==================== sysid_regfile_flat
Figure 1. Clock routing (sysid_regfile_flat).
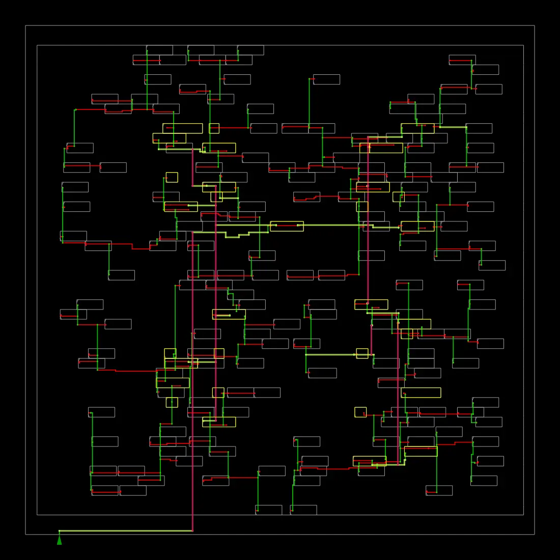

**src/rtl/sysid_regfile_if.sv**
```systemverilog
// Avalon-MM slave bus bundle for the system-identification register file.
// The host drives word-addressed single-cycle strobes; the slave returns registered read data.
interface sysid_regfile_if #(
    parameter int ADDR_WIDTH = 4
);
    logic [ADDR_WIDTH-1:0] address;
    logic                  read;
    logic                  write;
    logic [31:0]           writedata;
    logic [3:0]            byteenable;
    logic [31:0]           readdata;
    logic                  readdatavalid;

    modport master (
        output address, read, write, writedata, byteenable,
        input  readdata, readdatavalid
    );

    modport slave (
        input  address, read, write, writedata, byteenable,
        output readdata, readdatavalid
    );
endinterface

```
**src/rtl/sysid_regfile.sv**
```systemverilog
// System-ID / housekeeping register file: ID and build stamp, 64-bit uptime with
// coherent high-word snapshot, scratch, control/status and read-only user status words.
module sysid_regfile #(
    parameter logic [31:0] ID_VALUE       = 32'h0000_0000,
    parameter logic [31:0] TIMESTAMP      = 32'h0000_0000,
    parameter logic [31:0] SCRATCH_RESET  = 32'h0000_0000,
    parameter int          NUM_USER_WORDS = 2,
    parameter int          ADDR_WIDTH     = 4,
    localparam int         US_W           = (NUM_USER_WORDS == 0) ? 32 : 32 * NUM_USER_WORDS
) (
    input  logic                   clock,
    input  logic                   reset,
    sysid_regfile_if.slave         bus,
    input  logic [US_W-1:0]        user_status
);

    localparam logic [ADDR_WIDTH-1:0] A_ID      = ADDR_WIDTH'(0);
    localparam logic [ADDR_WIDTH-1:0] A_STAMP   = ADDR_WIDTH'(1);
    localparam logic [ADDR_WIDTH-1:0] A_UP_LO   = ADDR_WIDTH'(2);
    localparam logic [ADDR_WIDTH-1:0] A_UP_HI   = ADDR_WIDTH'(3);
    localparam logic [ADDR_WIDTH-1:0] A_SCRATCH = ADDR_WIDTH'(4);
    localparam logic [ADDR_WIDTH-1:0] A_CTRL    = ADDR_WIDTH'(5);

    logic [63:0] counter;
    logic [31:0] snapshot;
    logic [31:0] scratch;
    logic        freeze;
    logic        wrap;

    logic [31:0] rd_mux;
    logic        wr_scratch;
    logic        wr_ctrl;
    logic        wr_lo;
    logic        wr_hi;
    logic        rd_lo;
    logic        clr;
    logic        wrap_clr;
    logic        cnt_wrap;

    function automatic logic [31:0] be_merge(input logic [31:0] old_val,
                                             input logic [31:0] new_val,
                                             input logic [3:0]  be);
        logic [31:0] res;
        for (int b = 0; b < 4; b++) begin
            res[8*b +: 8] = be[b] ? new_val[8*b +: 8] : old_val[8*b +: 8];
        end
        return res;
    endfunction

    always_comb begin
        wr_scratch = bus.write && (bus.address == A_SCRATCH);
        wr_ctrl    = bus.write && (bus.address == A_CTRL);
        wr_lo      = bus.write && (bus.address == A_UP_LO);
        wr_hi      = bus.write && (bus.address == A_UP_HI);
        rd_lo      = bus.read  && (bus.address == A_UP_LO);
        clr        = wr_ctrl && bus.byteenable[0] && bus.writedata[0];
        wrap_clr   = wr_ctrl && bus.byteenable[1] && bus.writedata[8];
        // A clear edge does not count, so it can never produce a wrap.
        cnt_wrap   = !freeze && !clr && (&counter);
    end

    // Read mux always sees pre-write state, so a same-cycle write is not visible yet.
    always_comb begin
        rd_mux = 32'h0;
        case (bus.address)
            A_ID:      rd_mux = ID_VALUE;
            A_STAMP:   rd_mux = TIMESTAMP;
            A_UP_LO:   rd_mux = counter[31:0];
            A_UP_HI:   rd_mux = snapshot;
            A_SCRATCH: rd_mux = scratch;
            A_CTRL:    rd_mux = {23'h0, wrap, 6'h0, freeze, 1'b0};
            default: begin
                for (int k = 0; k < NUM_USER_WORDS; k++) begin
                    if (bus.address == ADDR_WIDTH'(6 + k)) begin
                        rd_mux = user_status[32*k +: 32];
                    end
                end
            end
        endcase
    end

    always_ff @(posedge clock) begin
        if (reset) begin
            bus.readdata      <= 32'h0;
            bus.readdatavalid <= 1'b0;
            counter           <= 64'h0;
            snapshot          <= 32'h0;
            scratch           <= SCRATCH_RESET;
            freeze            <= 1'b0;
            wrap              <= 1'b0;
        end else begin
            bus.readdatavalid <= bus.read;
            if (bus.read) begin
                bus.readdata <= rd_mux;
            end

            if (wr_scratch) begin
                scratch <= be_merge(scratch, bus.writedata, bus.byteenable);
            end

            if (wr_ctrl && bus.byteenable[0]) begin
                freeze <= bus.writedata[1];
            end

            if (cnt_wrap) begin
                wrap <= 1'b1;
            end else if (wrap_clr) begin
                wrap <= 1'b0;
            end

            if (clr) begin
                counter  <= 64'h0;
                snapshot <= 32'h0;
            end else begin
                if (freeze) begin
                    if (wr_lo) begin
                        counter[31:0] <= be_merge(counter[31:0], bus.writedata, bus.byteenable);
                    end
                    if (wr_hi) begin
                        counter[63:32] <= be_merge(counter[63:32], bus.writedata, bus.byteenable);
                    end
                end else begin
                    counter <= counter + 64'h1;
                end
                if (rd_lo) begin
                    snapshot <= counter[63:32];
                end
            end
        end
    end

endmodule

```
**src/flat_wrapper.sv**
```systemverilog
// flat-port wrapper written by rule: the top's interface ports become plain ports
module sysid_regfile_flat 
#(
    parameter logic [31:0] ID_VALUE       = 32'h0000_0000,
    parameter logic [31:0] TIMESTAMP      = 32'h0000_0000,
    parameter logic [31:0] SCRATCH_RESET  = 32'h0000_0000,
    parameter int          NUM_USER_WORDS = 2,
    parameter int          ADDR_WIDTH     = 4,
    localparam int         US_W           = (NUM_USER_WORDS == 0) ? 32 : 32 * NUM_USER_WORDS
)
  (clock, reset, user_status, bus_address, bus_read, bus_write, bus_writedata, bus_byteenable, bus_readdata, bus_readdatavalid);
  sysid_regfile_if #(.ADDR_WIDTH(ADDR_WIDTH)) bus_i ();
  input  logic clock;
  input  logic reset;
  input  logic [US_W-1:0] user_status;
  input wire logic [$bits(bus_i.address)-1:0] bus_address;
  input wire logic [$bits(bus_i.read)-1:0] bus_read;
  input wire logic [$bits(bus_i.write)-1:0] bus_write;
  input wire logic [$bits(bus_i.writedata)-1:0] bus_writedata;
  input wire logic [$bits(bus_i.byteenable)-1:0] bus_byteenable;
  output wire logic [$bits(bus_i.readdata)-1:0] bus_readdata;
  output wire logic [$bits(bus_i.readdatavalid)-1:0] bus_readdatavalid;
  assign bus_i.address = bus_address;
  assign bus_i.read = bus_read;
  assign bus_i.write = bus_write;
  assign bus_i.writedata = bus_writedata;
  assign bus_i.byteenable = bus_byteenable;
  assign bus_readdata = bus_i.readdata;
  assign bus_readdatavalid = bus_i.readdatavalid;
  sysid_regfile #(.ID_VALUE(ID_VALUE), .TIMESTAMP(TIMESTAMP), .SCRATCH_RESET(SCRATCH_RESET), .NUM_USER_WORDS(NUM_USER_WORDS), .ADDR_WIDTH(ADDR_WIDTH)) u_core (.clock(clock), .reset(reset), .bus(bus_i), .user_status(user_status));
endmodule
```
**config.mk**
```make
export PLATFORM = sky130hd
export DESIGN_NAME = sysid_regfile_flat
export DESIGN_NICKNAME = d
export VERILOG_FILES = /design/src/rtl/sysid_regfile_if.sv /design/src/rtl/sysid_regfile.sv /design/src/flat_wrapper.sv
export SDC_FILE = /design/constraint.sdc
export NUM_CORES = 1
export LEC_CHECK = 0
export CAP_MARGIN = 0
export CORE_MARGIN = 3
export CORE_UTILIZATION = 47
export DETAILED_ROUTE_END_ITERATION = 7
export PLACE_DENSITY = 0.72
export SLEW_MARGIN = 10
export SYNTH_ARGS = -nofsm -noshare
export SYNTH_HDL_FRONTEND = slang
export SYNTH_SLANG_ARGS = --single-unit
```
**constraint.sdc**
```tcl
create_clock -name clock -period 3.77 [get_ports clock]
set_clock_uncertainty 0.05 [all_clocks]
set_input_delay 0.754 -clock clock [delete_from_list [all_inputs] [get_ports clock]]
set_output_delay 0.754 -clock clock [all_outputs]
set_load 0.1 [all_outputs]
```
==================== xh_chi_rsp_link_rx
[config.mk]
export PLATFORM = sky130hd
export DESIGN_NAME = xh_chi_rsp_link_rx
export DESIGN_NICKNAME = d
export VERILOG_FILES = /design/src/rtl/xh_chi_rsp_link_rx.sv
export SDC_FILE = /design/constraint.sdc
export NUM_CORES = 1
export LEC_CHECK = 0
export CAP_MARGIN = 20
export CELL_PAD_IN_SITES_DETAIL_PLACEMENT = 1
export CELL_PAD_IN_SITES_GLOBAL_PLACEMENT = 2
export CORE_ASPECT_RATIO = 0.8
export CORE_MARGIN = 1.5
export CORE_UTILIZATION = 50
export CTS_CLUSTER_DIAMETER = 100
export DETAILED_ROUTE_END_ITERATION = 12
export PLACE_DENSITY = 0.92
export SKIP_LAST_GASP = 1
export SYNTH_ARGS = -nofsm -noshare
export SYNTH_HDL_FRONTEND = slang
export SYNTH_SLANG_ARGS = --single-unit
[constraint.sdc]
create_clock -name clk -period 10.84 [get_ports clk]
set_input_delay 2.168 -clock clk [delete_from_list [all_inputs] [get_ports clk]]
set_output_delay 2.168 -clock clk [all_outputs]
set_load 0.01 [all_outputs]
[src/rtl/xh_chi_rsp_link_rx.sv]
// ---------------------------------------------------------------------------
// xh_chi_rsp_link_rx
// CHI link-layer receiver for the RSP channel. It runs the receive-side link
// activation handshake. It grants L-credits only while there is free buffer
// space for them. Incoming flits go into a small circular FIFO; LCrdReturn
// flits (opcode 0) are dropped there. The FIFO head is presented to the
// requester over a valid/ready port.
//
// Ports
//   clk, rst           clock, synchronous active-high reset
//   rx_linkactivereq   link activate request from the transmitter
//   rx_linkactiveack   registered link activate acknowledge
//   rx_flitpend        flit-pending hint (not used)
//   rx_flitv, rx_flit  incoming flit valid / payload
//   rx_lcrdv           L-credit grant, one credit per high cycle
//   out_valid,
//   out_ready,
//   out_flit           FIFO head presented downstream
//   credits_out        credits granted but not yet consumed
//   err_proto          sticky protocol-error flag
//
// Handshake: a flit leaves the FIFO on every rising clock edge at which
// out_valid and out_ready are both 1. out_valid and out_flit stay stable
// until that happens. out_valid does not depend on out_ready.
// ---------------------------------------------------------------------------
module xh_chi_rsp_link_rx #(
  parameter int FLIT_W      = 55,
  parameter int DEPTH       = 8,
  parameter int MAX_CREDITS = 15,
  parameter int OPC_LSB     = 26,
  parameter int OPC_W       = 4
) (
  input  logic              clk,
  input  logic              rst,
  input  logic              rx_linkactivereq,
  output logic              rx_linkactiveack,
  input  logic              rx_flitpend,
  input  logic              rx_flitv,
  input  logic [FLIT_W-1:0] rx_flit,
  output logic              rx_lcrdv,
  output logic              out_valid,
  input  logic              out_ready,
  output logic [FLIT_W-1:0] out_flit,
  output logic [3:0]        credits_out,
  output logic              err_proto
);

  localparam int AW = $clog2(DEPTH);
  localparam int CW = AW + 1;

  typedef enum logic [1:0] {
    ST_STOP  = 2'd0,
    ST_ACT   = 2'd1,
    ST_RUN   = 2'd2,
    ST_DEACT = 2'd3
  } link_state_t;

  link_state_t       state;
  link_state_t       state_next;
  logic [3:0]        credits_q;
  logic [CW-1:0]     count_q;
  logic [AW-1:0]     wr_ptr;
  logic [AW-1:0]     rd_ptr;
  logic [FLIT_W-1:0] mem [DEPTH];

  logic              grant;
  logic              proto_err;
  logic              consume;
  logic              enq;
  logic              pop;
  logic [4:0]        committed;

  // The flit-pending hint carries no information this receiver needs.
  logic              unused_flitpend;
  assign unused_flitpend = rx_flitpend;

  // Outstanding credits plus buffered flits. Keeping this below DEPTH means
  // every credit already has a FIFO slot reserved for it, so the FIFO can
  // never overflow.
  assign committed = 5'(credits_q) + 5'(count_q);

  always_comb begin
    grant     = 1'b0;
    proto_err = 1'b0;
    consume   = 1'b0;
    enq       = 1'b0;
    pop       = 1'b0;
    grant     = (state == ST_RUN) && rx_linkactivereq &&
                (credits_q < 4'(MAX_CREDITS)) && (committed < 5'(DEPTH));
    // A flit without a credit to spend, or any flit while stopped, is dropped.
    proto_err = rx_flitv && ((credits_q == 4'd0) || (state == ST_STOP));
    consume   = rx_flitv && !proto_err;
    enq       = consume && (rx_flit[OPC_LSB +: OPC_W] != '0);
    pop       = out_valid && out_ready;
  end

  // Next-state logic.
  always_comb begin
    state_next = state;
    case (state)
      ST_STOP:  if (rx_linkactivereq) state_next = ST_ACT;
      ST_ACT:   state_next = rx_linkactivereq ? ST_RUN : ST_DEACT;
      ST_RUN:   if (!rx_linkactivereq) state_next = ST_DEACT;
      // A credit pulse still on the wire must be returned before stopping.
      ST_DEACT: if ((credits_q == 4'd0) && !rx_lcrdv) state_next = ST_STOP;
      default:  state_next = ST_STOP;
    endcase
  end

  always_ff @(posedge clk) begin
    if (rst) begin
      state            <= ST_STOP;
      rx_linkactiveack <= 1'b0;
      rx_lcrdv         <= 1'b0;
      credits_q        <= 4'd0;
      count_q          <= '0;
      wr_ptr           <= '0;
      rd_ptr           <= '0;
      err_proto        <= 1'b0;
    end else begin
      state            <= state_next;
      rx_linkactiveack <= (state_next != ST_STOP);
      rx_lcrdv         <= grant;
      // A credit counts as outstanding from the edge that raises rx_lcrdv.
      credits_q        <= credits_q + 4'(grant) - 4'(consume);
      if (enq) wr_ptr <= wr_ptr + AW'(1);
      if (pop) rd_ptr <= rd_ptr + AW'(1);
      case ({enq, pop})
        2'b10:   count_q <= count_q + CW'(1);
        2'b01:   count_q <= count_q - CW'(1);
        default: count_q <= count_q;
      endcase
      err_proto <= err_proto | proto_err;
    end
  end

  // Storage needs no reset: out_flit is masked while the FIFO is empty.
  always_ff @(posedge clk) begin
    if (enq) mem[wr_ptr] <= rx_flit;
  end

  assign out_valid   = (count_q != '0);
  assign out_flit    = out_valid ? mem[rd_ptr] : '0;
  assign credits_out = credits_q;

endmodule

==================== detect7b_match_ctrl
## src/rtl/detect7b_pkg.sv

```systemverilog
// Shared types and constants for the 7-byte pattern detector sequencer.
package detect7b_pkg;

   typedef enum logic [1:0] {
      IDLE,
      WAIT_SOP,
      SCAN,
      DRAIN
   } state_e;

   localparam logic [7:0] CTRL_HDR  = 8'hFF;
   localparam logic [7:0] CTRL_DATA = 8'h00;

   localparam int unsigned DEF_DATA_W  = 64;
   localparam int unsigned DEF_CTRL_W  = 8;
   localparam int unsigned DEF_CNT_W   = 32;
   localparam int unsigned DEF_IDX_W   = 16;
   localparam int unsigned DEF_DET_LAT = 2;

endpackage

```

## src/rtl/detect7b_word_tracker.sv

```systemverilog
// Packet framing tracker: in-packet flag from the ctrl byte plus a saturating
// data-word index that restarts on the first word of every packet.
module detect7b_word_tracker
   import detect7b_pkg::*;
#(
   parameter int unsigned CTRL_W = DEF_CTRL_W,
   parameter int unsigned IDX_W  = DEF_IDX_W
) (
   input  logic              clk_i,
   input  logic              rst_i,
   input  logic              in_wr_i,
   input  logic [CTRL_W-1:0] in_ctrl_i,
   input  logic              idx_inc_i,
   output logic              in_pkt_o,
   output logic              sop_o,
   output logic              eop_wr_o,
   output logic              is_hdr_o,
   output logic [IDX_W-1:0]  word_idx_o
);

   localparam logic [CTRL_W-1:0] HDR  = CTRL_W'(CTRL_HDR);
   localparam logic [CTRL_W-1:0] DATA = CTRL_W'(CTRL_DATA);

   logic             in_pkt_q, in_pkt_d;
   logic [IDX_W-1:0] idx_q, idx_d;
   logic             is_eop;

   always_ff @(posedge clk_i or posedge rst_i) begin
      if (rst_i) begin
         in_pkt_q <= 1'b0;
         idx_q    <= '0;
      end else begin
         in_pkt_q <= in_pkt_d;
         idx_q    <= idx_d;
      end
   end

   always_comb begin
      is_eop   = (in_ctrl_i != HDR) && (in_ctrl_i != DATA);
      in_pkt_d = in_pkt_q;
      if (in_wr_i) begin
         in_pkt_d = !is_eop;
      end
      idx_d = idx_q;
      if (in_wr_i && !in_pkt_q) begin
         idx_d = '0;
      end else if (idx_inc_i && (idx_q != '1)) begin
         idx_d = idx_q + 1'b1;
      end
   end

   assign in_pkt_o   = in_pkt_q;
   assign sop_o      = in_wr_i && !in_pkt_q;
   assign eop_wr_o   = in_wr_i && is_eop;
   assign is_hdr_o   = (in_ctrl_i == HDR);
   assign word_idx_o = idx_q;

endmodule

```

## src/rtl/detect7b_match_ctrl.sv

```systemverilog
// Sequencer for the 7-byte pattern detector: arms on software pulse, frames
// packets, drives detector ce/match_en/mrst and keeps hit/packet counters.
// Optional build macro DETECT7B_STOP_ON_HIT_EN: auto-disarm after a hit packet.
module detect7b_match_ctrl
   import detect7b_pkg::*;
#(
   parameter int unsigned DATA_W  = DEF_DATA_W,
   parameter int unsigned CTRL_W  = DEF_CTRL_W,
   parameter int unsigned CNT_W   = DEF_CNT_W,
   parameter int unsigned IDX_W   = DEF_IDX_W,
   parameter int unsigned DET_LAT = DEF_DET_LAT
) (
   input  logic              clk,
   input  logic              reset,
   input  logic [DATA_W-1:0] sw_pattern,
   input  logic              sw_arm,
   input  logic              sw_disarm,
   input  logic              sw_clear,
   input  logic [DATA_W-1:0] in_data,
   input  logic [CTRL_W-1:0] in_ctrl,
   input  logic              in_wr,
   output logic [DATA_W-1:0] det_pattern,
   output logic              det_ce,
   output logic              det_match_en,
   output logic              det_mrst,
   input  logic              det_match,
   output logic              busy,
   output logic              hit_flag,
   output logic [IDX_W-1:0]  hit_word_idx,
   output logic [CNT_W-1:0]  match_count,
   output logic [CNT_W-1:0]  pkt_count
);

   localparam int unsigned DRAIN_W = (DET_LAT > 1) ? $clog2(DET_LAT) : 1;

   state_e              state_q, state_d;
   logic [DATA_W-1:0]   pattern_q, pattern_d;
   logic [DRAIN_W-1:0]  drain_q, drain_d;
   logic                pkt_hit_q, pkt_hit_d;
   logic                hit_flag_q, hit_flag_d;
   logic [IDX_W-1:0]    hit_idx_q, hit_idx_d;
   logic [CNT_W-1:0]    match_cnt_q, match_cnt_d;
   logic [CNT_W-1:0]    pkt_cnt_q, pkt_cnt_d;

   logic                in_pkt, sop, eop_wr, is_hdr;
   logic [IDX_W-1:0]    word_idx;
   logic                drain_last, hit_now, pkt_hit_any, count_upd, scanning;
   logic                unused_data;

   assign unused_data = ^in_data;

   detect7b_word_tracker #(
      .CTRL_W (CTRL_W),
      .IDX_W  (IDX_W)
   ) u_tracker (
      .clk_i      (clk),
      .rst_i      (reset),
      .in_wr_i    (in_wr),
      .in_ctrl_i  (in_ctrl),
      .idx_inc_i  (det_ce),
      .in_pkt_o   (in_pkt),
      .sop_o      (sop),
      .eop_wr_o   (eop_wr),
      .is_hdr_o   (is_hdr),
      .word_idx_o (word_idx)
   );

   assign scanning    = (state_q == SCAN) || (state_q == DRAIN);
   assign drain_last  = (state_q == DRAIN) && (drain_q == DRAIN_W'(DET_LAT - 1));
   assign hit_now     = scanning && det_match && !pkt_hit_q && !sw_disarm;
   assign pkt_hit_any = pkt_hit_q || hit_now;
   assign count_upd   = drain_last && !sw_disarm;

   always_ff @(posedge clk or posedge reset) begin
      if (reset) begin
         state_q <= IDLE;
      end else begin
         state_q <= state_d;
      end
   end

   // SCAN entered with in_pkt low means the starting word already carried EOP.
   always_comb begin
      state_d = state_q;
      unique case (state_q)
         IDLE:     if (sw_arm) state_d = WAIT_SOP;
         WAIT_SOP: if (sop) state_d = SCAN;
         SCAN:     if (!in_pkt || eop_wr) state_d = DRAIN;
         DRAIN: begin
            if (drain_last) begin
`ifdef DETECT7B_STOP_ON_HIT_EN
               state_d = pkt_hit_any ? IDLE : WAIT_SOP;
`else
               state_d = WAIT_SOP;
`endif
            end
         end
         default:  state_d = IDLE;
      endcase
      if (sw_disarm) begin
         state_d = IDLE;
      end
   end

   always_comb begin
      det_ce       = (state_q == SCAN) && in_wr && in_pkt && !is_hdr;
      det_match_en = scanning;
      det_mrst     = (state_q == IDLE) || drain_last;
      busy         = (state_q != IDLE);
   end

   always_ff @(posedge clk or posedge reset) begin
      if (reset) begin
         pattern_q   <= '0;
         drain_q     <= '0;
         pkt_hit_q   <= 1'b0;
         hit_flag_q  <= 1'b0;
         hit_idx_q   <= '0;
         match_cnt_q <= '0;
         pkt_cnt_q   <= '0;
      end else begin
         pattern_q   <= pattern_d;
         drain_q     <= drain_d;
         pkt_hit_q   <= pkt_hit_d;
         hit_flag_q  <= hit_flag_d;
         hit_idx_q   <= hit_idx_d;
         match_cnt_q <= match_cnt_d;
         pkt_cnt_q   <= pkt_cnt_d;
      end
   end

   // Clear is applied before the end-of-packet update so a same-cycle hit survives.
   always_comb begin
      pattern_d = pattern_q;
      if ((state_q == IDLE) && sw_arm && !sw_disarm) begin
         pattern_d = sw_pattern;
      end

      drain_d   = (state_q == DRAIN) ? drain_q + 1'b1 : '0;
      pkt_hit_d = scanning ? pkt_hit_any : 1'b0;

      hit_flag_d  = sw_clear ? 1'b0 : hit_flag_q;
      match_cnt_d = sw_clear ? '0 : match_cnt_q;
      pkt_cnt_d   = sw_clear ? '0 : pkt_cnt_q;
      hit_idx_d   = hit_idx_q;

      if (hit_now) begin
         hit_flag_d = 1'b1;
         hit_idx_d  = (word_idx >= IDX_W'(DET_LAT)) ? word_idx - IDX_W'(DET_LAT) : '0;
      end
      if (count_upd) begin
         pkt_cnt_d = pkt_cnt_d + 1'b1;
         if (pkt_hit_any) begin
            match_cnt_d = match_cnt_d + 1'b1;
         end
      end
   end

   assign det_pattern  = pattern_q;
   assign hit_flag     = hit_flag_q;
   assign hit_word_idx = hit_idx_q;
   assign match_count  = match_cnt_q;
   assign pkt_count    = pkt_cnt_q;

endmodule
```

## config.mk

```make
export PLATFORM = sky130hd
export DESIGN_NAME = detect7b_match_ctrl
export DESIGN_NICKNAME = d
export VERILOG_FILES = /design/src/rtl/detect7b_pkg.sv /design/src/rtl/detect7b_word_tracker.sv /design/src/rtl/detect7b_match_ctrl.sv
export SDC_FILE = /design/constraint.sdc
export NUM_CORES = 1
export LEC_CHECK = 0
export CORE_AREA = 4 4 99 194
export DETAILED_ROUTE_END_ITERATION = 8
export DIE_AREA = 0 0 103 198
export MAX_ROUTING_LAYER = met4
export PLACE_DENSITY_LB_ADDON = 0.2
export SLEW_MARGIN = 5
export SYNTH_ARGS = -nofsm -noshare
export SYNTH_HDL_FRONTEND = slang
export SYNTH_SLANG_ARGS = --single-unit
```

## constraint.sdc

```tcl
create_clock -name clk -period 6.52 [get_ports clk]
set_clock_uncertainty 0.05 [all_clocks]
set_input_delay 1.304 -clock clk [delete_from_list [all_inputs] [get_ports clk]]
set_output_delay 1.304 -clock clk [all_outputs]
set_load 0.01 [all_outputs]
```

Figure 2. Met1 routing (xh_chi_rsp_link_rx).
Supply wires on this layer in grey.
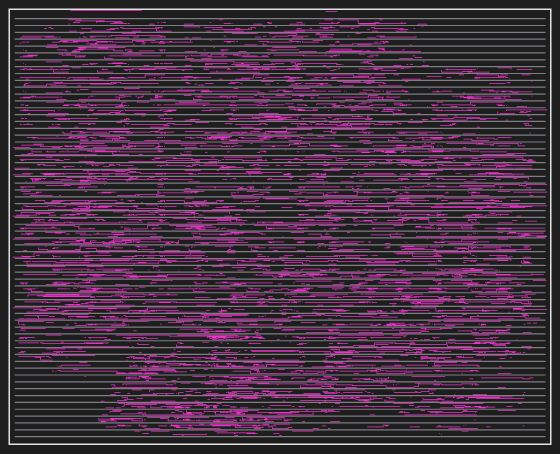
The layer carries 15,700 µm of wire. 988 nets have wire on it. The layer holds 42% of the routed length.

==> results_dict.tcl, xh_chi_rsp_link_rx <==
# place-and-route summary
set metrics [dict create \
    status "completed" \
    synth_chip_area_um2 17870 \
    yosysTopAreaCellShare_pct 73.95 \
    simple_gate_share_pct 2.598 \
    reg2reg_to "mem[2][5]" \
    slowest_stage "dfxtp_4" \
    nNetsFinal 1052 \
    topCellsByArea "edfxtp_1 (74%), mux4_2 (14%), mux2i_1 (3.2%)" \
    met3_usage_pct 3.553 \
    synth_flops 462 \
    h-tree-depth 2 \
    fp_util_pct 51.11 \
    ys_cells 828 \
    critical-path-max-stage-delay_ns 0.87 \
    flop_cell "edfxtp_1" \
    cts_resized 0 \
    r2r_start "credits_out[2]" \
    rrSetupSlack_ns 7.68 \
    synth.logic.top_family "multiplexers" \
    cts_buffer_depth 3 \
    numCtsBuffers 46 \
]
## xh_chi_rsp_link_rx: final cells by class
type,instances,share of cell area [%]
Antenna cell,1,0.01184
Clock buffer,64,6.067
Clock inverter,22,0.9706
Inverter,11,0.1953
Multi-Input combinational cell,314,18.79
Sequential cell,462,64.64
Tap cell,472,2.794
Timing Repair Buffer,140,6.534
## xh_chi_rsp_link_rx: through the flow
stage / setup WS, ns / utilization [%]
after detailed placement: 5.603 / 56.10
after CTS: 5.089 / 60.36
final: 5.085 / 60.48
after global placement: 5.690 / 56.10
after floorplan: 3.846 / -
after global routing: 4.981 / 60.48
## xh_chi_rsp_link_rx: cells in the mapped netlist (all sizes together) (2+ instances only)
cell / number
a21oi: 8
and3: 2
o21ai: 3
nand2b: 4
mux2i: 57
nor2: 81
xor2: 5
buf: 33
dfxtp: 22
nand2: 2
mux4: 110
xnor2: 3
nor3: 3
nand3: 3
ha: 14
nor4: 2
inv: 11
clkbuf: 8
fa: 2
edfxtp: 440
## xh_chi_rsp_link_rx: power by group
part	switching, µW	internal (µW)	total [µW]
clock network	642	921	1560
registers	39.0	2010	2050
logic	464	486	950
total	1150	3420	4570
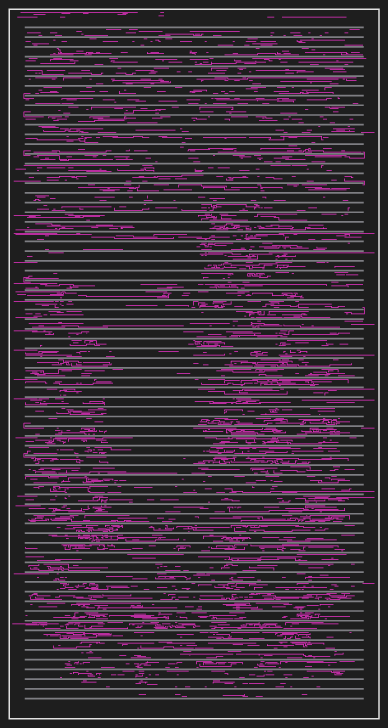
Figure 3: detect7b_match_ctrl, met1 routing.
Supply wires on this layer in grey.
The layer carries 7,820 µm of wire. The layer holds 37% of the routed length. The longest straight run is 34.0 µm.

==> results_dict.tcl, detect7b_match_ctrl <==
# place-and-route summary
set metrics [dict create \
    endpoint "det_ce" \
    syn_inst 735 \
    grt_antenna_before_repair 0 \
    status "completed" \
    syn_area_per_cell_um2 10.68 \
    wl_met2_mm 11.88 \
    start_kind "primary input" \
    met3_usage_pct 3.456 \
    p_int_uw 2577 \
    drtIter0Drc 188 \
    comb_area_um2 3485 \
    warnings 95 \
    seqCellArea_um2 4154 \
    nClkBuffers 22 \
    synth.logic.top_family "simple AND/OR/NAND/NOR gates" \
    pwr-share-seq_pct 39.2 \
    hold_viol_final 0 \
    postSynthSeqShare_pct 52.90 \
    ys_async_sr_fraction_pct 100.0 \
    top_area_cell "dfrtp_1" \
    final_util_pct 61.43 \
    p_comb_uw 1110 \
    slew_violations 0 \
    inv_count 23 \
    fillers 1512 \
]
[detect7b_match_ctrl: worst max-delay path, delay by kind of cell]
kind                   cells  cell delay [ns]
and+or+nand+nor            1             0.12
AOI/OAI and AO/OA          1             0.57
buffers and inverters      3             1.05
[detect7b_match_ctrl: through the flow]
step	hold WS, ns	area (µm²)	cells	setup slack [ns]	power [µW]
after floorplan	0.4165	7853	735	0.6760	1862
after global placement	0.4104	10300	1146	2.115	2519
after detailed placement	0.4193	10300	1146	2.105	2539
after CTS	0.4337	10920	1178	2.106	3612
after global routing	0.4644	10920	1178	2.043	3736
final	0.4258	10920	1179	2.117	3561
[detect7b_match_ctrl: cells in the final DEF, fill, tap and decap left out, drive strengths merged, types with 20 or more instances in the layout]
cell type,n
clkdlybuf4s50,226
dfrtp,166
mux2,67
nand2,58
nor2,56
xnor2,45
nand3,32
o21ai,31
nand4,24
a21oi,23
inv,23
clkbuf,22
nor4,20
[detect7b_match_ctrl: registers in the layout, indices dropped and copies added, names as in the netlist]
signal,flops
u_tracker.in_pkt_o,1
drain_q,1
pkt_count,32
hit_word_idx,16
hit_flag,1
match_count,32
det_pattern,64
pkt_hit_q,1
state_q,2
u_tracker.word_idx_o,16
Figure 4. Gate families picked out (sysid_regfile_flat).
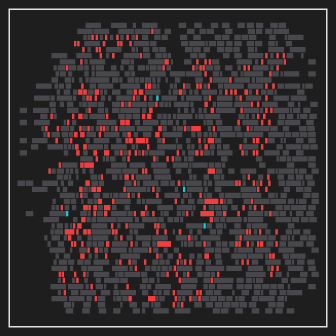
Red shows NAND gates, cells 294. Cyan shows inverters, cells 4.

Figure 5. PDN straps and rails (sysid_regfile_flat).
Pins as bars on the die edge.
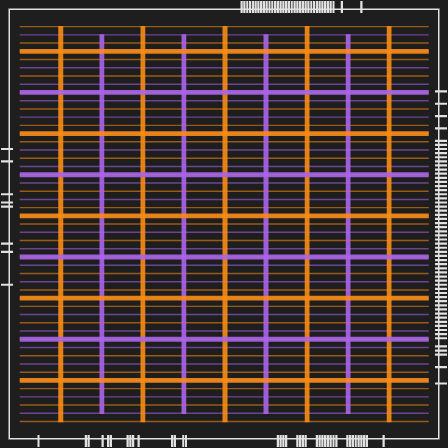
Purple shows VDD. Orange shows VSS.
141 signal pins sit on the boundary. The core has 48 rows. 9 straps on met4.

About Figure 1:
clkbuf count: 17
clk latency late pin: 0.43 ns
TritonCTS buffer count: 17

==> results_dict.tcl, sysid_regfile_flat <==
# place-and-route summary
set metrics [dict create \
    simple_gate_share_pct 27.53 \
    place_ws_ns 0.4895 \
    top_cell "nand2_1" \
    viasPerCell 6.265 \
    maxCapViolCount 0 \
    endpoint "u_core.counter[25]" \
    fillers 1611 \
    root_buffer "clkbuf_16" \
    portBuffers 140 \
    critical-path-max-stage-delay_ns 0.68 \
    wl_met3_mm 3.251 \
    num_vias 9022 \
    largest_register_ffs 64 \
    power.leakage_uw 0.003447 \
    wl_met1_mm 13.00 \
    crit_fanout 22 \
    netlist_area_um2 8630 \
    final_util_pct 61.20 \
    use_met2_pct 41.18 \
    hold_path.class "register to register" \
    status "completed" \
    synth_chip_area_um2 8630 \
    top_area_cell "dfxtp_1" \
]
## sysid_regfile_flat: area by class of cell
cell class                      count  share of cell area (%)
Multi-Input combinational cell    845                   46.39
Sequential cell                   163                   30.21
Timing Repair Buffer              171                   15.14
Clock buffer                       17                   3.937
Tap cell                          225                   2.605
Clock inverter                     15                   1.575
Inverter                            4                  0.1389
## sysid_regfile_flat: tightest hold or removal path, stage by stage, from the launching register on
cell and delay, ns:
dfxtp_1 0.31, nand2_1 0.05, a21oi_1 0.05
## sysid_regfile_flat: power by group through the flow
stage | logic [µW] | clock network, µW | registers (µW)
3_3_place_gp | 482 | 0 | 1810
2_1_floorplan | 128 | 0 | 1940
4_1_cts | 485 | 1780 | 1770
6_report | 490 | 1770 | 1770
5_1_grt | 513 | 1850 | 1780
3_5_place_dp | 484 | 0 | 1810
## sysid_regfile_flat: metrics by stage
stage | hold WS [ns] | instance area, µm²
2_1_floorplan | 0.3859 | 8630
3_3_place_gp | 0.3927 | 10210
3_5_place_dp | 0.3965 | 10210
4_1_cts | 0.4061 | 10810
5_1_grt | 0.4241 | 10810
6_report | 0.4065 | 10810

==> notes/layouts.md <==
Pictures saved along the way, in no particular order.

Register map, names as in the netlist.
Other sequential cells in the stronger grey, the rest of the logic in the fainter grey.
picture 1
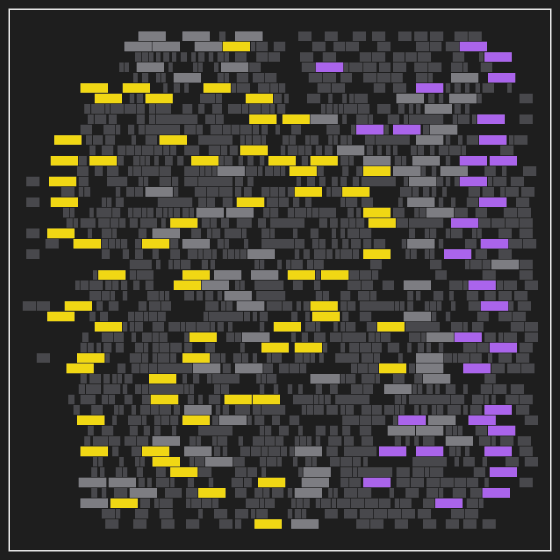
picture 2
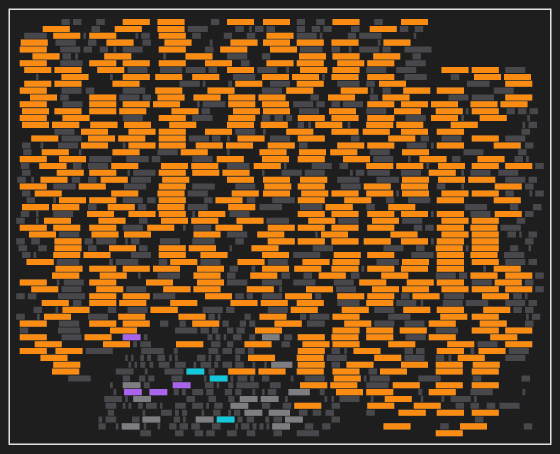
picture 3
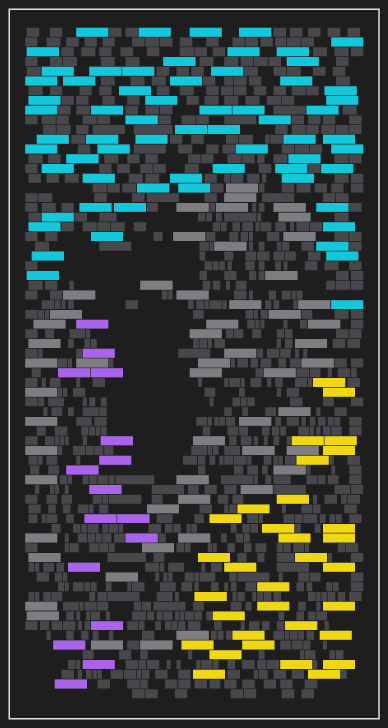
detect7b_match_ctrl -> picture 3
xh_chi_rsp_link_rx -> picture 2
sysid_regfile_flat -> picture 1
Of these, most sequential cells: picture 2
Of these, fewest cells: picture 3

Key to picture 1:
Purple shows u_core.bus.readdata, placed flops 32, where a column on the right. Yellow shows u_core.counter, placed flops 64.
Another 67 sequential cells are not coloured.


==================== seg7_reader_flat
Figure 6. Register map, names as in the netlist (seg7_reader_flat).
Other sequential cells in the stronger grey, the rest of the logic in the fainter grey.
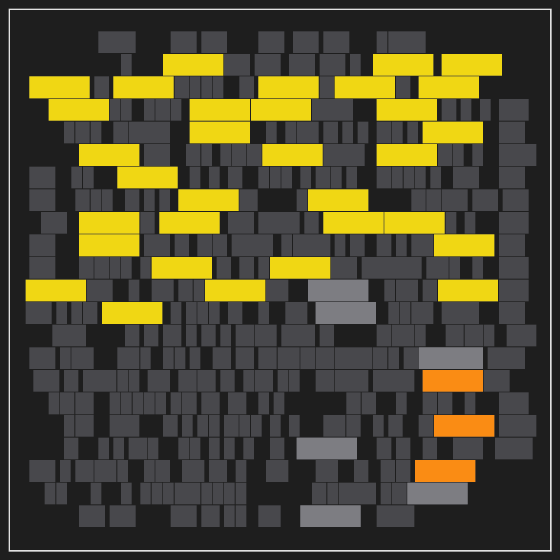

===== src/rtl/seg7_reader_if.sv =====
// Handshake bundle for seg7_reader: a segment-digit input stream and a decoded 32-bit word output stream.
interface seg7_reader_if;
    logic [6:0]  SEG_IN;
    logic        SEG_VALID;
    logic        SEG_READY;
    logic [31:0] WORD_OUT;
    logic        WORD_VALID;
    logic        WORD_READY;
    logic        ERR;
    logic [2:0]  ERR_POS;
    logic        BCD_OK;

    modport slave (
        input  SEG_IN, SEG_VALID, WORD_READY,
        output SEG_READY, WORD_OUT, WORD_VALID, ERR, ERR_POS, BCD_OK
    );

    modport master (
        output SEG_IN, SEG_VALID, WORD_READY,
        input  SEG_READY, WORD_OUT, WORD_VALID, ERR, ERR_POS, BCD_OK
    );
endinterface


===== src/rtl/seg7_reader.sv =====
// Collects eight active-low 7-segment digits into a 32-bit nibble word and offers it with error/BCD flags.
// Optional macro SEG7_BLANK_EN: the all-off pattern decodes as a recognised 0 (leading blanks).
module seg7_reader (
    input  logic          CLOCK_50,
    input  logic          RST,
    seg7_reader_if.slave  bus
);

    typedef enum logic {COLLECT = 1'b0, HOLD = 1'b1} state_t;

    state_t      state_q, state_d;
    logic [2:0]  cnt_q, cnt_d;
    logic [31:0] word_q, word_d;
    logic        err_q, err_d;
    logic [2:0]  err_pos_q, err_pos_d;
    logic        bcd_ok_q, bcd_ok_d;
    logic [4:0]  dec;
    logic        xfer;

    // Returns {unrecognised, nibble}; input is active-low so invert to segment-on notation first.
    function automatic logic [4:0] decode(input logic [6:0] seg_n);
        logic [6:0] on;
        logic [4:0] r;
        on = ~seg_n;
        case (on)
            7'h3F:   r = {1'b0, 4'h0};
            7'h06:   r = {1'b0, 4'h1};
            7'h5B:   r = {1'b0, 4'h2};
            7'h4F:   r = {1'b0, 4'h3};
            7'h66:   r = {1'b0, 4'h4};
            7'h6D:   r = {1'b0, 4'h5};
            7'h7D:   r = {1'b0, 4'h6};
            7'h07:   r = {1'b0, 4'h7};
            7'h7F:   r = {1'b0, 4'h8};
            7'h6F:   r = {1'b0, 4'h9};
            7'h77:   r = {1'b0, 4'hA};
            7'h7C:   r = {1'b0, 4'hB};
            7'h58:   r = {1'b0, 4'hC};
            7'h5E:   r = {1'b0, 4'hD};
            7'h79:   r = {1'b0, 4'hE};
            7'h71:   r = {1'b0, 4'hF};
`ifdef SEG7_BLANK_EN
            7'h00:   r = {1'b0, 4'h0};
`endif
            default: r = {1'b1, 4'h0};
        endcase
        return r;
    endfunction

    function automatic logic all_bcd(input logic [31:0] w);
        logic ok;
        ok = 1'b1;
        for (int i = 0; i < 8; i++) begin
            if (w[4*i +: 4] > 4'd9) ok = 1'b0;
        end
        return ok;
    endfunction

    assign xfer = bus.SEG_VALID && (state_q == COLLECT);

    always_ff @(posedge CLOCK_50) begin
        if (RST) state_q <= COLLECT;
        else     state_q <= state_d;
    end

    always_comb begin
        state_d = state_q;
        case (state_q)
            COLLECT: if (xfer && cnt_q == 3'd7) state_d = HOLD;
            HOLD:    if (bus.WORD_READY)        state_d = COLLECT;
            default: state_d = COLLECT;
        endcase
    end

    always_comb begin
        bus.SEG_READY  = (state_q == COLLECT);
        bus.WORD_VALID = (state_q == HOLD);
        bus.WORD_OUT   = word_q;
        bus.ERR        = err_q;
        bus.ERR_POS    = err_pos_q;
        bus.BCD_OK     = bcd_ok_q;
    end

    // Word is not cleared on hand-off: it is simply overwritten by the next eight shifts.
    always_comb begin
        cnt_d     = cnt_q;
        word_d    = word_q;
        err_d     = err_q;
        err_pos_d = err_pos_q;
        bcd_ok_d  = bcd_ok_q;
        dec       = decode(bus.SEG_IN);
        if (xfer) begin
            word_d = {word_q[27:0], dec[3:0]};
            cnt_d  = cnt_q + 3'd1;
            if (dec[4] && !err_q) begin
                err_d     = 1'b1;
                err_pos_d = cnt_q;
            end
            if (cnt_q == 3'd7) bcd_ok_d = all_bcd(word_d) && !err_d;
        end else if (state_q == HOLD && bus.WORD_READY) begin
            cnt_d     = 3'd0;
            err_d     = 1'b0;
            err_pos_d = 3'd0;
            bcd_ok_d  = 1'b0;
        end
    end

    always_ff @(posedge CLOCK_50) begin
        if (RST) begin
            cnt_q     <= 3'd0;
            word_q    <= 32'd0;
            err_q     <= 1'b0;
            err_pos_q <= 3'd0;
            bcd_ok_q  <= 1'b0;
        end else begin
            cnt_q     <= cnt_d;
            word_q    <= word_d;
            err_q     <= err_d;
            err_pos_q <= err_pos_d;
            bcd_ok_q  <= bcd_ok_d;
        end
    end

endmodule

===== src/flat_wrapper.sv =====
// flat-port wrapper written by rule: the top's interface ports become plain ports
module seg7_reader_flat 
  (CLOCK_50, RST, bus_SEG_IN, bus_SEG_VALID, bus_WORD_READY, bus_SEG_READY, bus_WORD_OUT, bus_WORD_VALID, bus_ERR, bus_ERR_POS, bus_BCD_OK);
  seg7_reader_if bus_i ();
  input  logic CLOCK_50;
  input  logic RST;
  input wire logic [$bits(bus_i.SEG_IN)-1:0] bus_SEG_IN;
  input wire logic [$bits(bus_i.SEG_VALID)-1:0] bus_SEG_VALID;
  input wire logic [$bits(bus_i.WORD_READY)-1:0] bus_WORD_READY;
  output wire logic [$bits(bus_i.SEG_READY)-1:0] bus_SEG_READY;
  output wire logic [$bits(bus_i.WORD_OUT)-1:0] bus_WORD_OUT;
  output wire logic [$bits(bus_i.WORD_VALID)-1:0] bus_WORD_VALID;
  output wire logic [$bits(bus_i.ERR)-1:0] bus_ERR;
  output wire logic [$bits(bus_i.ERR_POS)-1:0] bus_ERR_POS;
  output wire logic [$bits(bus_i.BCD_OK)-1:0] bus_BCD_OK;
  assign bus_i.SEG_IN = bus_SEG_IN;
  assign bus_i.SEG_VALID = bus_SEG_VALID;
  assign bus_i.WORD_READY = bus_WORD_READY;
  assign bus_SEG_READY = bus_i.SEG_READY;
  assign bus_WORD_OUT = bus_i.WORD_OUT;
  assign bus_WORD_VALID = bus_i.WORD_VALID;
  assign bus_ERR = bus_i.ERR;
  assign bus_ERR_POS = bus_i.ERR_POS;
  assign bus_BCD_OK = bus_i.BCD_OK;
  seg7_reader u_core (.CLOCK_50(CLOCK_50), .RST(RST), .bus(bus_i));
endmodule

===== config.mk =====
export PLATFORM = sky130hd
export DESIGN_NAME = seg7_reader_flat
export DESIGN_NICKNAME = d
export VERILOG_FILES = /design/src/rtl/seg7_reader_if.sv /design/src/rtl/seg7_reader.sv /design/src/flat_wrapper.sv
export SDC_FILE = /design/constraint.sdc
export NUM_CORES = 1
export LEC_CHECK = 0
export ABC_AREA = 1
export CAP_MARGIN = 10
export CORE_MARGIN = 1.5
export CORE_UTILIZATION = 50
export CTS_BUF_LIST = sky130_fd_sc_hd__clkbuf_8
export CTS_CLUSTER_DIAMETER = 150
export DETAILED_ROUTE_END_ITERATION = 7
export HOLD_SLACK_MARGIN = 0.03
export PLACE_DENSITY_LB_ADDON = 0.25
export SLEW_MARGIN = 20
export SYNTH_ARGS = -nofsm -noshare
export SYNTH_HDL_FRONTEND = slang
export SYNTH_SLANG_ARGS = --single-unit
export TNS_END_PERCENT = 1

===== constraint.sdc =====
create_clock -name CLOCK_50 -period 1.4 [get_ports CLOCK_50]
set_input_delay 0.14 -clock CLOCK_50 [delete_from_list [all_inputs] [get_ports CLOCK_50]]
set_output_delay 0.14 -clock CLOCK_50 [all_outputs]
set_load 0.02 [all_outputs]

==================== fifo_write_ctrl
==> config.mk <==
export PLATFORM = sky130hd
export DESIGN_NAME = fifo_write_ctrl
export DESIGN_NICKNAME = d
export VERILOG_FILES = /design/src/rtl/fifo_pkg.sv /design/src/rtl/fifo_sync.sv /design/src/rtl/fifo_write_ctrl.sv
export SDC_FILE = /design/constraint.sdc
export NUM_CORES = 1
export LEC_CHECK = 0
export ABC_AREA = 0
export CAP_MARGIN = 10
export CORE_UTILIZATION = 56
export CTS_BUF_LIST = sky130_fd_sc_hd__clkbuf_8 sky130_fd_sc_hd__clkbuf_16
export DETAILED_ROUTE_END_ITERATION = 6
export HOLD_SLACK_MARGIN = 0.03
export PLACE_DENSITY_LB_ADDON = 0.05
export REMOVE_ABC_BUFFERS = 1
export SYNTH_ARGS = -nofsm -noshare
export SYNTH_HDL_FRONTEND = slang
export SYNTH_SLANG_ARGS = --single-unit
==> constraint.sdc <==
create_clock -name w_clk -period 6.2 [get_ports w_clk]
set_input_delay 0.62 -clock w_clk [delete_from_list [all_inputs] [get_ports w_clk]]
set_output_delay 0.62 -clock w_clk [all_outputs]
set_load 0.005 [all_outputs]
==> src/rtl/fifo_pkg.sv <==
// Shared types and pointer helpers for the asynchronous FIFO controllers.
// Gray/binary helpers work on any pointer up to PTR_MAX_W bits (zero-extended).
package fifo_pkg;

    localparam int PTR_MAX_W = 32;

    typedef enum logic {
        RUN   = 1'b0,
        FLUSH = 1'b1
    } wr_state_t;

    function automatic int depth_of(input int aw);
        return 1 << aw;
    endfunction

    function automatic logic [PTR_MAX_W-1:0] bin2gray(input logic [PTR_MAX_W-1:0] b);
        return b ^ (b >> 1);
    endfunction

    // Each binary bit is the XOR of all Gray bits at and above it.
    function automatic logic [PTR_MAX_W-1:0] gray2bin(input logic [PTR_MAX_W-1:0] g);
        logic [PTR_MAX_W-1:0] b;
        for (int i = 0; i < PTR_MAX_W; i++) b[i] = ^(g >> i);
        return b;
    endfunction

endpackage

==> src/rtl/fifo_sync.sv <==
// Multi-flop synchroniser for a Gray-coded pointer crossing into this clock domain.
module fifo_sync #(
    parameter int WIDTH  = 1,
    parameter int STAGES = 2
) (
    input  logic             i_clk,
    input  logic             i_rst_n,
    input  logic [WIDTH-1:0] i_d,
    output logic [WIDTH-1:0] o_q
);

    logic [STAGES-1:0][WIDTH-1:0] r_pipe;

    always_ff @(posedge i_clk or negedge i_rst_n) begin
        if (!i_rst_n) r_pipe <= '0;
        else          r_pipe <= {r_pipe[STAGES-2:0], i_d};
    end

    assign o_q = r_pipe[STAGES-1];

endmodule

==> src/rtl/fifo_write_ctrl.sv <==
// Write-domain controller of the async FIFO: write strobe/address, Gray write
// pointer, full/almost-full/free-count flags, sticky overflow and a settling flush.
module fifo_write_ctrl
    import fifo_pkg::*;
#(
    parameter int ADDR_WIDTH   = 4,
    parameter int AFULL_THRESH = 2,
    parameter int SYNC_STAGES  = 2
) (
    input  logic                  w_clk,
    input  logic                  wresetn,
    input  logic                  wr_enable,
    input  logic                  flush,
    input  logic [ADDR_WIDTH:0]   rd_ptr_gray,
    output logic                  fifo_wr_enable,
    output logic [ADDR_WIDTH-1:0] wr_addr,
    output logic [ADDR_WIDTH:0]   wr_ptr_gray,
    output logic                  full,
    output logic                  almost_full,
    output logic [ADDR_WIDTH:0]   free_count,
    output logic                  overflow,
    output logic                  flush_busy
);

    localparam int PW = ADDR_WIDTH + 1;
    localparam int CW = $clog2(SYNC_STAGES + 2);
    localparam logic [PW-1:0] DEPTH_P = PW'(depth_of(ADDR_WIDTH));
    localparam logic [PW-1:0] THRESH  = PW'(AFULL_THRESH);
    localparam logic [CW-1:0] SETTLE  = CW'(SYNC_STAGES + 1);

    wr_state_t     r_state, w_state_next;
    logic [CW-1:0] r_cnt, w_cnt_next;
    logic [PW-1:0] r_wbin, r_wgray, r_free;
    logic [PW-1:0] w_wbin_next, w_wgray_next, w_rq, w_rbin_s, w_fill, w_free_next;
    logic          r_full, r_afull, r_ovf;
    logic          w_busy, w_accept, w_refused, w_full_next;

    fifo_sync #(.WIDTH(PW), .STAGES(SYNC_STAGES)) u_rptr_sync (
        .i_clk   (w_clk),
        .i_rst_n (wresetn),
        .i_d     (rd_ptr_gray),
        .o_q     (w_rq)
    );

    assign w_busy       = (r_state == FLUSH);
    assign w_accept     = wr_enable & ~r_full & ~flush & ~w_busy;
    assign w_refused    = wr_enable &  r_full & ~flush & ~w_busy;
    assign w_wbin_next  = r_wbin + PW'(w_accept);
    assign w_wgray_next = PW'(bin2gray(PTR_MAX_W'(w_wbin_next)));
    assign w_rbin_s     = PW'(gray2bin(PTR_MAX_W'(w_rq)));
    // Full when the writer is exactly one lap ahead: top two Gray bits differ.
    assign w_full_next  = (w_wgray_next == {~w_rq[PW-1:PW-2], w_rq[PW-3:0]});
    assign w_fill       = w_wbin_next - w_rbin_s;
    // A read pointer seemingly ahead of the writer (stale after flush) reads as no room.
    assign w_free_next  = (w_fill > DEPTH_P) ? '0 : DEPTH_P - w_fill;

    always_comb begin
        w_state_next = r_state;
        w_cnt_next   = r_cnt;
        unique case (r_state)
            RUN: begin
                if (flush) begin
                    w_state_next = FLUSH;
                    w_cnt_next   = SETTLE;
                end
            end
            FLUSH: begin
                if (flush) begin
                    w_cnt_next = SETTLE;
                end else if (r_cnt <= CW'(1)) begin
                    w_state_next = RUN;
                    w_cnt_next   = '0;
                end else begin
                    w_cnt_next = r_cnt - CW'(1);
                end
            end
            default: begin
                w_state_next = RUN;
                w_cnt_next   = '0;
            end
        endcase
    end

    always_ff @(posedge w_clk or negedge wresetn) begin
        if (!wresetn) begin
            r_state <= RUN;
            r_cnt   <= '0;
            r_wbin  <= '0;
            r_wgray <= '0;
            r_ovf   <= 1'b0;
            r_full  <= 1'b0;
            r_afull <= 1'b0;
            r_free  <= DEPTH_P;
        end else begin
            r_state <= w_state_next;
            r_cnt   <= w_cnt_next;
            if (!w_busy && flush) begin
                r_wbin  <= '0;
                r_wgray <= '0;
                r_ovf   <= 1'b0;
            end else begin
                r_wbin  <= w_wbin_next;
                r_wgray <= w_wgray_next;
                if (w_refused) r_ovf <= 1'b1;
            end
            // Flags are pinned while flushing and recomputed on the exit edge.
            if (w_state_next == FLUSH) begin
                r_full  <= 1'b1;
                r_afull <= 1'b1;
                r_free  <= '0;
            end else begin
                r_full  <= w_full_next;
                r_afull <= (w_free_next <= THRESH);
                r_free  <= w_free_next;
            end
        end
    end

    assign fifo_wr_enable = w_accept;
    assign wr_addr        = r_wbin[ADDR_WIDTH-1:0];
    assign wr_ptr_gray    = r_wgray;
    assign full           = r_full;
    assign almost_full    = r_afull;
    assign free_count     = r_free;
    assign overflow       = r_ovf;
    assign flush_busy     = w_busy;

endmodule

Figure 7. Clock routing (fifo_write_ctrl).
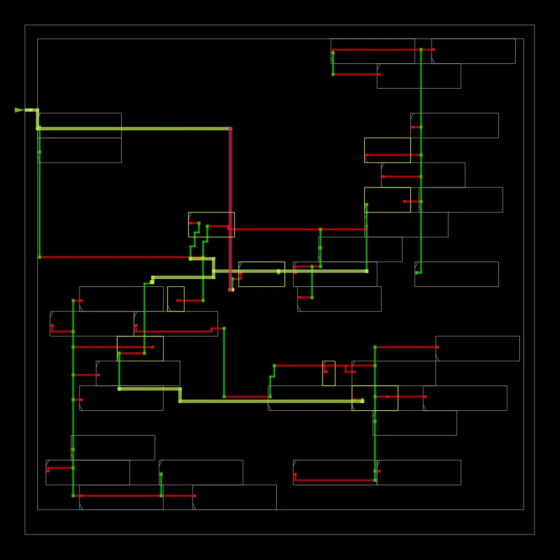
flop count: 30
clock group power: 158 µW
CTS sink count: 30
clk latency late pin: 0.28 ns

==> results_dict.tcl, fifo_write_ctrl <==
# place-and-route summary
set metrics [dict create \
    ctsHoldBuffers 0 \
    wl_met2_mm 1.546 \
    simple_gate_share_pct 15.99 \
    critical_path_class "primary input to register" \
    antenna_cells 0 \
    grt-busiest-layer "met2" \
    final_cells 210 \
    endpoint "almost_full" \
    power_uw 554.7 \
    p_int_uw 383.6 \
    crit_fanout 9 \
    slowest_stage "clkdlybuf4s50_1" \
    rsz0062_at_grt "false" \
    pwr-share-seq_pct 40.2 \
    numCtsBuffers 5 \
    whs_ns 0.3442 \
    min_path_cells 0 \
    final_util_pct 72.69 \
    path_common_cell "ha_1" \
    grt_pass1_vias 1155 \
    status "completed" \
    nNetsFinal 194 \
    rows 19 \
    netlist_area_um2 1628 \
]
[fifo_write_ctrl: flip-flops by register name, summed over array words and instances (netlist names)]
signal              flops
full                    1
overflow                1
r_cnt                   2
free_count              5
u_rptr_sync.o_q         5
r_wbin                  5
almost_full             1
wr_ptr_gray             4
u_rptr_sync.r_pipe      5
flush_busy              1
[fifo_write_ctrl: worst max-delay path: cells and delay by family]
kind,cells,cell delay [ns]
compound gates,4,1.02
simple gates,3,0.82
fa+ha+maj,3,0.86
buf+inv,2,0.61
xor+xnor,1,0.28
[fifo_write_ctrl: worst min-delay path by stage]
stage	from	to	slack (ns)
floorplan	wresetn	almost_full	0.32
global placement	u_rptr_sync.r_pipe[0]	u_rptr_sync.o_q[0]	0.33
detailed placement	u_rptr_sync.r_pipe[0]	u_rptr_sync.o_q[0]	0.34
CTS	u_rptr_sync.r_pipe[2]	u_rptr_sync.o_q[2]	0.36
global route	u_rptr_sync.r_pipe[0]	u_rptr_sync.o_q[0]	0.36
finish	u_rptr_sync.r_pipe[2]	u_rptr_sync.o_q[2]	0.34
Figure 8. Clock routing (seg7_reader_flat).
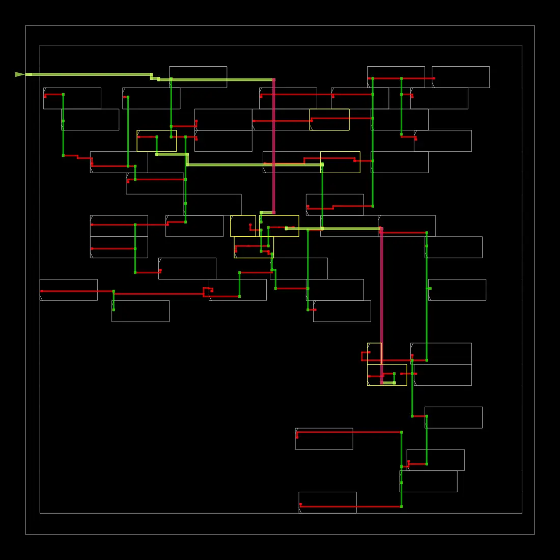
clkbuf count: 6
CTS sink count: 41
Setup Skew: 0.005983 ns
clock group power: 818 µW
flop count: 41

About Figure 6:
Yellow shows u_core.bus.WORD_OUT, placed flops 32. Orange shows u_core.bus.ERR_POS, placed flops 3.
Another 6 sequential cells are not coloured.

==> results_dict.tcl, seg7_reader_flat <==
# place-and-route summary
set metrics [dict create \
    status "completed" \
    crit_buf_inv 1 \
    drc 0 \
    hold_viol_final 0 \
    whs_ns 0.4844 \
    endpoint "bus_ERR_POS[0]" \
    sh_comb_area_pct 38.61 \
    post-route-min-period_ns 1.375 \
    final_util_pct 72.39 \
    die_h_um 65.08 \
    inv_count 15 \
    viasPerCell 5.104 \
    finalSetupViolCount 0 \
    hpwl_mm 3.319 \
    critPathCaptureType "output pin" \
    hold_path.class "register to register" \
    seqCellArea_um2 822.0 \
]
seg7_reader_flat: routing by layer:
layer  up-vias  part of all wire (%)  global-route usage (%)
met5         -                     0                       0
met4         0                  0.88                   6.250
met3         6                   6.5                   5.382
met2        70                    45                   35.70
met1       888                    48                   29.51
li1       1042                     -                       -
seg7_reader_flat: Yosys cell counts:
library cell / count / share of area [%]
a211oi_1: 1 / 0.39
a211oi_2: 1 / 0.65
a21oi_1: 11 / 2.9
clkbuf_1: 10 / 1.9
clkinv_1: 1 / 0.19
dfxtp_1: 41 / 43
ha_1: 2 / 1.3
inv_1: 10 / 1.9
inv_2: 4 / 0.78
nand2_1: 42 / 8.2
nand2_2: 7 / 2.3
nand2_4: 1 / 0.58
nand3_1: 16 / 4.2
nand3_2: 1 / 0.52
nand4_1: 2 / 0.65
nor2_1: 74 / 14
nor2_2: 9 / 2.9
nor2_4: 2 / 1.2
nor3_1: 2 / 0.52
nor4_1: 1 / 0.32
o211ai_1: 2 / 0.78
o21a_1: 1 / 0.39
o21ai_0: 39 / 10
or2_2: 1 / 0.32

==================== inst_fetch_unit
Figure 9. Register map, names as in the netlist (inst_fetch_unit).
Other sequential cells in the stronger grey, the rest of the logic in the fainter grey.
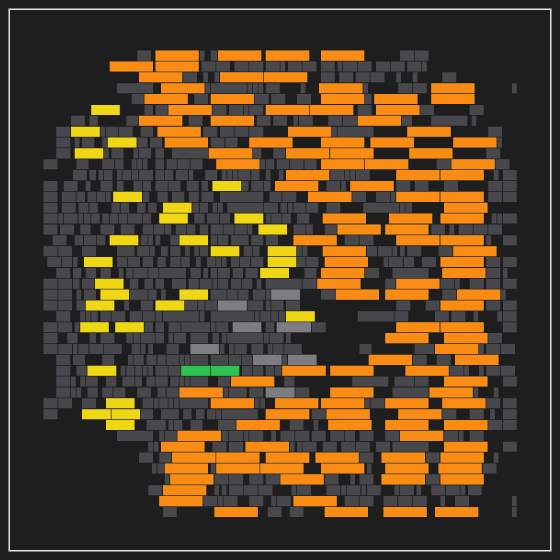

## src/rtl/cpu_pkg.sv

```systemverilog
// cpu_pkg: constants and types shared across the R/I/J pipeline front end
package cpu_pkg;
    localparam logic [5:0] OP_NOP = 6'b111111;
    localparam logic [31:0] NOP_INST = {OP_NOP, 26'b0};
    localparam logic [31:0] DEFAULT_RESET_PC = 32'h0000_0000;
    typedef enum logic {RUN, SQUASH} mode_t;
endpackage

```

## src/rtl/fetch_fifo.sv

```systemverilog
// fetch_fifo: response buffer of {pc, word} entries; head comes straight from storage flops
module fetch_fifo #(
    parameter int DEPTH = 2,
    localparam int AW = $clog2(DEPTH),
    localparam int CW = AW + 1
) (
    input  logic          clk,
    input  logic          rst,
    input  logic          push,
    input  logic [63:0]   push_data,
    input  logic          pop,
    input  logic          flush,
    output logic [CW-1:0] count,
    output logic [63:0]   head
);
    logic [63:0]   mem [DEPTH];
    logic [AW-1:0] wr_ptr, rd_ptr;
    logic          do_push, do_pop;

    assign do_pop  = pop && count != '0;
    assign do_push = push && (count != CW'(DEPTH) || do_pop);
    assign head    = mem[rd_ptr];

    always_ff @(posedge clk) begin
        if (rst || flush) begin
            wr_ptr <= '0;
            rd_ptr <= '0;
            count  <= '0;
        end else begin
            if (do_push) begin
                mem[wr_ptr] <= push_data;
                wr_ptr      <= wr_ptr + AW'(1);
            end
            if (do_pop) rd_ptr <= rd_ptr + AW'(1);
            count <= count + CW'(do_push) - CW'(do_pop);
        end
    end
endmodule

```

## src/rtl/inst_fetch_unit.sv

```systemverilog
// inst_fetch_unit: PC generation, credit-limited imem fetch, redirect squash, and ir presentation
module inst_fetch_unit
    import cpu_pkg::*;
#(
    parameter logic [31:0] RESET_PC = DEFAULT_RESET_PC,
    parameter int          DEPTH    = 2
) (
    input  logic        clk,
    input  logic        rst,
    output logic        imem_req_valid,
    output logic [31:0] imem_req_addr,
    input  logic        imem_req_ready,
    input  logic        imem_rsp_valid,
    input  logic [31:0] imem_rsp_data,
    input  logic        redirect_valid,
    input  logic [31:0] redirect_pc,
    output logic        ir_valid,
    output logic [31:0] ir,
    output logic [31:0] ir_pc,
    input  logic        ir_ready
);
    localparam int CW = $clog2(DEPTH) + 1;

    logic [31:0]   pc, rsp_pc;
    logic [CW-1:0] outstanding, outstanding_next, discard, count;
    logic [CW:0]   credit_used;
    logic [63:0]   head;
    logic          pop, req_fire, push;
    mode_t         mode;

    assign pop              = ir_valid && ir_ready;
    assign credit_used      = {1'b0, outstanding} + {1'b0, count} - (CW+1)'(pop);
    assign imem_req_valid   = !rst && credit_used < (CW+1)'(DEPTH);
    assign imem_req_addr    = pc;
    assign req_fire         = imem_req_valid && imem_req_ready;
    assign outstanding_next = outstanding + CW'(req_fire) - CW'(imem_rsp_valid);
    // Kept requests are contiguous up to pc-4, so the oldest one sits outstanding words back.
    assign rsp_pc           = pc - 32'({outstanding, 2'b00});
    assign push             = imem_rsp_valid && mode == RUN;

    fetch_fifo #(.DEPTH(DEPTH)) u_fifo (
        .clk      (clk),
        .rst      (rst),
        .push     (push),
        .push_data({rsp_pc, imem_rsp_data}),
        .pop      (pop),
        .flush    (redirect_valid),
        .count    (count),
        .head     (head)
    );

    assign ir_valid = count != '0;
    assign ir       = ir_valid ? head[31:0] : NOP_INST;
    assign ir_pc    = ir_valid ? head[63:32] : '0;

    always_ff @(posedge clk) begin
        if (rst) begin
            pc          <= {RESET_PC[31:2], 2'b00};
            outstanding <= '0;
            discard     <= '0;
            mode        <= RUN;
        end else begin
            outstanding <= outstanding_next;
            if (redirect_valid) begin
                pc      <= {redirect_pc[31:2], 2'b00};
                discard <= outstanding_next;
                mode    <= (outstanding_next != '0) ? SQUASH : RUN;
            end else begin
                if (req_fire) pc <= pc + 32'd4;
                if (imem_rsp_valid && mode == SQUASH) begin
                    discard <= discard - CW'(1);
                    if (discard == CW'(1)) mode <= RUN;
                end
            end
        end
    end

    a_credit: assert property (@(posedge clk) disable iff (rst)
        ({1'b0, outstanding} + {1'b0, count}) <= (CW+1)'(DEPTH));
endmodule

```

## config.mk

```make
export PLATFORM = sky130hd
export DESIGN_NAME = inst_fetch_unit
export DESIGN_NICKNAME = d
export VERILOG_FILES = /design/src/rtl/cpu_pkg.sv /design/src/rtl/fetch_fifo.sv /design/src/rtl/inst_fetch_unit.sv
export SDC_FILE = /design/constraint.sdc
export NUM_CORES = 1
export LEC_CHECK = 0
export CORE_MARGIN = 8
export CORE_UTILIZATION = 55
export DETAILED_ROUTE_END_ITERATION = 16
export PLACE_DENSITY = 0.92
export SETUP_SLACK_MARGIN = 0.5
export SYNTH_ARGS = -nofsm -noshare
export SYNTH_HDL_FRONTEND = slang
export SYNTH_SLANG_ARGS = --single-unit
```

## constraint.sdc

```tcl
create_clock -name clk -period 11 [get_ports clk]
set_input_delay 2.75 -clock clk [delete_from_list [all_inputs] [get_ports clk]]
set_output_delay 2.75 -clock clk [all_outputs]
set_load 0.01 [all_outputs]
```

==================== fp_normalize_stage
==> config.mk <==
export PLATFORM = sky130hd
export DESIGN_NAME = fp_normalize_stage
export DESIGN_NICKNAME = d
export VERILOG_FILES = /design/src/rtl/fp_normalize_stage.sv
export SDC_FILE = /design/constraint.sdc
export NUM_CORES = 1
export LEC_CHECK = 0
export ABC_AREA = 0
export CAP_MARGIN = 20
export CORE_MARGIN = 5
export CORE_UTILIZATION = 47
export DETAILED_ROUTE_END_ITERATION = 12
export GPL_TIMING_DRIVEN = 0
export HOLD_SLACK_MARGIN = 0.08
export PLACE_DENSITY_LB_ADDON = 0.05
export SLEW_MARGIN = 0
export SYNTH_ARGS = -nofsm -noshare
export SYNTH_HDL_FRONTEND = slang
export SYNTH_SLANG_ARGS = --single-unit
==> constraint.sdc <==
create_clock -name clk -period 2.7 [get_ports clk]
set_input_delay 0.675 -clock clk [delete_from_list [all_inputs] [get_ports clk]]
set_output_delay 0.675 -clock clk [all_outputs]
set_load 0.005 [all_outputs]
==> src/rtl/fp_normalize_stage.sv <==
// Two-stage normalization of a bfloat16-style adder result: realigns the raw
// mantissa sum on the detected leading one, adjusts the exponent, flushes or saturates.
module fp_normalize_stage #(
  parameter int EXP_W  = 8,
  parameter int FRAC_W = 7
) (
  input  logic                      clk,
  input  logic                      rst_n,
  input  logic                      in_valid,
  output logic                      in_ready,
  input  logic                      in_sign,
  input  logic [EXP_W-1:0]          in_exp,
  input  logic [FRAC_W+1:0]         in_mant,
  input  logic signed [4:0]         in_lead_idx,
  output logic                      out_valid,
  input  logic                      out_ready,
  output logic [EXP_W+FRAC_W:0]     out_word,
  output logic                      out_uf,
  output logic                      out_of
);

  localparam int MANT_W = FRAC_W + 2;
  localparam int ALGN_W = FRAC_W + 1;
  localparam int WORD_W = 1 + EXP_W + FRAC_W;
  localparam int XW     = EXP_W + 2;
  localparam int SH_W   = $clog2(FRAC_W + 1);
  localparam logic signed [XW-1:0] EXP_MAX = XW'((1 << EXP_W) - 1);

  typedef enum logic [1:0] {
    ACT_NONE = 2'd0,
    ACT_RSH  = 2'd1,
    ACT_LSH  = 2'd2,
    ACT_ZERO = 2'd3
  } act_e;

  typedef struct packed {
    act_e            act;
    logic [SH_W-1:0] sh;
  } dec_t;

  typedef struct packed {
    logic [WORD_W-1:0] word;
    logic              uf;
    logic              of;
  } res_t;

  function automatic dec_t decode_idx(input logic signed [4:0] idx);
    dec_t d;
    int   i;
    i     = idx;
    d.act = ACT_ZERO;
    d.sh  = '0;
    if (i == FRAC_W + 1) begin
      d.act = ACT_RSH;
    end else if (i == FRAC_W) begin
      d.act = ACT_NONE;
    end else if (i >= 0 && i < FRAC_W) begin
      d.act = ACT_LSH;
      d.sh  = SH_W'(FRAC_W - i);
    end
    return d;
  endfunction

  // The one-bit right shift is applied up front so stage 2 only ever shifts left;
  // the dropped LSB is truncated, never rounded.
  function automatic logic [ALGN_W-1:0] pre_align(input logic [MANT_W-1:0] m, input act_e a);
    if (a == ACT_RSH) return m[MANT_W-1:1];
    return m[ALGN_W-1:0];
  endfunction

  function automatic res_t finalize(input logic              s,
                                    input logic [EXP_W-1:0]  e,
                                    input logic [ALGN_W-1:0] m,
                                    input act_e              a,
                                    input logic [SH_W-1:0]   sh);
    res_t                   r;
    logic signed [XW-1:0]   adj;
    logic [FRAC_W-1:0]      frac;
    adj = $signed({2'b00, e});
    case (a)
      ACT_RSH: adj = adj + $signed(XW'(1));
      ACT_LSH: adj = adj - $signed(XW'(sh));
      default: adj = adj;
    endcase
    frac = FRAC_W'(m << sh);
    r.word = {s, adj[EXP_W-1:0], frac};
    r.uf   = 1'b0;
    r.of   = 1'b0;
    if (a == ACT_ZERO) begin
      r.word = {s, {(EXP_W+FRAC_W){1'b0}}};
    end else if (adj <= $signed(XW'(0))) begin
      r.word = {s, {(EXP_W+FRAC_W){1'b0}}};
      r.uf   = 1'b1;
    end else if (adj >= EXP_MAX) begin
      r.word = {s, {EXP_W{1'b1}}, {FRAC_W{1'b0}}};
      r.of   = 1'b1;
    end
    return r;
  endfunction

  logic              vld_p1_q, vld_p1_d;
  logic              vld_p2_q, vld_p2_d;
  logic              p2_free, in_fire, p1_fire;

  logic              sign_p1_q, sign_p1_d;
  logic [EXP_W-1:0]  exp_p1_q,  exp_p1_d;
  logic [ALGN_W-1:0] mant_p1_q, mant_p1_d;
  act_e              act_p1_q,  act_p1_d;
  logic [SH_W-1:0]   sh_p1_q,   sh_p1_d;

  logic [WORD_W-1:0] word_p2_q, word_p2_d;
  logic              uf_p2_q,   uf_p2_d;
  logic              of_p2_q,   of_p2_d;

  dec_t              dec_in;
  res_t              res_p1;

  always_comb begin
    p2_free  = !vld_p2_q || out_ready;
    in_ready = !vld_p1_q || p2_free;
    in_fire  = in_valid && in_ready;
    p1_fire  = vld_p1_q && p2_free;
    vld_p1_d = in_ready ? in_valid : vld_p1_q;
    vld_p2_d = p2_free ? vld_p1_q : vld_p2_q;
  end

  // Stage 1: decode the leading-one index into a shift action
  always_comb begin
    dec_in    = decode_idx(in_lead_idx);
    sign_p1_d = sign_p1_q;
    exp_p1_d  = exp_p1_q;
    mant_p1_d = mant_p1_q;
    act_p1_d  = act_p1_q;
    sh_p1_d   = sh_p1_q;
    if (in_fire) begin
      sign_p1_d = in_sign;
      exp_p1_d  = in_exp;
      mant_p1_d = pre_align(in_mant, dec_in.act);
      act_p1_d  = dec_in.act;
      sh_p1_d   = dec_in.sh;
    end
  end

  always_ff @(posedge clk) begin
    sign_p1_q <= sign_p1_d;
    exp_p1_q  <= exp_p1_d;
    mant_p1_q <= mant_p1_d;
    act_p1_q  <= act_p1_d;
    sh_p1_q   <= sh_p1_d;
  end

  // Stage 2: exponent adjust, range checks and packing
  always_comb begin
    res_p1    = finalize(sign_p1_q, exp_p1_q, mant_p1_q, act_p1_q, sh_p1_q);
    word_p2_d = word_p2_q;
    uf_p2_d   = uf_p2_q;
    of_p2_d   = of_p2_q;
    if (p1_fire) begin
      word_p2_d = res_p1.word;
      uf_p2_d   = res_p1.uf;
      of_p2_d   = res_p1.of;
    end
  end

  always_ff @(posedge clk or negedge rst_n) begin
    if (!rst_n) begin
      vld_p1_q  <= 1'b0;
      vld_p2_q  <= 1'b0;
      word_p2_q <= '0;
      uf_p2_q   <= 1'b0;
      of_p2_q   <= 1'b0;
    end else begin
      vld_p1_q  <= vld_p1_d;
      vld_p2_q  <= vld_p2_d;
      word_p2_q <= word_p2_d;
      uf_p2_q   <= uf_p2_d;
      of_p2_q   <= of_p2_d;
    end
  end

  assign out_valid = vld_p2_q;
  assign out_word  = word_p2_q;
  assign out_uf    = uf_p2_q;
  assign out_of    = of_p2_q;

endmodule

==================== ula_seq
`src/rtl/ula_pkg.sv`:
```
`default_nettype none
// ==========================================================================
// ula_pkg - opcode map, FSM state encoding and op classification for ula_seq
// Rev 1.0
// ==========================================================================
package ula_pkg;

  localparam logic [3:0] OP_NOT  = 4'b0000;
  localparam logic [3:0] OP_AND  = 4'b0001;
  localparam logic [3:0] OP_OR   = 4'b0010;
  localparam logic [3:0] OP_XOR  = 4'b0011;
  localparam logic [3:0] OP_ADD  = 4'b0100;
  localparam logic [3:0] OP_SUB  = 4'b0101;
  localparam logic [3:0] OP_SLL  = 4'b0110;
  localparam logic [3:0] OP_SRL  = 4'b0111;
  localparam logic [3:0] OP_MUL  = 4'b1000;
  localparam logic [3:0] OP_ROL  = 4'b1001;
  localparam logic [3:0] OP_DIVU = 4'b1010;
  localparam logic [3:0] OP_REMU = 4'b1011;
  localparam logic [3:0] OP_ROR  = 4'b1100;

  typedef enum logic [1:0] {
    ST_IDLE = 2'd0,
    ST_BUSY = 2'd1,
    ST_DONE = 2'd2
  } state_t;

  function automatic logic is_iterative(input logic [3:0] op);
    return (op == OP_MUL) || (op == OP_DIVU) || (op == OP_REMU);
  endfunction

  function automatic logic is_divide(input logic [3:0] op);
    return (op == OP_DIVU) || (op == OP_REMU);
  endfunction

endpackage
`default_nettype wire

```
`src/rtl/ula_iter.sv`:
```
`default_nettype none
// ==========================================================================
// ula_iter - shared WIDTH-step shift-add multiplier / restoring divider
// Rev 1.0
// ==========================================================================
module ula_iter #(
  parameter  int WIDTH = 8,
  localparam int SHW   = $clog2(WIDTH)
) (
  input  logic             clk,
  input  logic             rst_n,
  input  logic             start,
  input  logic             mode,
  input  logic [WIDTH-1:0] a,
  input  logic [WIDTH-1:0] b,
  output logic             busy,
  output logic             done,
  output logic [WIDTH-1:0] lo,
  output logic [WIDTH-1:0] hi
);

  localparam logic [SHW-1:0] LAST = SHW'(WIDTH - 1);

  logic [WIDTH-1:0] acc_hi;
  logic [WIDTH-1:0] acc_lo;
  logic [WIDTH-1:0] opb;
  logic             is_div;
  logic [SHW-1:0]   cnt;
  logic             busy_q;

  logic [WIDTH:0]   mul_sum;
  logic [WIDTH:0]   div_shift;
  logic [WIDTH-1:0] div_diff;
  logic [WIDTH-1:0] nxt_hi;
  logic [WIDTH-1:0] nxt_lo;

  // acc_lo holds the multiplier / dividend being consumed and collects the
  // product low half / quotient; acc_hi is the partial product / remainder.
  always_comb begin
    mul_sum   = {1'b0, acc_hi} + (acc_lo[0] ? {1'b0, opb} : '0);
    div_shift = {acc_hi, acc_lo[WIDTH-1]};
    div_diff  = div_shift[WIDTH-1:0] - opb;
    if (is_div) begin
      if (div_shift >= {1'b0, opb}) begin
        nxt_hi = div_diff;
        nxt_lo = {acc_lo[WIDTH-2:0], 1'b1};
      end else begin
        nxt_hi = div_shift[WIDTH-1:0];
        nxt_lo = {acc_lo[WIDTH-2:0], 1'b0};
      end
    end else begin
      nxt_hi = mul_sum[WIDTH:1];
      nxt_lo = {mul_sum[0], acc_lo[WIDTH-1:1]};
    end
  end

  always_ff @(posedge clk or negedge rst_n) begin
    if (!rst_n) begin
      acc_hi <= '0;
      acc_lo <= '0;
      opb    <= '0;
      is_div <= 1'b0;
      cnt    <= '0;
      busy_q <= 1'b0;
    end else if (start) begin
      acc_hi <= '0;
      acc_lo <= a;
      opb    <= b;
      is_div <= mode;
      cnt    <= '0;
      busy_q <= 1'b1;
    end else if (busy_q) begin
      acc_hi <= nxt_hi;
      acc_lo <= nxt_lo;
      cnt    <= cnt + SHW'(1);
      if (done) busy_q <= 1'b0;
    end
  end

  // Results are the post-step values so the caller can capture them on the
  // same edge as the final step.
  assign busy = busy_q;
  assign done = busy_q && (cnt == LAST);
  assign lo   = nxt_lo;
  assign hi   = nxt_hi;

endmodule
`default_nettype wire

```
`src/rtl/ula_seq.sv`:
```
`default_nettype none
// ==========================================================================
// ula_seq - handshaked ALU: single-cycle logic/arith/shift ops plus iterative MUL/DIVU/REMU
// Rev 1.0
// ==========================================================================
module ula_seq
  import ula_pkg::*;
#(
  parameter  int WIDTH = 8,
  localparam int SHW   = $clog2(WIDTH)
) (
  input  logic             clk,
  input  logic             rst_n,
  input  logic             in_valid,
  output logic             in_ready,
  input  logic [3:0]       op,
  input  logic [WIDTH-1:0] a,
  input  logic [WIDTH-1:0] b,
  output logic             out_valid,
  input  logic             out_ready,
  output logic [WIDTH-1:0] s,
  output logic [WIDTH-1:0] s_hi,
  output logic             flag_zero,
  output logic             flag_carry,
  output logic             flag_dz,
  output logic             flag_illegal
);

  localparam logic [SHW:0] WBITS = (SHW + 1)'(WIDTH);

  state_t state;
  state_t state_nxt;

  logic [3:0]       op_q;
  logic             accept;
  logic             div_zero;
  logic             go_iter;
  logic             iter_busy;
  logic             iter_done;
  logic [WIDTH-1:0] iter_lo;
  logic [WIDTH-1:0] iter_hi;

  logic [WIDTH:0]   add_w;
  logic [WIDTH:0]   sub_w;
  logic [SHW-1:0]   amt;
  logic [SHW:0]     inv_amt;
  logic             shift_oor;
  logic [WIDTH-1:0] sc_s;
  logic [WIDTH-1:0] sc_hi;
  logic             sc_carry;
  logic [WIDTH-1:0] it_s;
  logic [WIDTH-1:0] it_hi;

  assign accept   = in_ready && in_valid;
  assign div_zero = is_divide(op) && (b == '0);
  assign go_iter  = is_iterative(op) && !div_zero;

  ula_iter #(.WIDTH(WIDTH)) u_iter (
    .clk   (clk),
    .rst_n (rst_n),
    .start (accept && go_iter),
    .mode  (is_divide(op)),
    .a     (a),
    .b     (b),
    .busy  (iter_busy),
    .done  (iter_done),
    .lo    (iter_lo),
    .hi    (iter_hi)
  );

  always_ff @(posedge clk or negedge rst_n) begin
    if (!rst_n) state <= ST_IDLE;
    else        state <= state_nxt;
  end

  always_comb begin
    state_nxt = state;
    case (state)
      ST_IDLE: if (in_valid)  state_nxt = go_iter ? ST_BUSY : ST_DONE;
      ST_BUSY: if (iter_done) state_nxt = ST_DONE;
      ST_DONE: if (out_ready) state_nxt = ST_IDLE;
      default:                state_nxt = ST_IDLE;
    endcase
  end

  always_comb begin
    in_ready  = (state == ST_IDLE) && !iter_busy;
    out_valid = (state == ST_DONE);
  end

  // Power-of-two WIDTH: b >= WIDTH exactly when any bit above the amount is set.
  always_comb begin
    add_w     = {1'b0, a} + {1'b0, b};
    sub_w     = {1'b0, a} - {1'b0, b};
    amt       = b[SHW-1:0];
    shift_oor = |b[WIDTH-1:SHW];
    inv_amt   = WBITS - {1'b0, amt};
    sc_s      = '0;
    sc_hi     = '0;
    sc_carry  = 1'b0;
    case (op)
      OP_NOT:  sc_s = ~a;
      OP_AND:  sc_s = a & b;
      OP_OR:   sc_s = a | b;
      OP_XOR:  sc_s = a ^ b;
      OP_ADD:  begin sc_s = add_w[WIDTH-1:0]; sc_carry = add_w[WIDTH]; end
      OP_SUB:  begin sc_s = sub_w[WIDTH-1:0]; sc_carry = sub_w[WIDTH]; end
      OP_SLL:  sc_s = shift_oor ? '0 : (a << amt);
      OP_SRL:  sc_s = shift_oor ? '0 : (a >> amt);
      OP_ROL:  sc_s = (a << amt) | (a >> inv_amt);
      OP_ROR:  sc_s = (a >> amt) | (a << inv_amt);
      OP_DIVU: begin sc_s = '1; sc_hi = a;  end
      OP_REMU: begin sc_s = a;  sc_hi = '1; end
      default: ;
    endcase
  end

  // The engine leaves quotient in lo and remainder in hi; REMU swaps them.
  always_comb begin
    it_s  = iter_lo;
    it_hi = iter_hi;
    if (op_q == OP_REMU) begin
      it_s  = iter_hi;
      it_hi = iter_lo;
    end
  end

  always_ff @(posedge clk or negedge rst_n) begin
    if (!rst_n) begin
      op_q         <= OP_NOT;
      s            <= '0;
      s_hi         <= '0;
      flag_zero    <= 1'b0;
      flag_carry   <= 1'b0;
      flag_dz      <= 1'b0;
      flag_illegal <= 1'b0;
    end else if (accept) begin
      op_q <= op;
      if (!go_iter) begin
        s            <= sc_s;
        s_hi         <= sc_hi;
        flag_zero    <= (sc_s == '0);
        flag_carry   <= sc_carry;
        flag_dz      <= div_zero;
        flag_illegal <= (op > OP_ROR);
      end
    end else if ((state == ST_BUSY) && iter_done) begin
      s            <= it_s;
      s_hi         <= it_hi;
      flag_zero    <= (it_s == '0);
      flag_carry   <= 1'b0;
      flag_dz      <= 1'b0;
      flag_illegal <= 1'b0;
    end
  end

endmodule
`default_nettype wire

```
`config.mk`:
```
export PLATFORM = sky130hd
export DESIGN_NAME = ula_seq
export DESIGN_NICKNAME = d
export VERILOG_FILES = /design/src/rtl/ula_pkg.sv /design/src/rtl/ula_iter.sv /design/src/rtl/ula_seq.sv
export SDC_FILE = /design/constraint.sdc
export NUM_CORES = 1
export LEC_CHECK = 0
export CAP_MARGIN = 20
export CORE_UTILIZATION = 60
export DETAILED_ROUTE_END_ITERATION = 8
export GPL_ROUTABILITY_DRIVEN = 0
export PLACE_DENSITY_LB_ADDON = 0.25
export SLEW_MARGIN = 20
export SYNTH_ARGS = -nofsm -noshare
export SYNTH_HDL_FRONTEND = slang
export SYNTH_SLANG_ARGS = --single-unit
```
`constraint.sdc`:
```
create_clock -name clk -period 3.88 [get_ports clk]
set_input_delay 0.388 -clock clk [delete_from_list [all_inputs] [get_ports clk]]
set_output_delay 0.388 -clock clk [all_outputs]
set_load 0.02 [all_outputs]
```
==================== uart_rx_cfg
[src/rtl/uart_rx_cfg.sv]
// 8N1 UART receiver with a runtime baud divisor (bit period = DB+1 clocks), LSB first.
// Define UART_RX_FRM_ERR_EN to report stop-bit framing errors on frm_err; otherwise frm_err is tied low.
module uart_rx_cfg (
    input  logic        clk,
    input  logic        rst_n,
    input  logic        RX,
    input  logic [12:0] DB,
    input  logic        clr_rdy,
    output logic [7:0]  rx_data,
    output logic        rdy,
    output logic        frm_err
);

    typedef enum logic {IDLE = 1'b0, RECV = 1'b1} state_t;

    state_t      state_q, state_d;
    logic        rx_meta_q, rx_s_q;
    logic [12:0] baud_cnt_q, baud_cnt_d;
    logic [3:0]  bit_cnt_q, bit_cnt_d;
    logic [8:0]  shft_q, shft_d;
    logic        rdy_q, rdy_d;
    logic        sample, start_det, stop_sample;

    // Two-flop synchronizer; presets to the idle line level so reset never looks like a start bit.
    always_ff @(posedge clk or negedge rst_n) begin
        if (!rst_n) begin
            rx_meta_q <= 1'b1;
            rx_s_q    <= 1'b1;
        end else begin
            rx_meta_q <= RX;
            rx_s_q    <= rx_meta_q;
        end
    end

    always_ff @(posedge clk or negedge rst_n) begin
        if (!rst_n) state_q <= IDLE;
        else        state_q <= state_d;
    end

    always_comb begin
        state_d = state_q;
        case (state_q)
            IDLE: if (!rx_s_q) state_d = RECV;
            RECV: begin
                if (sample) begin
                    if (bit_cnt_q == 4'd0 && rx_s_q) state_d = IDLE;
                    else if (bit_cnt_q == 4'd9)      state_d = IDLE;
                end
            end
            default: state_d = IDLE;
        endcase
    end

    always_comb begin
        start_det   = (state_q == IDLE) && !rx_s_q;
        sample      = (state_q == RECV) && (baud_cnt_q == 13'd0);
        stop_sample = sample && (bit_cnt_q == 4'd9);
    end

    // First sample lands mid start bit (half period), then one full period per bit.
    always_comb begin
        baud_cnt_d = baud_cnt_q;
        bit_cnt_d  = bit_cnt_q;
        shft_d     = shft_q;
        rdy_d      = rdy_q;
        if (start_det) begin
            baud_cnt_d = {1'b0, DB[12:1]};
            bit_cnt_d  = 4'd0;
        end else if (sample) begin
            baud_cnt_d = DB;
            bit_cnt_d  = bit_cnt_q + 4'd1;
            shft_d     = {rx_s_q, shft_q[8:1]};
        end else if (state_q == RECV) begin
            baud_cnt_d = baud_cnt_q - 13'd1;
        end
        if (stop_sample)                rdy_d = 1'b1;
        else if (clr_rdy || start_det)  rdy_d = 1'b0;
    end

    always_ff @(posedge clk or negedge rst_n) begin
        if (!rst_n) begin
            baud_cnt_q <= 13'd0;
            bit_cnt_q  <= 4'd0;
            shft_q     <= 9'h1FF;
            rdy_q      <= 1'b0;
        end else begin
            baud_cnt_q <= baud_cnt_d;
            bit_cnt_q  <= bit_cnt_d;
            shft_q     <= shft_d;
            rdy_q      <= rdy_d;
        end
    end

`ifdef UART_RX_FRM_ERR_EN
    logic frm_err_q, frm_err_d;

    always_comb begin
        frm_err_d = frm_err_q;
        if (stop_sample)               frm_err_d = ~rx_s_q;
        else if (clr_rdy || start_det) frm_err_d = 1'b0;
    end

    always_ff @(posedge clk or negedge rst_n) begin
        if (!rst_n) frm_err_q <= 1'b0;
        else        frm_err_q <= frm_err_d;
    end

    assign frm_err = frm_err_q;
`else
    assign frm_err = 1'b0;
`endif

    assign rx_data = shft_q[7:0];
    assign rdy     = rdy_q;

endmodule
[config.mk]
export PLATFORM = sky130hd
export DESIGN_NAME = uart_rx_cfg
export DESIGN_NICKNAME = d
export VERILOG_FILES = /design/src/rtl/uart_rx_cfg.sv
export SDC_FILE = /design/constraint.sdc
export NUM_CORES = 1
export LEC_CHECK = 0
export CORE_UTILIZATION = 53
export CTS_CLUSTER_SIZE = 12
export DETAILED_ROUTE_END_ITERATION = 12
export PLACE_DENSITY = 0.79
export SYNTH_ARGS = -nofsm -noshare
export SYNTH_HDL_FRONTEND = slang
export SYNTH_SLANG_ARGS = --single-unit
[constraint.sdc]
create_clock -name clk -period 3 [get_ports clk]
set_input_delay 0.3 -clock clk [delete_from_list [all_inputs] [get_ports clk]]
set_output_delay 0.3 -clock clk [all_outputs]
set_load 0.1 [all_outputs]

==> screenshots <==
Met1 routing.
Supply wires on this layer in grey.
shot_01.png
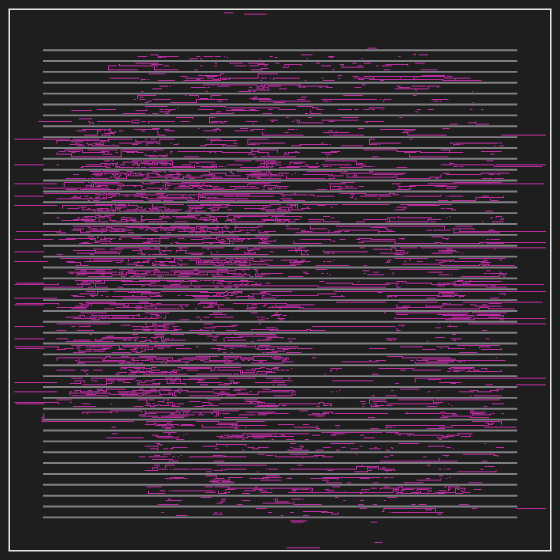
shot_02.png
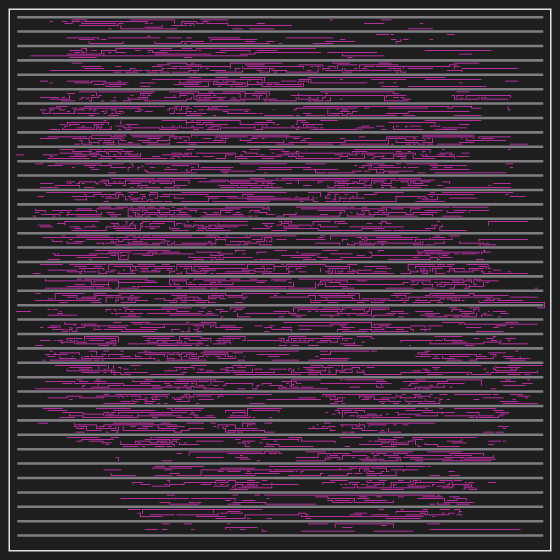
shot_03.png
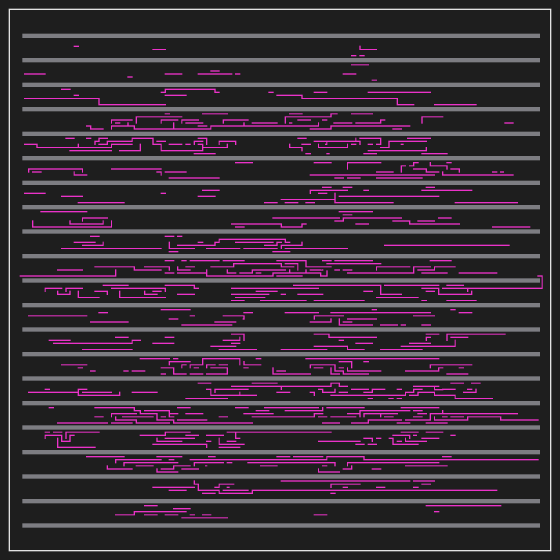
shot_04.png
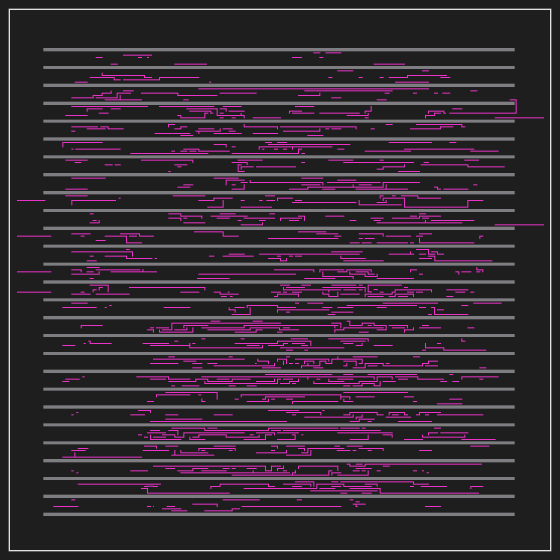
For fp_normalize_stage, see shot_04.png.
For inst_fetch_unit, see shot_01.png.
For uart_rx_cfg, see shot_03.png.
For ula_seq, see shot_02.png.

Figure 10. PDN straps and rails (ula_seq).
Pins as bars on the die edge.
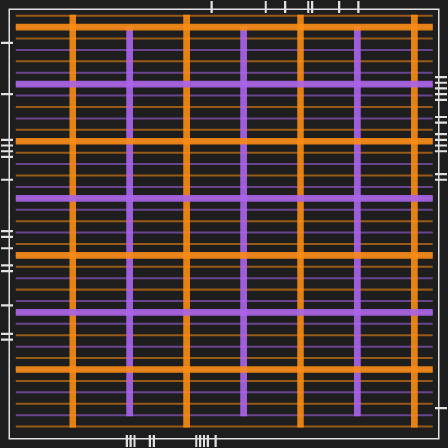
Purple shows VDD. Orange shows VSS.
7 straps on met5. 46 signal pins sit on the boundary. 7 straps on met4.

Figure 11. Clock routing (ula_seq).
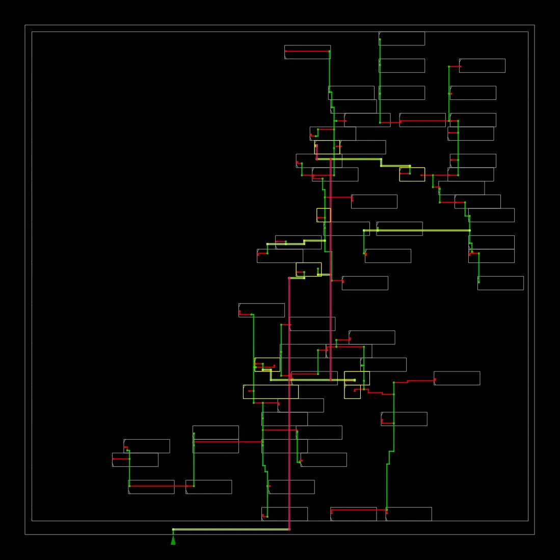
TritonCTS buffer count: 5
clock group power: 398 µW
Setup Skew: 0.003747 ns
clkbuf count: 5
clk latency late pin: 0.32 ns

==> results_dict.tcl, ula_seq <==
# place-and-route summary
set metrics [dict create \
    finalSetupViolCount 0 \
    netlist_area_um2 6000 \
    hpwl_mm 14.93 \
    synth_chip_area_um2 6000 \
    p_per_area_nw_per_um2 612.0 \
    hold_path.class "primary input to asynchronous set/reset pin" \
    grt_max_degree 33 \
    ys_sh_adder_pct 10.51 \
    fp_util_pct 61.66 \
    setup_slack_ns 0.5671 \
    seq_cell_power_uw 1090 \
    slew_headroom_pct 40.63 \
    rsz0062_at_grt "false" \
    mux_area_share_pct 10.93 \
    simple_gate_share_pct 20.40 \
    topCellsByArea "dfrtp_1 (23%), ha_1 (9.2%), nand2_1 (6.3%)" \
    switching_share_pct 47.86 \
    syn_area_per_cell_um2 7.957 \
    status "completed" \
    p_int_uw 2148 \
    synth_flops 55 \
    p_sw_uw 1972 \
    h-tree-depth 2 \
    ant_nets 0 \
    flop-count 55 \
    wl_met3_mm 2.225 \
    flop_cell "dfrtp_1" \
    ir_drop_uv 327.3 \
]
-- ula_seq: critical path, stage by stage --
cell             delay, ns
clkdlybuf4s50_1       0.64
inv_1                 0.13
ha_1                  0.26
fa_1                  0.41
o21bai_1              0.16
a21oi_1               0.11
o21ai_0               0.16
a21oi_1               0.12
a221o_1               0.35
a211oi_1              0.35
nand2_1               0.09
o31ai_1               0.25
a31o_1                0.16
-- ula_seq: Yosys cell counts, drive strengths merged, types with 3 or more instances --
library cell / n
a211oi: 10
a21o: 9
a21oi: 39
a221o: 7
a221oi: 6
a22oi: 15
a31o: 4
a31oi: 13
a32oi: 4
and2: 15
and3: 4
buf: 20
clkbuf: 31
dfrtp: 55
fa: 4
ha: 44
inv: 40
mux2: 19
mux2i: 25
mux4: 8
nand2: 101
nand2b: 9
nand3: 14
nor2: 55
nor2b: 14
nor3: 17
nor4: 4
nor4b: 3
nor4bb: 3
o2111ai: 5
o211ai: 8
o21a: 5
o21ai: 74
o21bai: 3
o221ai: 10
o22ai: 6
o31ai: 3
or3: 6
xnor2: 9
xor2: 8
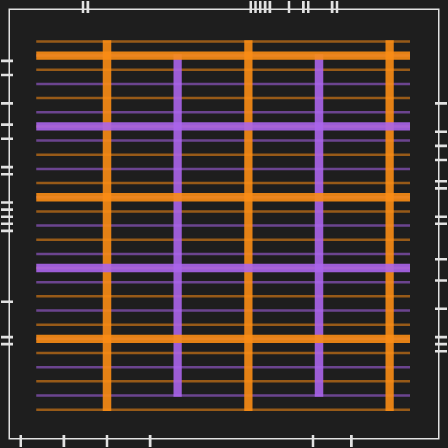
Figure 12: fp_normalize_stage, PDN straps and rails.
Pins as bars on the die edge.
Orange shows VSS. Purple shows VDD.
5 straps on met5. 5 straps on met4. 27 met1 rails follow the rows. The core has 26 rows. 47 signal pins sit on the boundary.

Figure 13. Gate families picked out (fp_normalize_stage).
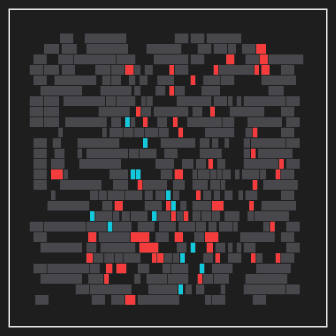
Cyan shows inverters, cells 13. Red shows NAND gates, cells 49.

==> results_dict.tcl, fp_normalize_stage <==
# place-and-route summary
set metrics [dict create \
    p_per_area_nw_per_um2 485.7 \
    power.leakage_uw 0.001277 \
    r2r_start "sh_p1_q[1]" \
    flop_cell "edfxtp_1" \
    wl_met3_um 255 \
    finalSetupViolCount 16 \
    num_vias 2039 \
    nNetsFinal 338 \
    topCellsByArea "edfxtp_1 (26%), dfrtp_1 (20%), nand2_1 (4.4%)" \
    path_cells "buf_6, fa_2, nor2b_4, nor3_2, a311o_1, a211o_1, or4_4, o21ai_4, o31ai_1" \
    status "finished, violations left" \
    tap_cells 70 \
    final.period_utilization_pct 105.4 \
    violations "negative setup slack" \
    crit_family "AND-OR/OR-AND gates" \
    syn_inst 240 \
    reg2reg_to "out_word[5]" \
    grt_pass1_wl_mm 9.039 \
    maxCapViolCount 0 \
    critical_path_class "register to register" \
    setup_slack_ns -0.1459 \
]
## fp_normalize_stage: per-stage QoR
stage | hold slack, ns | setup WS (ns) | area (µm²) | instances | TNS (ns)
6_report | 0.4826 | -0.1459 | 3327 | 373 | -1.830
2_1_floorplan | 0.3794 | -0.1426 | 2467 | 240 | -2.169
5_1_grt | 0.5077 | -0.2744 | 3327 | 373 | -3.955
3_5_place_dp | 0.4680 | -0.4366 | 3005 | 355 | -8.100
4_1_cts | 0.4869 | -0.1769 | 3269 | 371 | -1.980
3_3_place_gp | 0.4606 | -0.3940 | 3005 | 355 | -7.331
## fp_normalize_stage: layer usage
layer	vias up	track usage, %
met5	-	0
met2	47	31.17
li1	1024	-
met1	962	20.89
met3	6	3.905
met4	0	5.980
## fp_normalize_stage: where the power goes
| group | switching, µW | internal, µW | leakage, µW |
|---|---|---|---|
| sequential | 34.3 | 716 | 0.000460 |
| combinational | 178 | 207 | 0.000761 |
| clock | 217 | 263 | 0.0000556 |
## fp_normalize_stage: sequential cells by signal, summed over array words and instances, names as in the netlist, 2 cells and up
register and cells:
mant_p1_q 7, act_p1_q 2, exp_p1_q 8, sh_p1_q 3
out_word 16
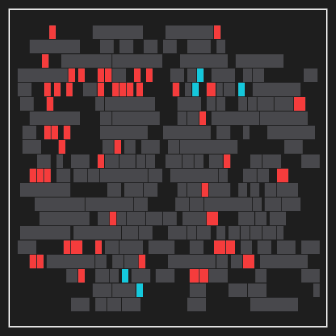
Figure 14: uart_rx_cfg, gate families picked out.
Red shows NAND gates, cells 48. Cyan shows inverters, cells 5.

Figure 15. Register map, names as in the netlist (uart_rx_cfg).
Other sequential cells in the stronger grey, the rest of the logic in the fainter grey.
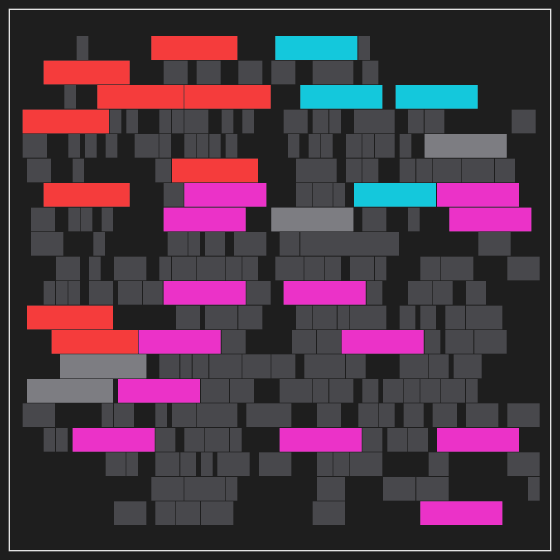
Red shows shft_q, placed flops 9. Cyan shows bit_cnt_q, placed flops 4. Magenta shows baud_cnt_q, placed flops 13.

==> results_dict.tcl, uart_rx_cfg <==
# place-and-route summary
set metrics [dict create \
    tap_cells 44 \
    crit_buf_inv 1 \
    p_sw_uw 421.0 \
    fillers 271 \
    core_um2 3128 \
    overflow 0 \
    ir_drop_uv 366.4 \
    clkCellAreaFrac_pct 3.672 \
    final_util_pct 65.36 \
    rrSetupSlack_ns 0.52 \
    seq_share_pct 37.39 \
    pwr-share-seq_pct 48.6 \
    clock_latency_ns 0.31 \
    grtUsageTotal_pct 23.19 \
    numCtsBuffers 5 \
    status "completed" \
    met3_usage_pct 4.545 \
    largestRegisters "baud_cnt_q: 13 flops, shft_q: 9 flops, bit_cnt_q: 4 flops" \
    warnings 29 \
    drive_above_1_share_pct 17.37 \
    flop-count 30 \
    path_clk_slew_ns 0.09 \
    rsz0062_at_grt "false" \
    top_area_cell "dfrtp_1" \
    nNetsFinal 234 \
    area_growth_pct 14.75 \
    topCellsByArea "dfrtp_1 (27%), dfstp_2 (16%), nand2_1 (8.0%)" \
]
uart_rx_cfg: cells by family (layout without fill, tap and decap cells):
family	count (synthesis)	count (layout)	share of synthesized area, %
AND/OR/NAND/NOR	80	80	22.61
AND-OR/OR-AND	42	42	15.31
flip-flops	30	30	42.91
buffers and inverters	28	43	8.848
multiplexers	9	9	5.127
adder cells (fa/ha/maj)	5	5	3.511
XOR/XNOR	3	3	1.475
other	1	1	0.2105
uart_rx_cfg: path summary, 6_finish.rpt:
kind	startpoint	end	cells after the start
worst min register to register	rx_meta_q	rx_s_q	0
worst max register to register	baud_cnt_q[0]	bit_cnt_q[3]	6
max in group asynchronous	rst_n	shft_q[4]	2
worst min-delay path	rx_meta_q	rx_s_q	0
min in group asynchronous	rst_n	baud_cnt_q[9]	1
worst max-delay path	baud_cnt_q[0]	bit_cnt_q[3]	6
uart_rx_cfg: layout by cell type, fill, tap and decap left out, types with 6 or more instances in the layout:
cell              n
a211oi_1          6
buf_4            14
clkdlybuf4s50_1  16
dfrtp_1          19
dfstp_2          11
mux2i_1           8
nand2_1          38
nor2b_1           6
nor3_1            8
o21ai_0           9
o22ai_1           6
Figure 16. Gate families picked out (inst_fetch_unit).
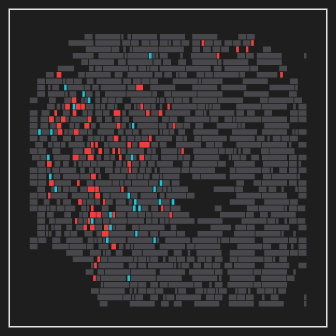
Red shows NAND gates, cells 72. Cyan shows inverters, cells 27.

About Figure 9:
Orange shows u_fifo.mem, placed flops 124. Yellow shows imem_req_addr, placed flops 30. Green shows outstanding, placed flops 2.

==> results_dict.tcl, inst_fetch_unit <==
# place-and-route summary
set metrics [dict create \
    post-route-min-period_ns 8.168 \
    drc 0 \
    tightest_slew_ns 1.120 \
    ys_top_cells_by_count "edfxtp_1 (124), nor2_1 (95), mux2i_1 (63), dfxtp_1 (40), nand2_1 (31)" \
    p_int_uw 1202 \
    postSynthSeqShare_pct 57.92 \
    p_sw_uw 443.6 \
    viasPerCell 6.036 \
    numClockSinks 164 \
    use_met2_pct 36.20 \
    grtUsageMet1_pct 26.15 \
    cts_tree "done" \
    root_buffer "clkbuf_16" \
    rows 43 \
    cts_buffer_depth 2 \
    num_vias 6048 \
    netlist_area_um2 7811 \
    synth_chip_area_um2 7811 \
    whs_ns 0.5417 \
    portBuffers 161 \
    path_cells "clkdlybuf4s50_1, and2_1, ha_1, inv_1, nand2_1, fa_1, xor2_1, nand2_1, nor2_1, clkdlybuf4s50_1" \
    ant_nets 0 \
    layout_top_cell "clkdlybuf4s50_1" \
    status "completed" \
    rsz0062_at_grt "false" \
]
[inst_fetch_unit: kinds of logic (layout without fill, tap and decap cells)]
| family | count (synthesis) | count (layout) | share of synthesized area (%) |
|---|---|---|---|
| adder cells (fa/ha/maj) | 11 | 11 | 1.954 |
| XOR/XNOR | 42 | 42 | 4.709 |
| flip-flops | 164 | 164 | 57.92 |
| AND/OR/NAND/NOR | 251 | 251 | 17.06 |
| AND-OR/OR-AND | 61 | 61 | 6.055 |
| buffers and inverters | 78 | 226 | 4.181 |
| other | 1 | 4 | 0.04801 |
| multiplexers | 63 | 63 | 8.073 |
[inst_fetch_unit: power groups by stage]
stage	clock network (µW)	registers, µW	logic, µW
2_1_floorplan	0	739	186
3_3_place_gp	0	753	300
3_5_place_dp	0	756	314
4_1_cts	588	743	319
5_1_grt	616	748	348
6_report	582	744	319
[inst_fetch_unit: final cells by class]
type | count | area [µm²] | share of cell area, %
clock buffer | 19 | 452.9 | 4.491
clock inverter | 13 | 132.6 | 1.315
inverter | 27 | 101.3 | 1.005
multi-input combinational | 432 | 2988 | 29.63
sequential | 164 | 4528 | 44.90
tap | 180 | 225.2 | 2.233
timing repair buffer | 167 | 1657 | 16.43

==================== multicycle_controller
Figure 17. Gate families picked out (multicycle_controller).
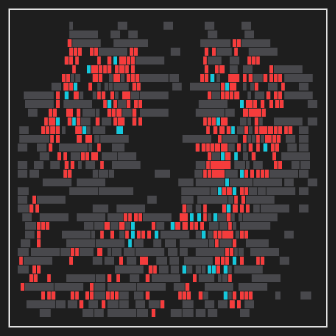

--- config.mk ---
export PLATFORM = sky130hd
export DESIGN_NAME = multicycle_controller
export DESIGN_NICKNAME = d
export VERILOG_FILES = /design/src/rtl/multicycle_controller.sv
export SDC_FILE = /design/constraint.sdc
export NUM_CORES = 1
export LEC_CHECK = 0
export ABC_AREA = 1
export CORE_MARGIN = 2
export CORE_UTILIZATION = 40
export CTS_BUF_LIST = sky130_fd_sc_hd__clkbuf_8
export DETAILED_ROUTE_END_ITERATION = 6
export PLACE_DENSITY = 0.76
export SLEW_MARGIN = 20
export SYNTH_ARGS = -nofsm -noshare
export SYNTH_HDL_FRONTEND = slang
export SYNTH_SLANG_ARGS = --single-unit
--- constraint.sdc ---
create_clock -name clk -period 1.65 [get_ports clk]
set_input_delay 0.33 -clock clk [delete_from_list [all_inputs] [get_ports clk]]
set_output_delay 0.33 -clock clk [all_outputs]
set_load 0.03 [all_outputs]
--- src/rtl/multicycle_controller.sv ---
// ---------------------------------------------------------------------------
// multicycle_controller
//
// Multi-cycle sequencer for the simplified MIPS datapath. It fetches one
// 16-bit instruction at a time over a req/ack handshake, latches it, decodes
// the 4-bit opcode and steps the datapath through EXECUTE and WRITEBACK.
// It owns the program counter, HALT handling and the retired/illegal
// instruction counters.
//
// Ports:
//   clk          in   system clock, rising edge
//   rst_n        in   asynchronous active-low reset
//   start        in   one-cycle pulse, leaves IDLE (ignored elsewhere)
//   imem_ack     in   instruction memory data valid this cycle
//   imem_rdata   in   instruction [15:12] opcode, [11:8] rs, [7:4] rt, [3:0] rd/imm
//   imem_req     out  fetch request (high throughout FETCH)
//   imem_addr    out  fetch address, equal to the program counter
//   instr        out  latched instruction register
//   reg_write    out  register-file write enable (WRITEBACK only)
//   alu_control  out  ALU operation select (EXECUTE/WRITEBACK only)
//   alu_src      out  ALU operand B: 0 = rt register, 1 = zero-extended imm
//   busy         out  high in any state other than IDLE and HALTED
//   halted       out  HALT has been executed
//   retired_cnt  out  instructions completed including HALT (saturating)
//   illegal_cnt  out  undefined opcodes skipped (saturating)
// ---------------------------------------------------------------------------
module multicycle_controller #(
    parameter int PC_WIDTH  = 8,
    parameter int CNT_WIDTH = 16
) (
    input  logic                 clk,
    input  logic                 rst_n,
    input  logic                 start,
    input  logic                 imem_ack,
    input  logic [15:0]          imem_rdata,
    output logic                 imem_req,
    output logic [PC_WIDTH-1:0]  imem_addr,
    output logic [15:0]          instr,
    output logic                 reg_write,
    output logic [3:0]           alu_control,
    output logic                 alu_src,
    output logic                 busy,
    output logic                 halted,
    output logic [CNT_WIDTH-1:0] retired_cnt,
    output logic [CNT_WIDTH-1:0] illegal_cnt
);

    typedef enum logic [2:0] {
        S_IDLE      = 3'd0,
        S_FETCH     = 3'd1,
        S_DECODE    = 3'd2,
        S_EXECUTE   = 3'd3,
        S_WRITEBACK = 3'd4,
        S_HALTED    = 3'd5
    } state_t;

    localparam logic [3:0] OP_ADD  = 4'b0000;
    localparam logic [3:0] OP_ADDI = 4'b0001;
    localparam logic [3:0] OP_SUB  = 4'b0010;
    localparam logic [3:0] OP_AND  = 4'b0011;
    localparam logic [3:0] OP_OR   = 4'b0100;
    localparam logic [3:0] OP_HALT = 4'b1111;

    state_t               r_state;
    logic [PC_WIDTH-1:0]  r_pc;
    logic [15:0]          r_instr;
    logic                 r_imem_req;
    logic                 r_reg_write;
    logic [3:0]           r_alu_control;
    logic                 r_alu_src;
    logic                 r_halted;
    logic [CNT_WIDTH-1:0] r_retired_cnt;
    logic [CNT_WIDTH-1:0] r_illegal_cnt;

    logic [3:0]           w_opcode;
    logic                 w_legal;
    logic [3:0]           w_alu_control;
    logic                 w_alu_src;

    // Decode works only from the latched instruction register, so there is
    // never a combinational path from imem_rdata to any control output.
    assign w_opcode = r_instr[15:12];

    always_comb begin
        w_legal       = 1'b1;
        w_alu_control = 4'b0000;
        w_alu_src     = 1'b0;
        unique case (w_opcode)
            OP_ADD:  w_alu_control = 4'b0010;
            OP_ADDI: begin
                w_alu_control = 4'b0010;
                w_alu_src     = 1'b1;
            end
            OP_SUB:  w_alu_control = 4'b0110;
            OP_AND:  w_alu_control = 4'b0000;
            OP_OR:   w_alu_control = 4'b0001;
            default: w_legal = 1'b0;
        endcase
    end

    // Sequencer. Every control output is a register that is set on the edge
    // entering the phase in which it must be valid, so it lines up exactly
    // with the state. Counters stick at all-ones instead of wrapping.
    always_ff @(posedge clk or negedge rst_n) begin
        if (!rst_n) begin
            r_state       <= S_IDLE;
            r_pc          <= '0;
            r_instr       <= '0;
            r_imem_req    <= 1'b0;
            r_reg_write   <= 1'b0;
            r_alu_control <= 4'b0000;
            r_alu_src     <= 1'b0;
            r_halted      <= 1'b0;
            r_retired_cnt <= '0;
            r_illegal_cnt <= '0;
        end else begin
            case (r_state)
                S_IDLE: begin
                    if (start) begin
                        r_state    <= S_FETCH;
                        r_imem_req <= 1'b1;
                    end
                end

                S_FETCH: begin
                    if (imem_ack) begin
                        r_instr    <= imem_rdata;
                        r_pc       <= r_pc + PC_WIDTH'(1);
                        r_imem_req <= 1'b0;
                        r_state    <= S_DECODE;
                    end
                end

                S_DECODE: begin
                    if (w_opcode == OP_HALT) begin
                        r_halted <= 1'b1;
                        if (r_retired_cnt != '1) begin
                            r_retired_cnt <= r_retired_cnt + CNT_WIDTH'(1);
                        end
                        r_state <= S_HALTED;
                    end else if (w_legal) begin
                        r_alu_control <= w_alu_control;
                        r_alu_src     <= w_alu_src;
                        r_state       <= S_EXECUTE;
                    end else begin
                        // Undefined opcode: skip it without writing or retiring.
                        if (r_illegal_cnt != '1) begin
                            r_illegal_cnt <= r_illegal_cnt + CNT_WIDTH'(1);
                        end
                        r_imem_req <= 1'b1;
                        r_state    <= S_FETCH;
                    end
                end

                S_EXECUTE: begin
                    r_reg_write <= 1'b1;
                    r_state     <= S_WRITEBACK;
                end

                S_WRITEBACK: begin
                    r_reg_write   <= 1'b0;
                    r_alu_control <= 4'b0000;
                    r_alu_src     <= 1'b0;
                    if (r_retired_cnt != '1) begin
                        r_retired_cnt <= r_retired_cnt + CNT_WIDTH'(1);
                    end
                    r_imem_req <= 1'b1;
                    r_state    <= S_FETCH;
                end

                S_HALTED: begin
                    r_state <= S_HALTED;
                end

                default: begin
                    r_state       <= S_IDLE;
                    r_imem_req    <= 1'b0;
                    r_reg_write   <= 1'b0;
                    r_alu_control <= 4'b0000;
                    r_alu_src     <= 1'b0;
                end
            endcase
        end
    end

    assign imem_req    = r_imem_req;
    assign imem_addr   = r_pc;
    assign instr       = r_instr;
    assign reg_write   = r_reg_write;
    assign alu_control = r_alu_control;
    assign alu_src     = r_alu_src;
    assign busy        = (r_state != S_IDLE) && (r_state != S_HALTED);
    assign halted      = r_halted;
    assign retired_cnt = r_retired_cnt;
    assign illegal_cnt = r_illegal_cnt;

endmodule

==================== dev_unpacker
$ cat src/rtl/dev_reshuffler_pkg.sv
// Shared types and default geometry for the wide-word reshuffler family.
// The unpacker and the tile slicer both build on these definitions.
package dev_reshuffler_pkg;

  localparam int unsigned DefSpatPar   = 8;
  localparam int unsigned DefDataWidth = 64;
  localparam int unsigned Elems        = DefDataWidth / DefSpatPar;
  localparam int unsigned IdxW         = $clog2(DefSpatPar);

  typedef logic [DefSpatPar-1:0][DefSpatPar-1:0][Elems-1:0] tile_t;

  typedef enum logic [0:0] {
    IDLE = 1'b0,
    SEND = 1'b1
  } state_e;

endpackage

$ cat src/rtl/dev_tile_slicer.sv
// Combinational selector: picks one row (or one column when transposing) of a
// SpatPar x SpatPar tile and packs it into a single narrow beat.
module dev_tile_slicer
  import dev_reshuffler_pkg::*;
#(
  parameter int unsigned SpatPar   = DefSpatPar,
  parameter int unsigned DataWidth = DefDataWidth
) (
  input  logic [SpatPar*DataWidth-1:0] tile_i,
  input  logic                         transpose_i,
  input  logic [$clog2(SpatPar)-1:0]   idx_i,
  output logic [DataWidth-1:0]         beat_o
);

  localparam int unsigned ElemW = DataWidth / SpatPar;

  // Element j of the beat is tile[idx][j] for rows, tile[j][idx] for columns
  always_comb begin
    int unsigned sel;
    sel    = 32'(idx_i);
    beat_o = '0;
    for (int unsigned j = 0; j < SpatPar; j++) begin
      if (transpose_i) begin
        beat_o[j*ElemW +: ElemW] = tile_i[(j*SpatPar + sel)*ElemW +: ElemW];
      end else begin
        beat_o[j*ElemW +: ElemW] = tile_i[(sel*SpatPar + j)*ElemW +: ElemW];
      end
    end
  end

endmodule

$ cat src/rtl/dev_unpacker.sv
// Serialises one wide tile word into SpatPar narrow beats (rows or columns),
// accepting the next tile on the cycle the last beat drains.
module dev_unpacker
  import dev_reshuffler_pkg::*;
#(
  parameter int unsigned SpatPar   = DefSpatPar,
  parameter int unsigned DataWidth = DefDataWidth
) (
  input  logic                         clk_i,
  input  logic                         rst_ni,
  input  logic [SpatPar*DataWidth-1:0] a_i,
  input  logic                         a_valid_i,
  output logic                         a_ready_o,
  input  logic                         csr_en_transpose_i,
  output logic [DataWidth-1:0]         z_o,
  output logic                         z_valid_o,
  input  logic                         z_ready_i,
  output logic                         z_last_o,
  output logic [$clog2(SpatPar)-1:0]   z_idx_o,
  output logic                         busy_o
);

  localparam int unsigned CntW = $clog2(SpatPar);

  state_e                       state_r;
  logic [SpatPar*DataWidth-1:0] buf_r;
  logic [CntW-1:0]              cnt_r;
  logic                         tr_r;

  logic a_success_s;
  logic z_success_s;
  logic last_beat_s;

  assign last_beat_s = (cnt_r == CntW'(SpatPar - 1));
  assign z_valid_o   = (state_r == SEND);
  assign busy_o      = (state_r == SEND);
  assign z_idx_o     = cnt_r;
  assign z_last_o    = (state_r == SEND) & last_beat_s;
  // Reopening on the draining last beat keeps back-to-back tiles bubble-free
  assign a_ready_o   = (state_r == IDLE) | (z_last_o & z_ready_i);
  assign a_success_s = a_valid_i & a_ready_o;
  assign z_success_s = z_valid_o & z_ready_i;

  dev_tile_slicer #(
    .SpatPar  (SpatPar),
    .DataWidth(DataWidth)
  ) u_slicer (
    .tile_i     (buf_r),
    .transpose_i(tr_r),
    .idx_i      (cnt_r),
    .beat_o     (z_o)
  );

  // Tile capture, beat counting and IDLE/SEND sequencing
  always_ff @(posedge clk_i or negedge rst_ni) begin
    if (!rst_ni) begin
      state_r <= IDLE;
      buf_r   <= '0;
      cnt_r   <= '0;
      tr_r    <= 1'b0;
    end else begin
      case (state_r)
        IDLE: begin
          if (a_success_s) begin
            buf_r   <= a_i;
            tr_r    <= csr_en_transpose_i;
            cnt_r   <= '0;
            state_r <= SEND;
          end
        end
        SEND: begin
          if (z_success_s) begin
            if (!last_beat_s) begin
              cnt_r <= cnt_r + CntW'(1);
            end else if (a_success_s) begin
              buf_r <= a_i;
              tr_r  <= csr_en_transpose_i;
              cnt_r <= '0;
            end else begin
              cnt_r   <= '0;
              state_r <= IDLE;
            end
          end
        end
        default: begin
          state_r <= IDLE;
        end
      endcase
    end
  end

endmodule

$ cat config.mk
export PLATFORM = sky130hd
export DESIGN_NAME = dev_unpacker
export DESIGN_NICKNAME = d
export VERILOG_FILES = /design/src/rtl/dev_reshuffler_pkg.sv /design/src/rtl/dev_tile_slicer.sv /design/src/rtl/dev_unpacker.sv
export SDC_FILE = /design/constraint.sdc
export NUM_CORES = 2
export LEC_CHECK = 0
export CAP_MARGIN = 20
export CELL_PAD_IN_SITES_DETAIL_PLACEMENT = 0
export CELL_PAD_IN_SITES_GLOBAL_PLACEMENT = 2
export CORE_UTILIZATION = 39
export CTS_CLUSTER_SIZE = 28
export DETAILED_ROUTE_END_ITERATION = 8
export MAX_ROUTING_LAYER = met4
export PLACE_DENSITY_LB_ADDON = 0.2
export SLEW_MARGIN = 25
export SYNTH_ARGS = -nofsm -noshare
export SYNTH_HDL_FRONTEND = slang
export SYNTH_SLANG_ARGS = --single-unit
$ cat constraint.sdc
create_clock -name clk_i -period 4.4 [get_ports clk_i]
set_input_delay 0.88 -clock clk_i [delete_from_list [all_inputs] [get_ports clk_i]]
set_output_delay 0.88 -clock clk_i [all_outputs]
set_load 0.01 [all_outputs]
Figure 18. Register map, names as in the netlist (multicycle_controller).
Other sequential cells in the stronger grey, the rest of the logic in the fainter grey.
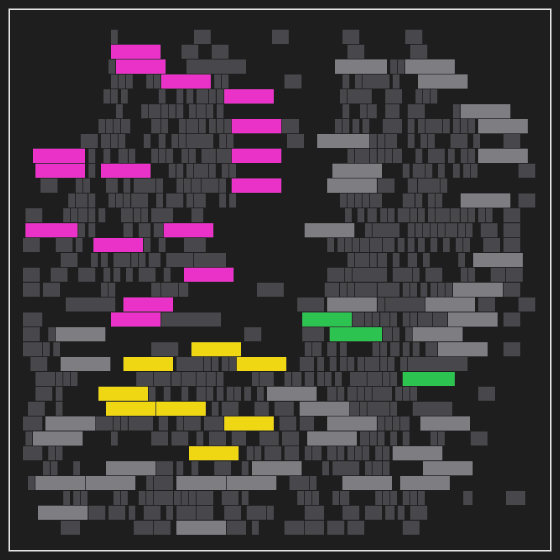
Magenta shows retired_cnt, placed flops 16. Green shows r_state, placed flops 3. Yellow shows imem_addr, placed flops 8.
Another 39 sequential cells are not coloured.

Notes on Figure 17 above:
Red shows NAND gates, cells 286, where spread over the die. Cyan shows inverters, cells 37.

==> results_dict.tcl, multicycle_controller <==
# place-and-route summary
set metrics [dict create \
    cts_resized 68 \
    postSynthSeqShare_pct 45.99 \
    ys_warn_count 0 \
    drc 0 \
    pin_count 85 \
    simple_gate_share_pct 39.16 \
    grtUsageTotal_pct 18.76 \
    aoi_share_pct 2.474 \
    area_growth_pct 35.47 \
    maxCapViolCount 0 \
    final.period_utilization_pct 97.24 \
    rows 34 \
    die_x_um 98.75 \
    dpl.cell_count 682 \
    met3_usage_pct 2.979 \
    fin_area_um2 4865 \
    numClockSinks 66 \
    grt-busiest-layer "met2" \
    status "completed" \
    fmax_mhz 623.3 \
]
==> multicycle_controller: where the power goes <==
| part | total [µW] | switching, µW | internal [µW] | leakage, µW |
|---|---|---|---|---|
| combinational | 2930 | 1900 | 1030 | 0.00156 |
| sequential | 2460 | 409 | 2050 | 0.000866 |
| clock | 1670 | 668 | 1000 | 0.000121 |
==> multicycle_controller: cell usage in the layout, fill, tap and decap left out, types with 3 or more instances in the layout <==
cell type / n
o21ai_0: 11
nor2_4: 5
nand2_2: 4
nand3b_1: 4
dlygate4sd2_1: 63
dfrtp_1: 60
buf_4: 15
nand4_1: 10
xor2_1: 6
xnor2_1: 13
nand3_1: 23
nor3_1: 3
clkdlybuf4s50_1: 18
nand2_1: 240
dfrtp_2: 6
clkbuf_8: 9
nor2_1: 37
bufinv_16: 3
inv_1: 35
nor2_2: 4
==> multicycle_controller: area by class of cell <==
type / count / area [µm²]
Fill cell: 804 / 3856
Multi-Input combinational cell: 378 / 1775
Sequential cell: 66 / 1659
Timing Repair Buffer: 101 / 910.9
Inverter: 37 / 141.4
Tap cell: 108 / 135.1
Clock buffer: 9 / 123.9
Clock inverter: 7 / 118.9
Figure 19. Met1 routing (dev_unpacker).
Supply wires on this layer in grey.
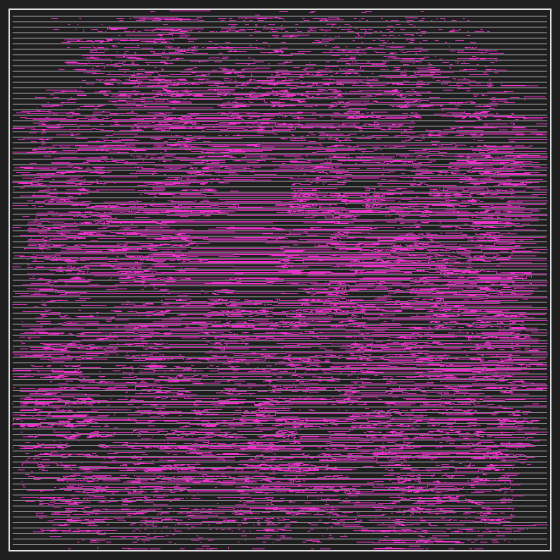
2,546 nets have wire on it. The wires run mostly horizontal. The longest straight run is 155 µm. The layer holds 40% of the routed length. The layer carries 41.5 mm of wire.

Figure 20. Register map, names as in the netlist (dev_unpacker).
Other sequential cells in the stronger grey, the rest of the logic in the fainter grey.
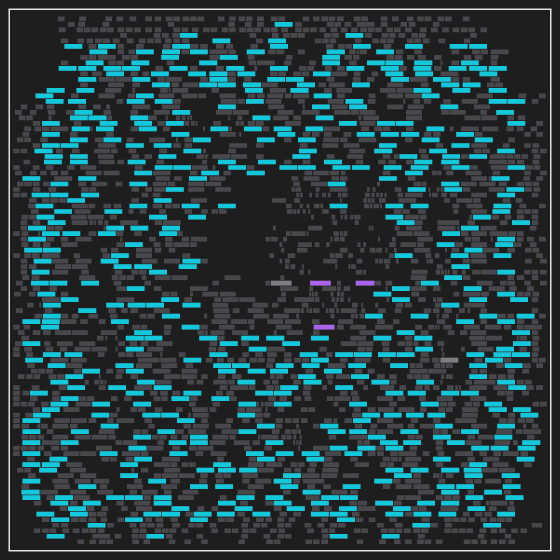
Purple shows z_idx_o, placed flops 3. Cyan shows buf_r, placed flops 512, where spread over the die.

==> results_dict.tcl, dev_unpacker <==
# place-and-route summary
set metrics [dict create \
    crit_buf_inv 2 \
    pwr-share-seq_pct 33.0 \
    nNetsFinal 2793 \
    cts_resized 5 \
    drtIter0Drc 1225 \
    status "completed" \
    r2r_start "z_idx_o[1]" \
    slew_violations 0 \
    required_ns 3.52 \
    rows 96 \
    topCellsByArea "dfrtp_1 (47%), mux4_2 (22%), mux2_2 (21%)" \
    crit_family "multiplexers" \
    numClockSinks 517 \
    die_h_um 266.9 \
    synth_cell_types 49 \
    rsz0062_at_grt "true" \
    warnings 27 \
]
dev_unpacker: power groups by stage:
stage               clock (µW)  combinational, µW  sequential [µW]
finish                    5180              14000             9440
global route              5500              14600             9720
CTS                       5300              14000             9410
detailed placement           0              13900             9480
global placement             0              13800             9410
floorplan                    0               8580             8230
dev_unpacker: sequential cells by signal, summed over array words and instances (netlist names):
name	flops
z_idx_o	3
buf_r	512
busy_o	1
tr_r	1
dev_unpacker: final cells by class:
type	count	area, µm²	share of cell area, %
antenna	43	107.6	0.2951
clock buffer	87	1733	4.752
clock inverter	25	309.0	0.8475
inverter	8	35.03	0.09607
multi-input combinational	1047	13640	37.40
sequential	517	12950	35.51
tap	931	1165	3.194
timing repair buffer	640	6529	17.90
dev_unpacker: metal layers:
| layer | wire length [µm] | share of wire [%] | vias to the layer above | global-route usage (%) |
|---|---|---|---|---|
| met3 | 7604 | 7.4 | 108 | 7.316 |
| met4 | 2841 | 2.8 | 0 | 9.226 |
| met1 | 41450 | 40 | 9950 | 37.17 |
| met2 | 51300 | 50 | 655 | 48.68 |
| li1 | - | - | 7935 | - |
| met5 | 0 | 0 | - | - |

==> screenshots <==
PDN straps and rails.
Pins as bars on the die edge.
(a)
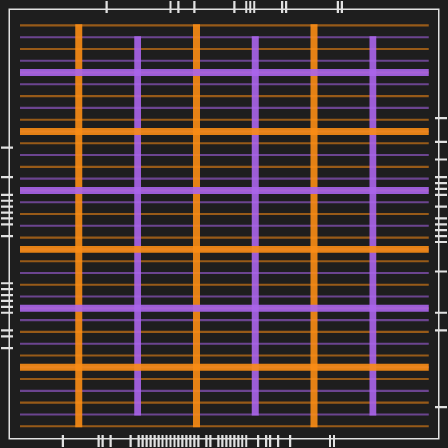
(b)
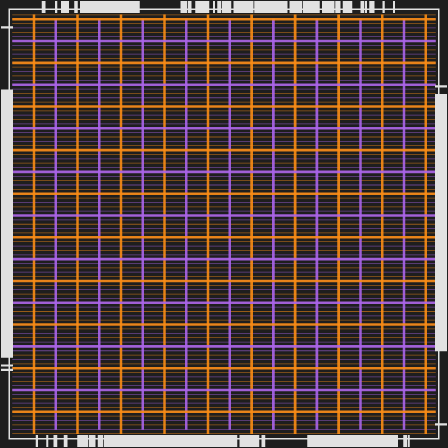
Of these, largest die: (b)
- dev_unpacker = (b)
- multicycle_controller = (a)



==> screenshots <==
Gate families picked out.
image #1
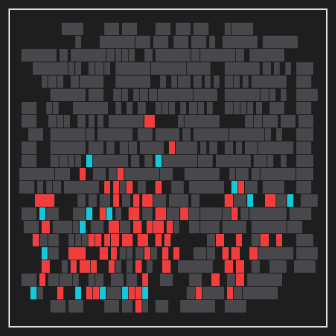
image #2
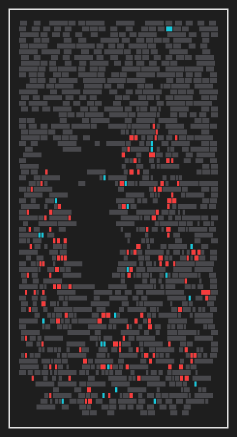
image #3
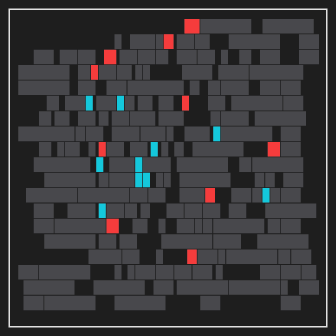
image #4
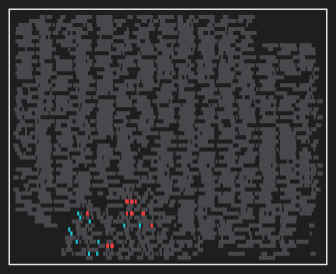
image #5
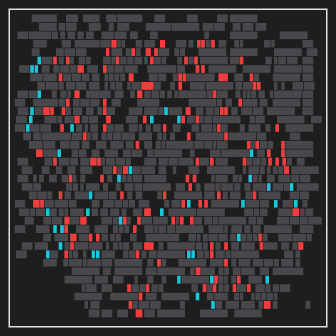
image #5: ula_seq
image #1: seg7_reader_flat
image #4: xh_chi_rsp_link_rx
image #3: fifo_write_ctrl
image #2: detect7b_match_ctrl
Of these, most cells: image #4
Of these, fewest cells: image #3


==> layout pictures side by side <==
Met1 routing.
Supply wires on this layer in grey.
panel A
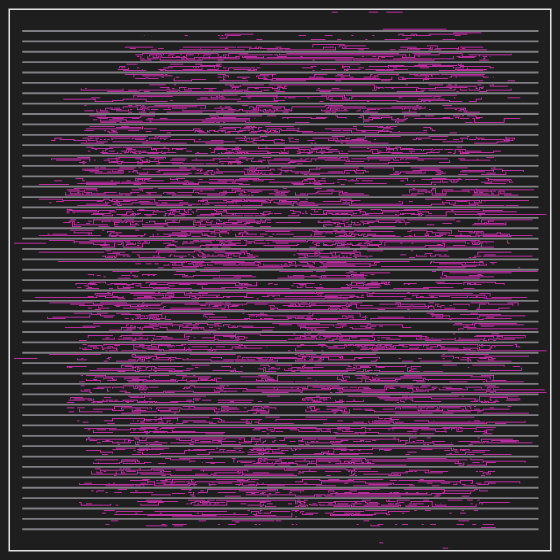
panel B
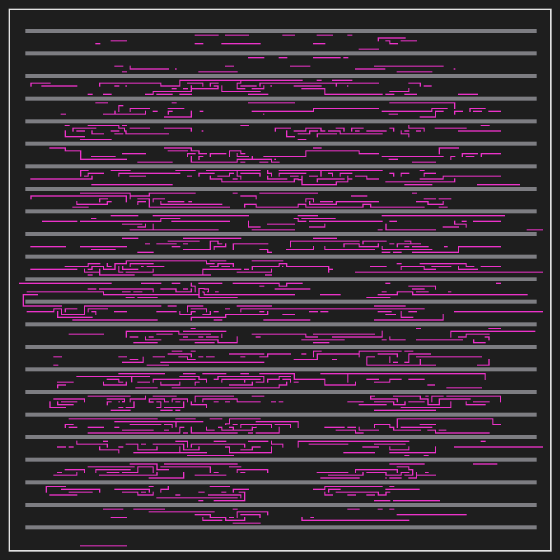
panel C
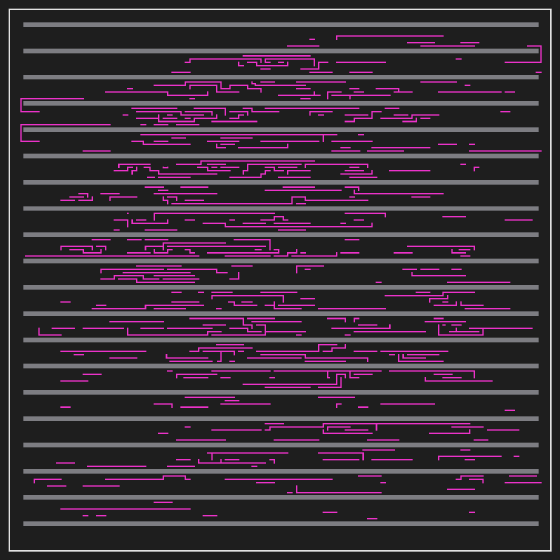
panel D
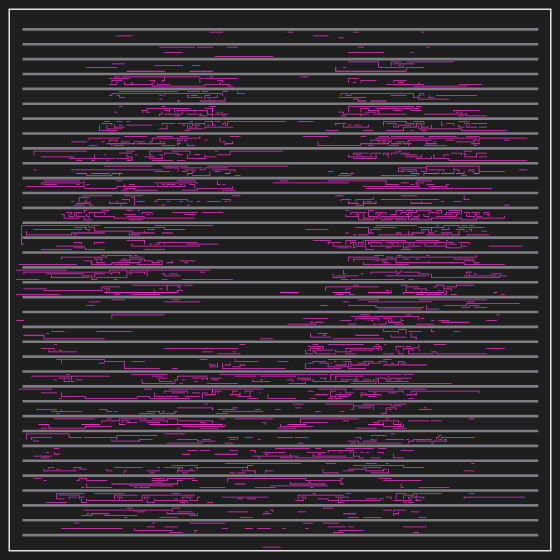
- panel B = seg7_reader_flat
- panel A = sysid_regfile_flat
- panel C = fifo_write_ctrl
- panel D = multicycle_controller

Key to panel D:
The layer holds 44% of the routed length. The wires run mostly horizontal. The layer carries 3,810 µm of wire.

Power and IR drop assume default switching activity.
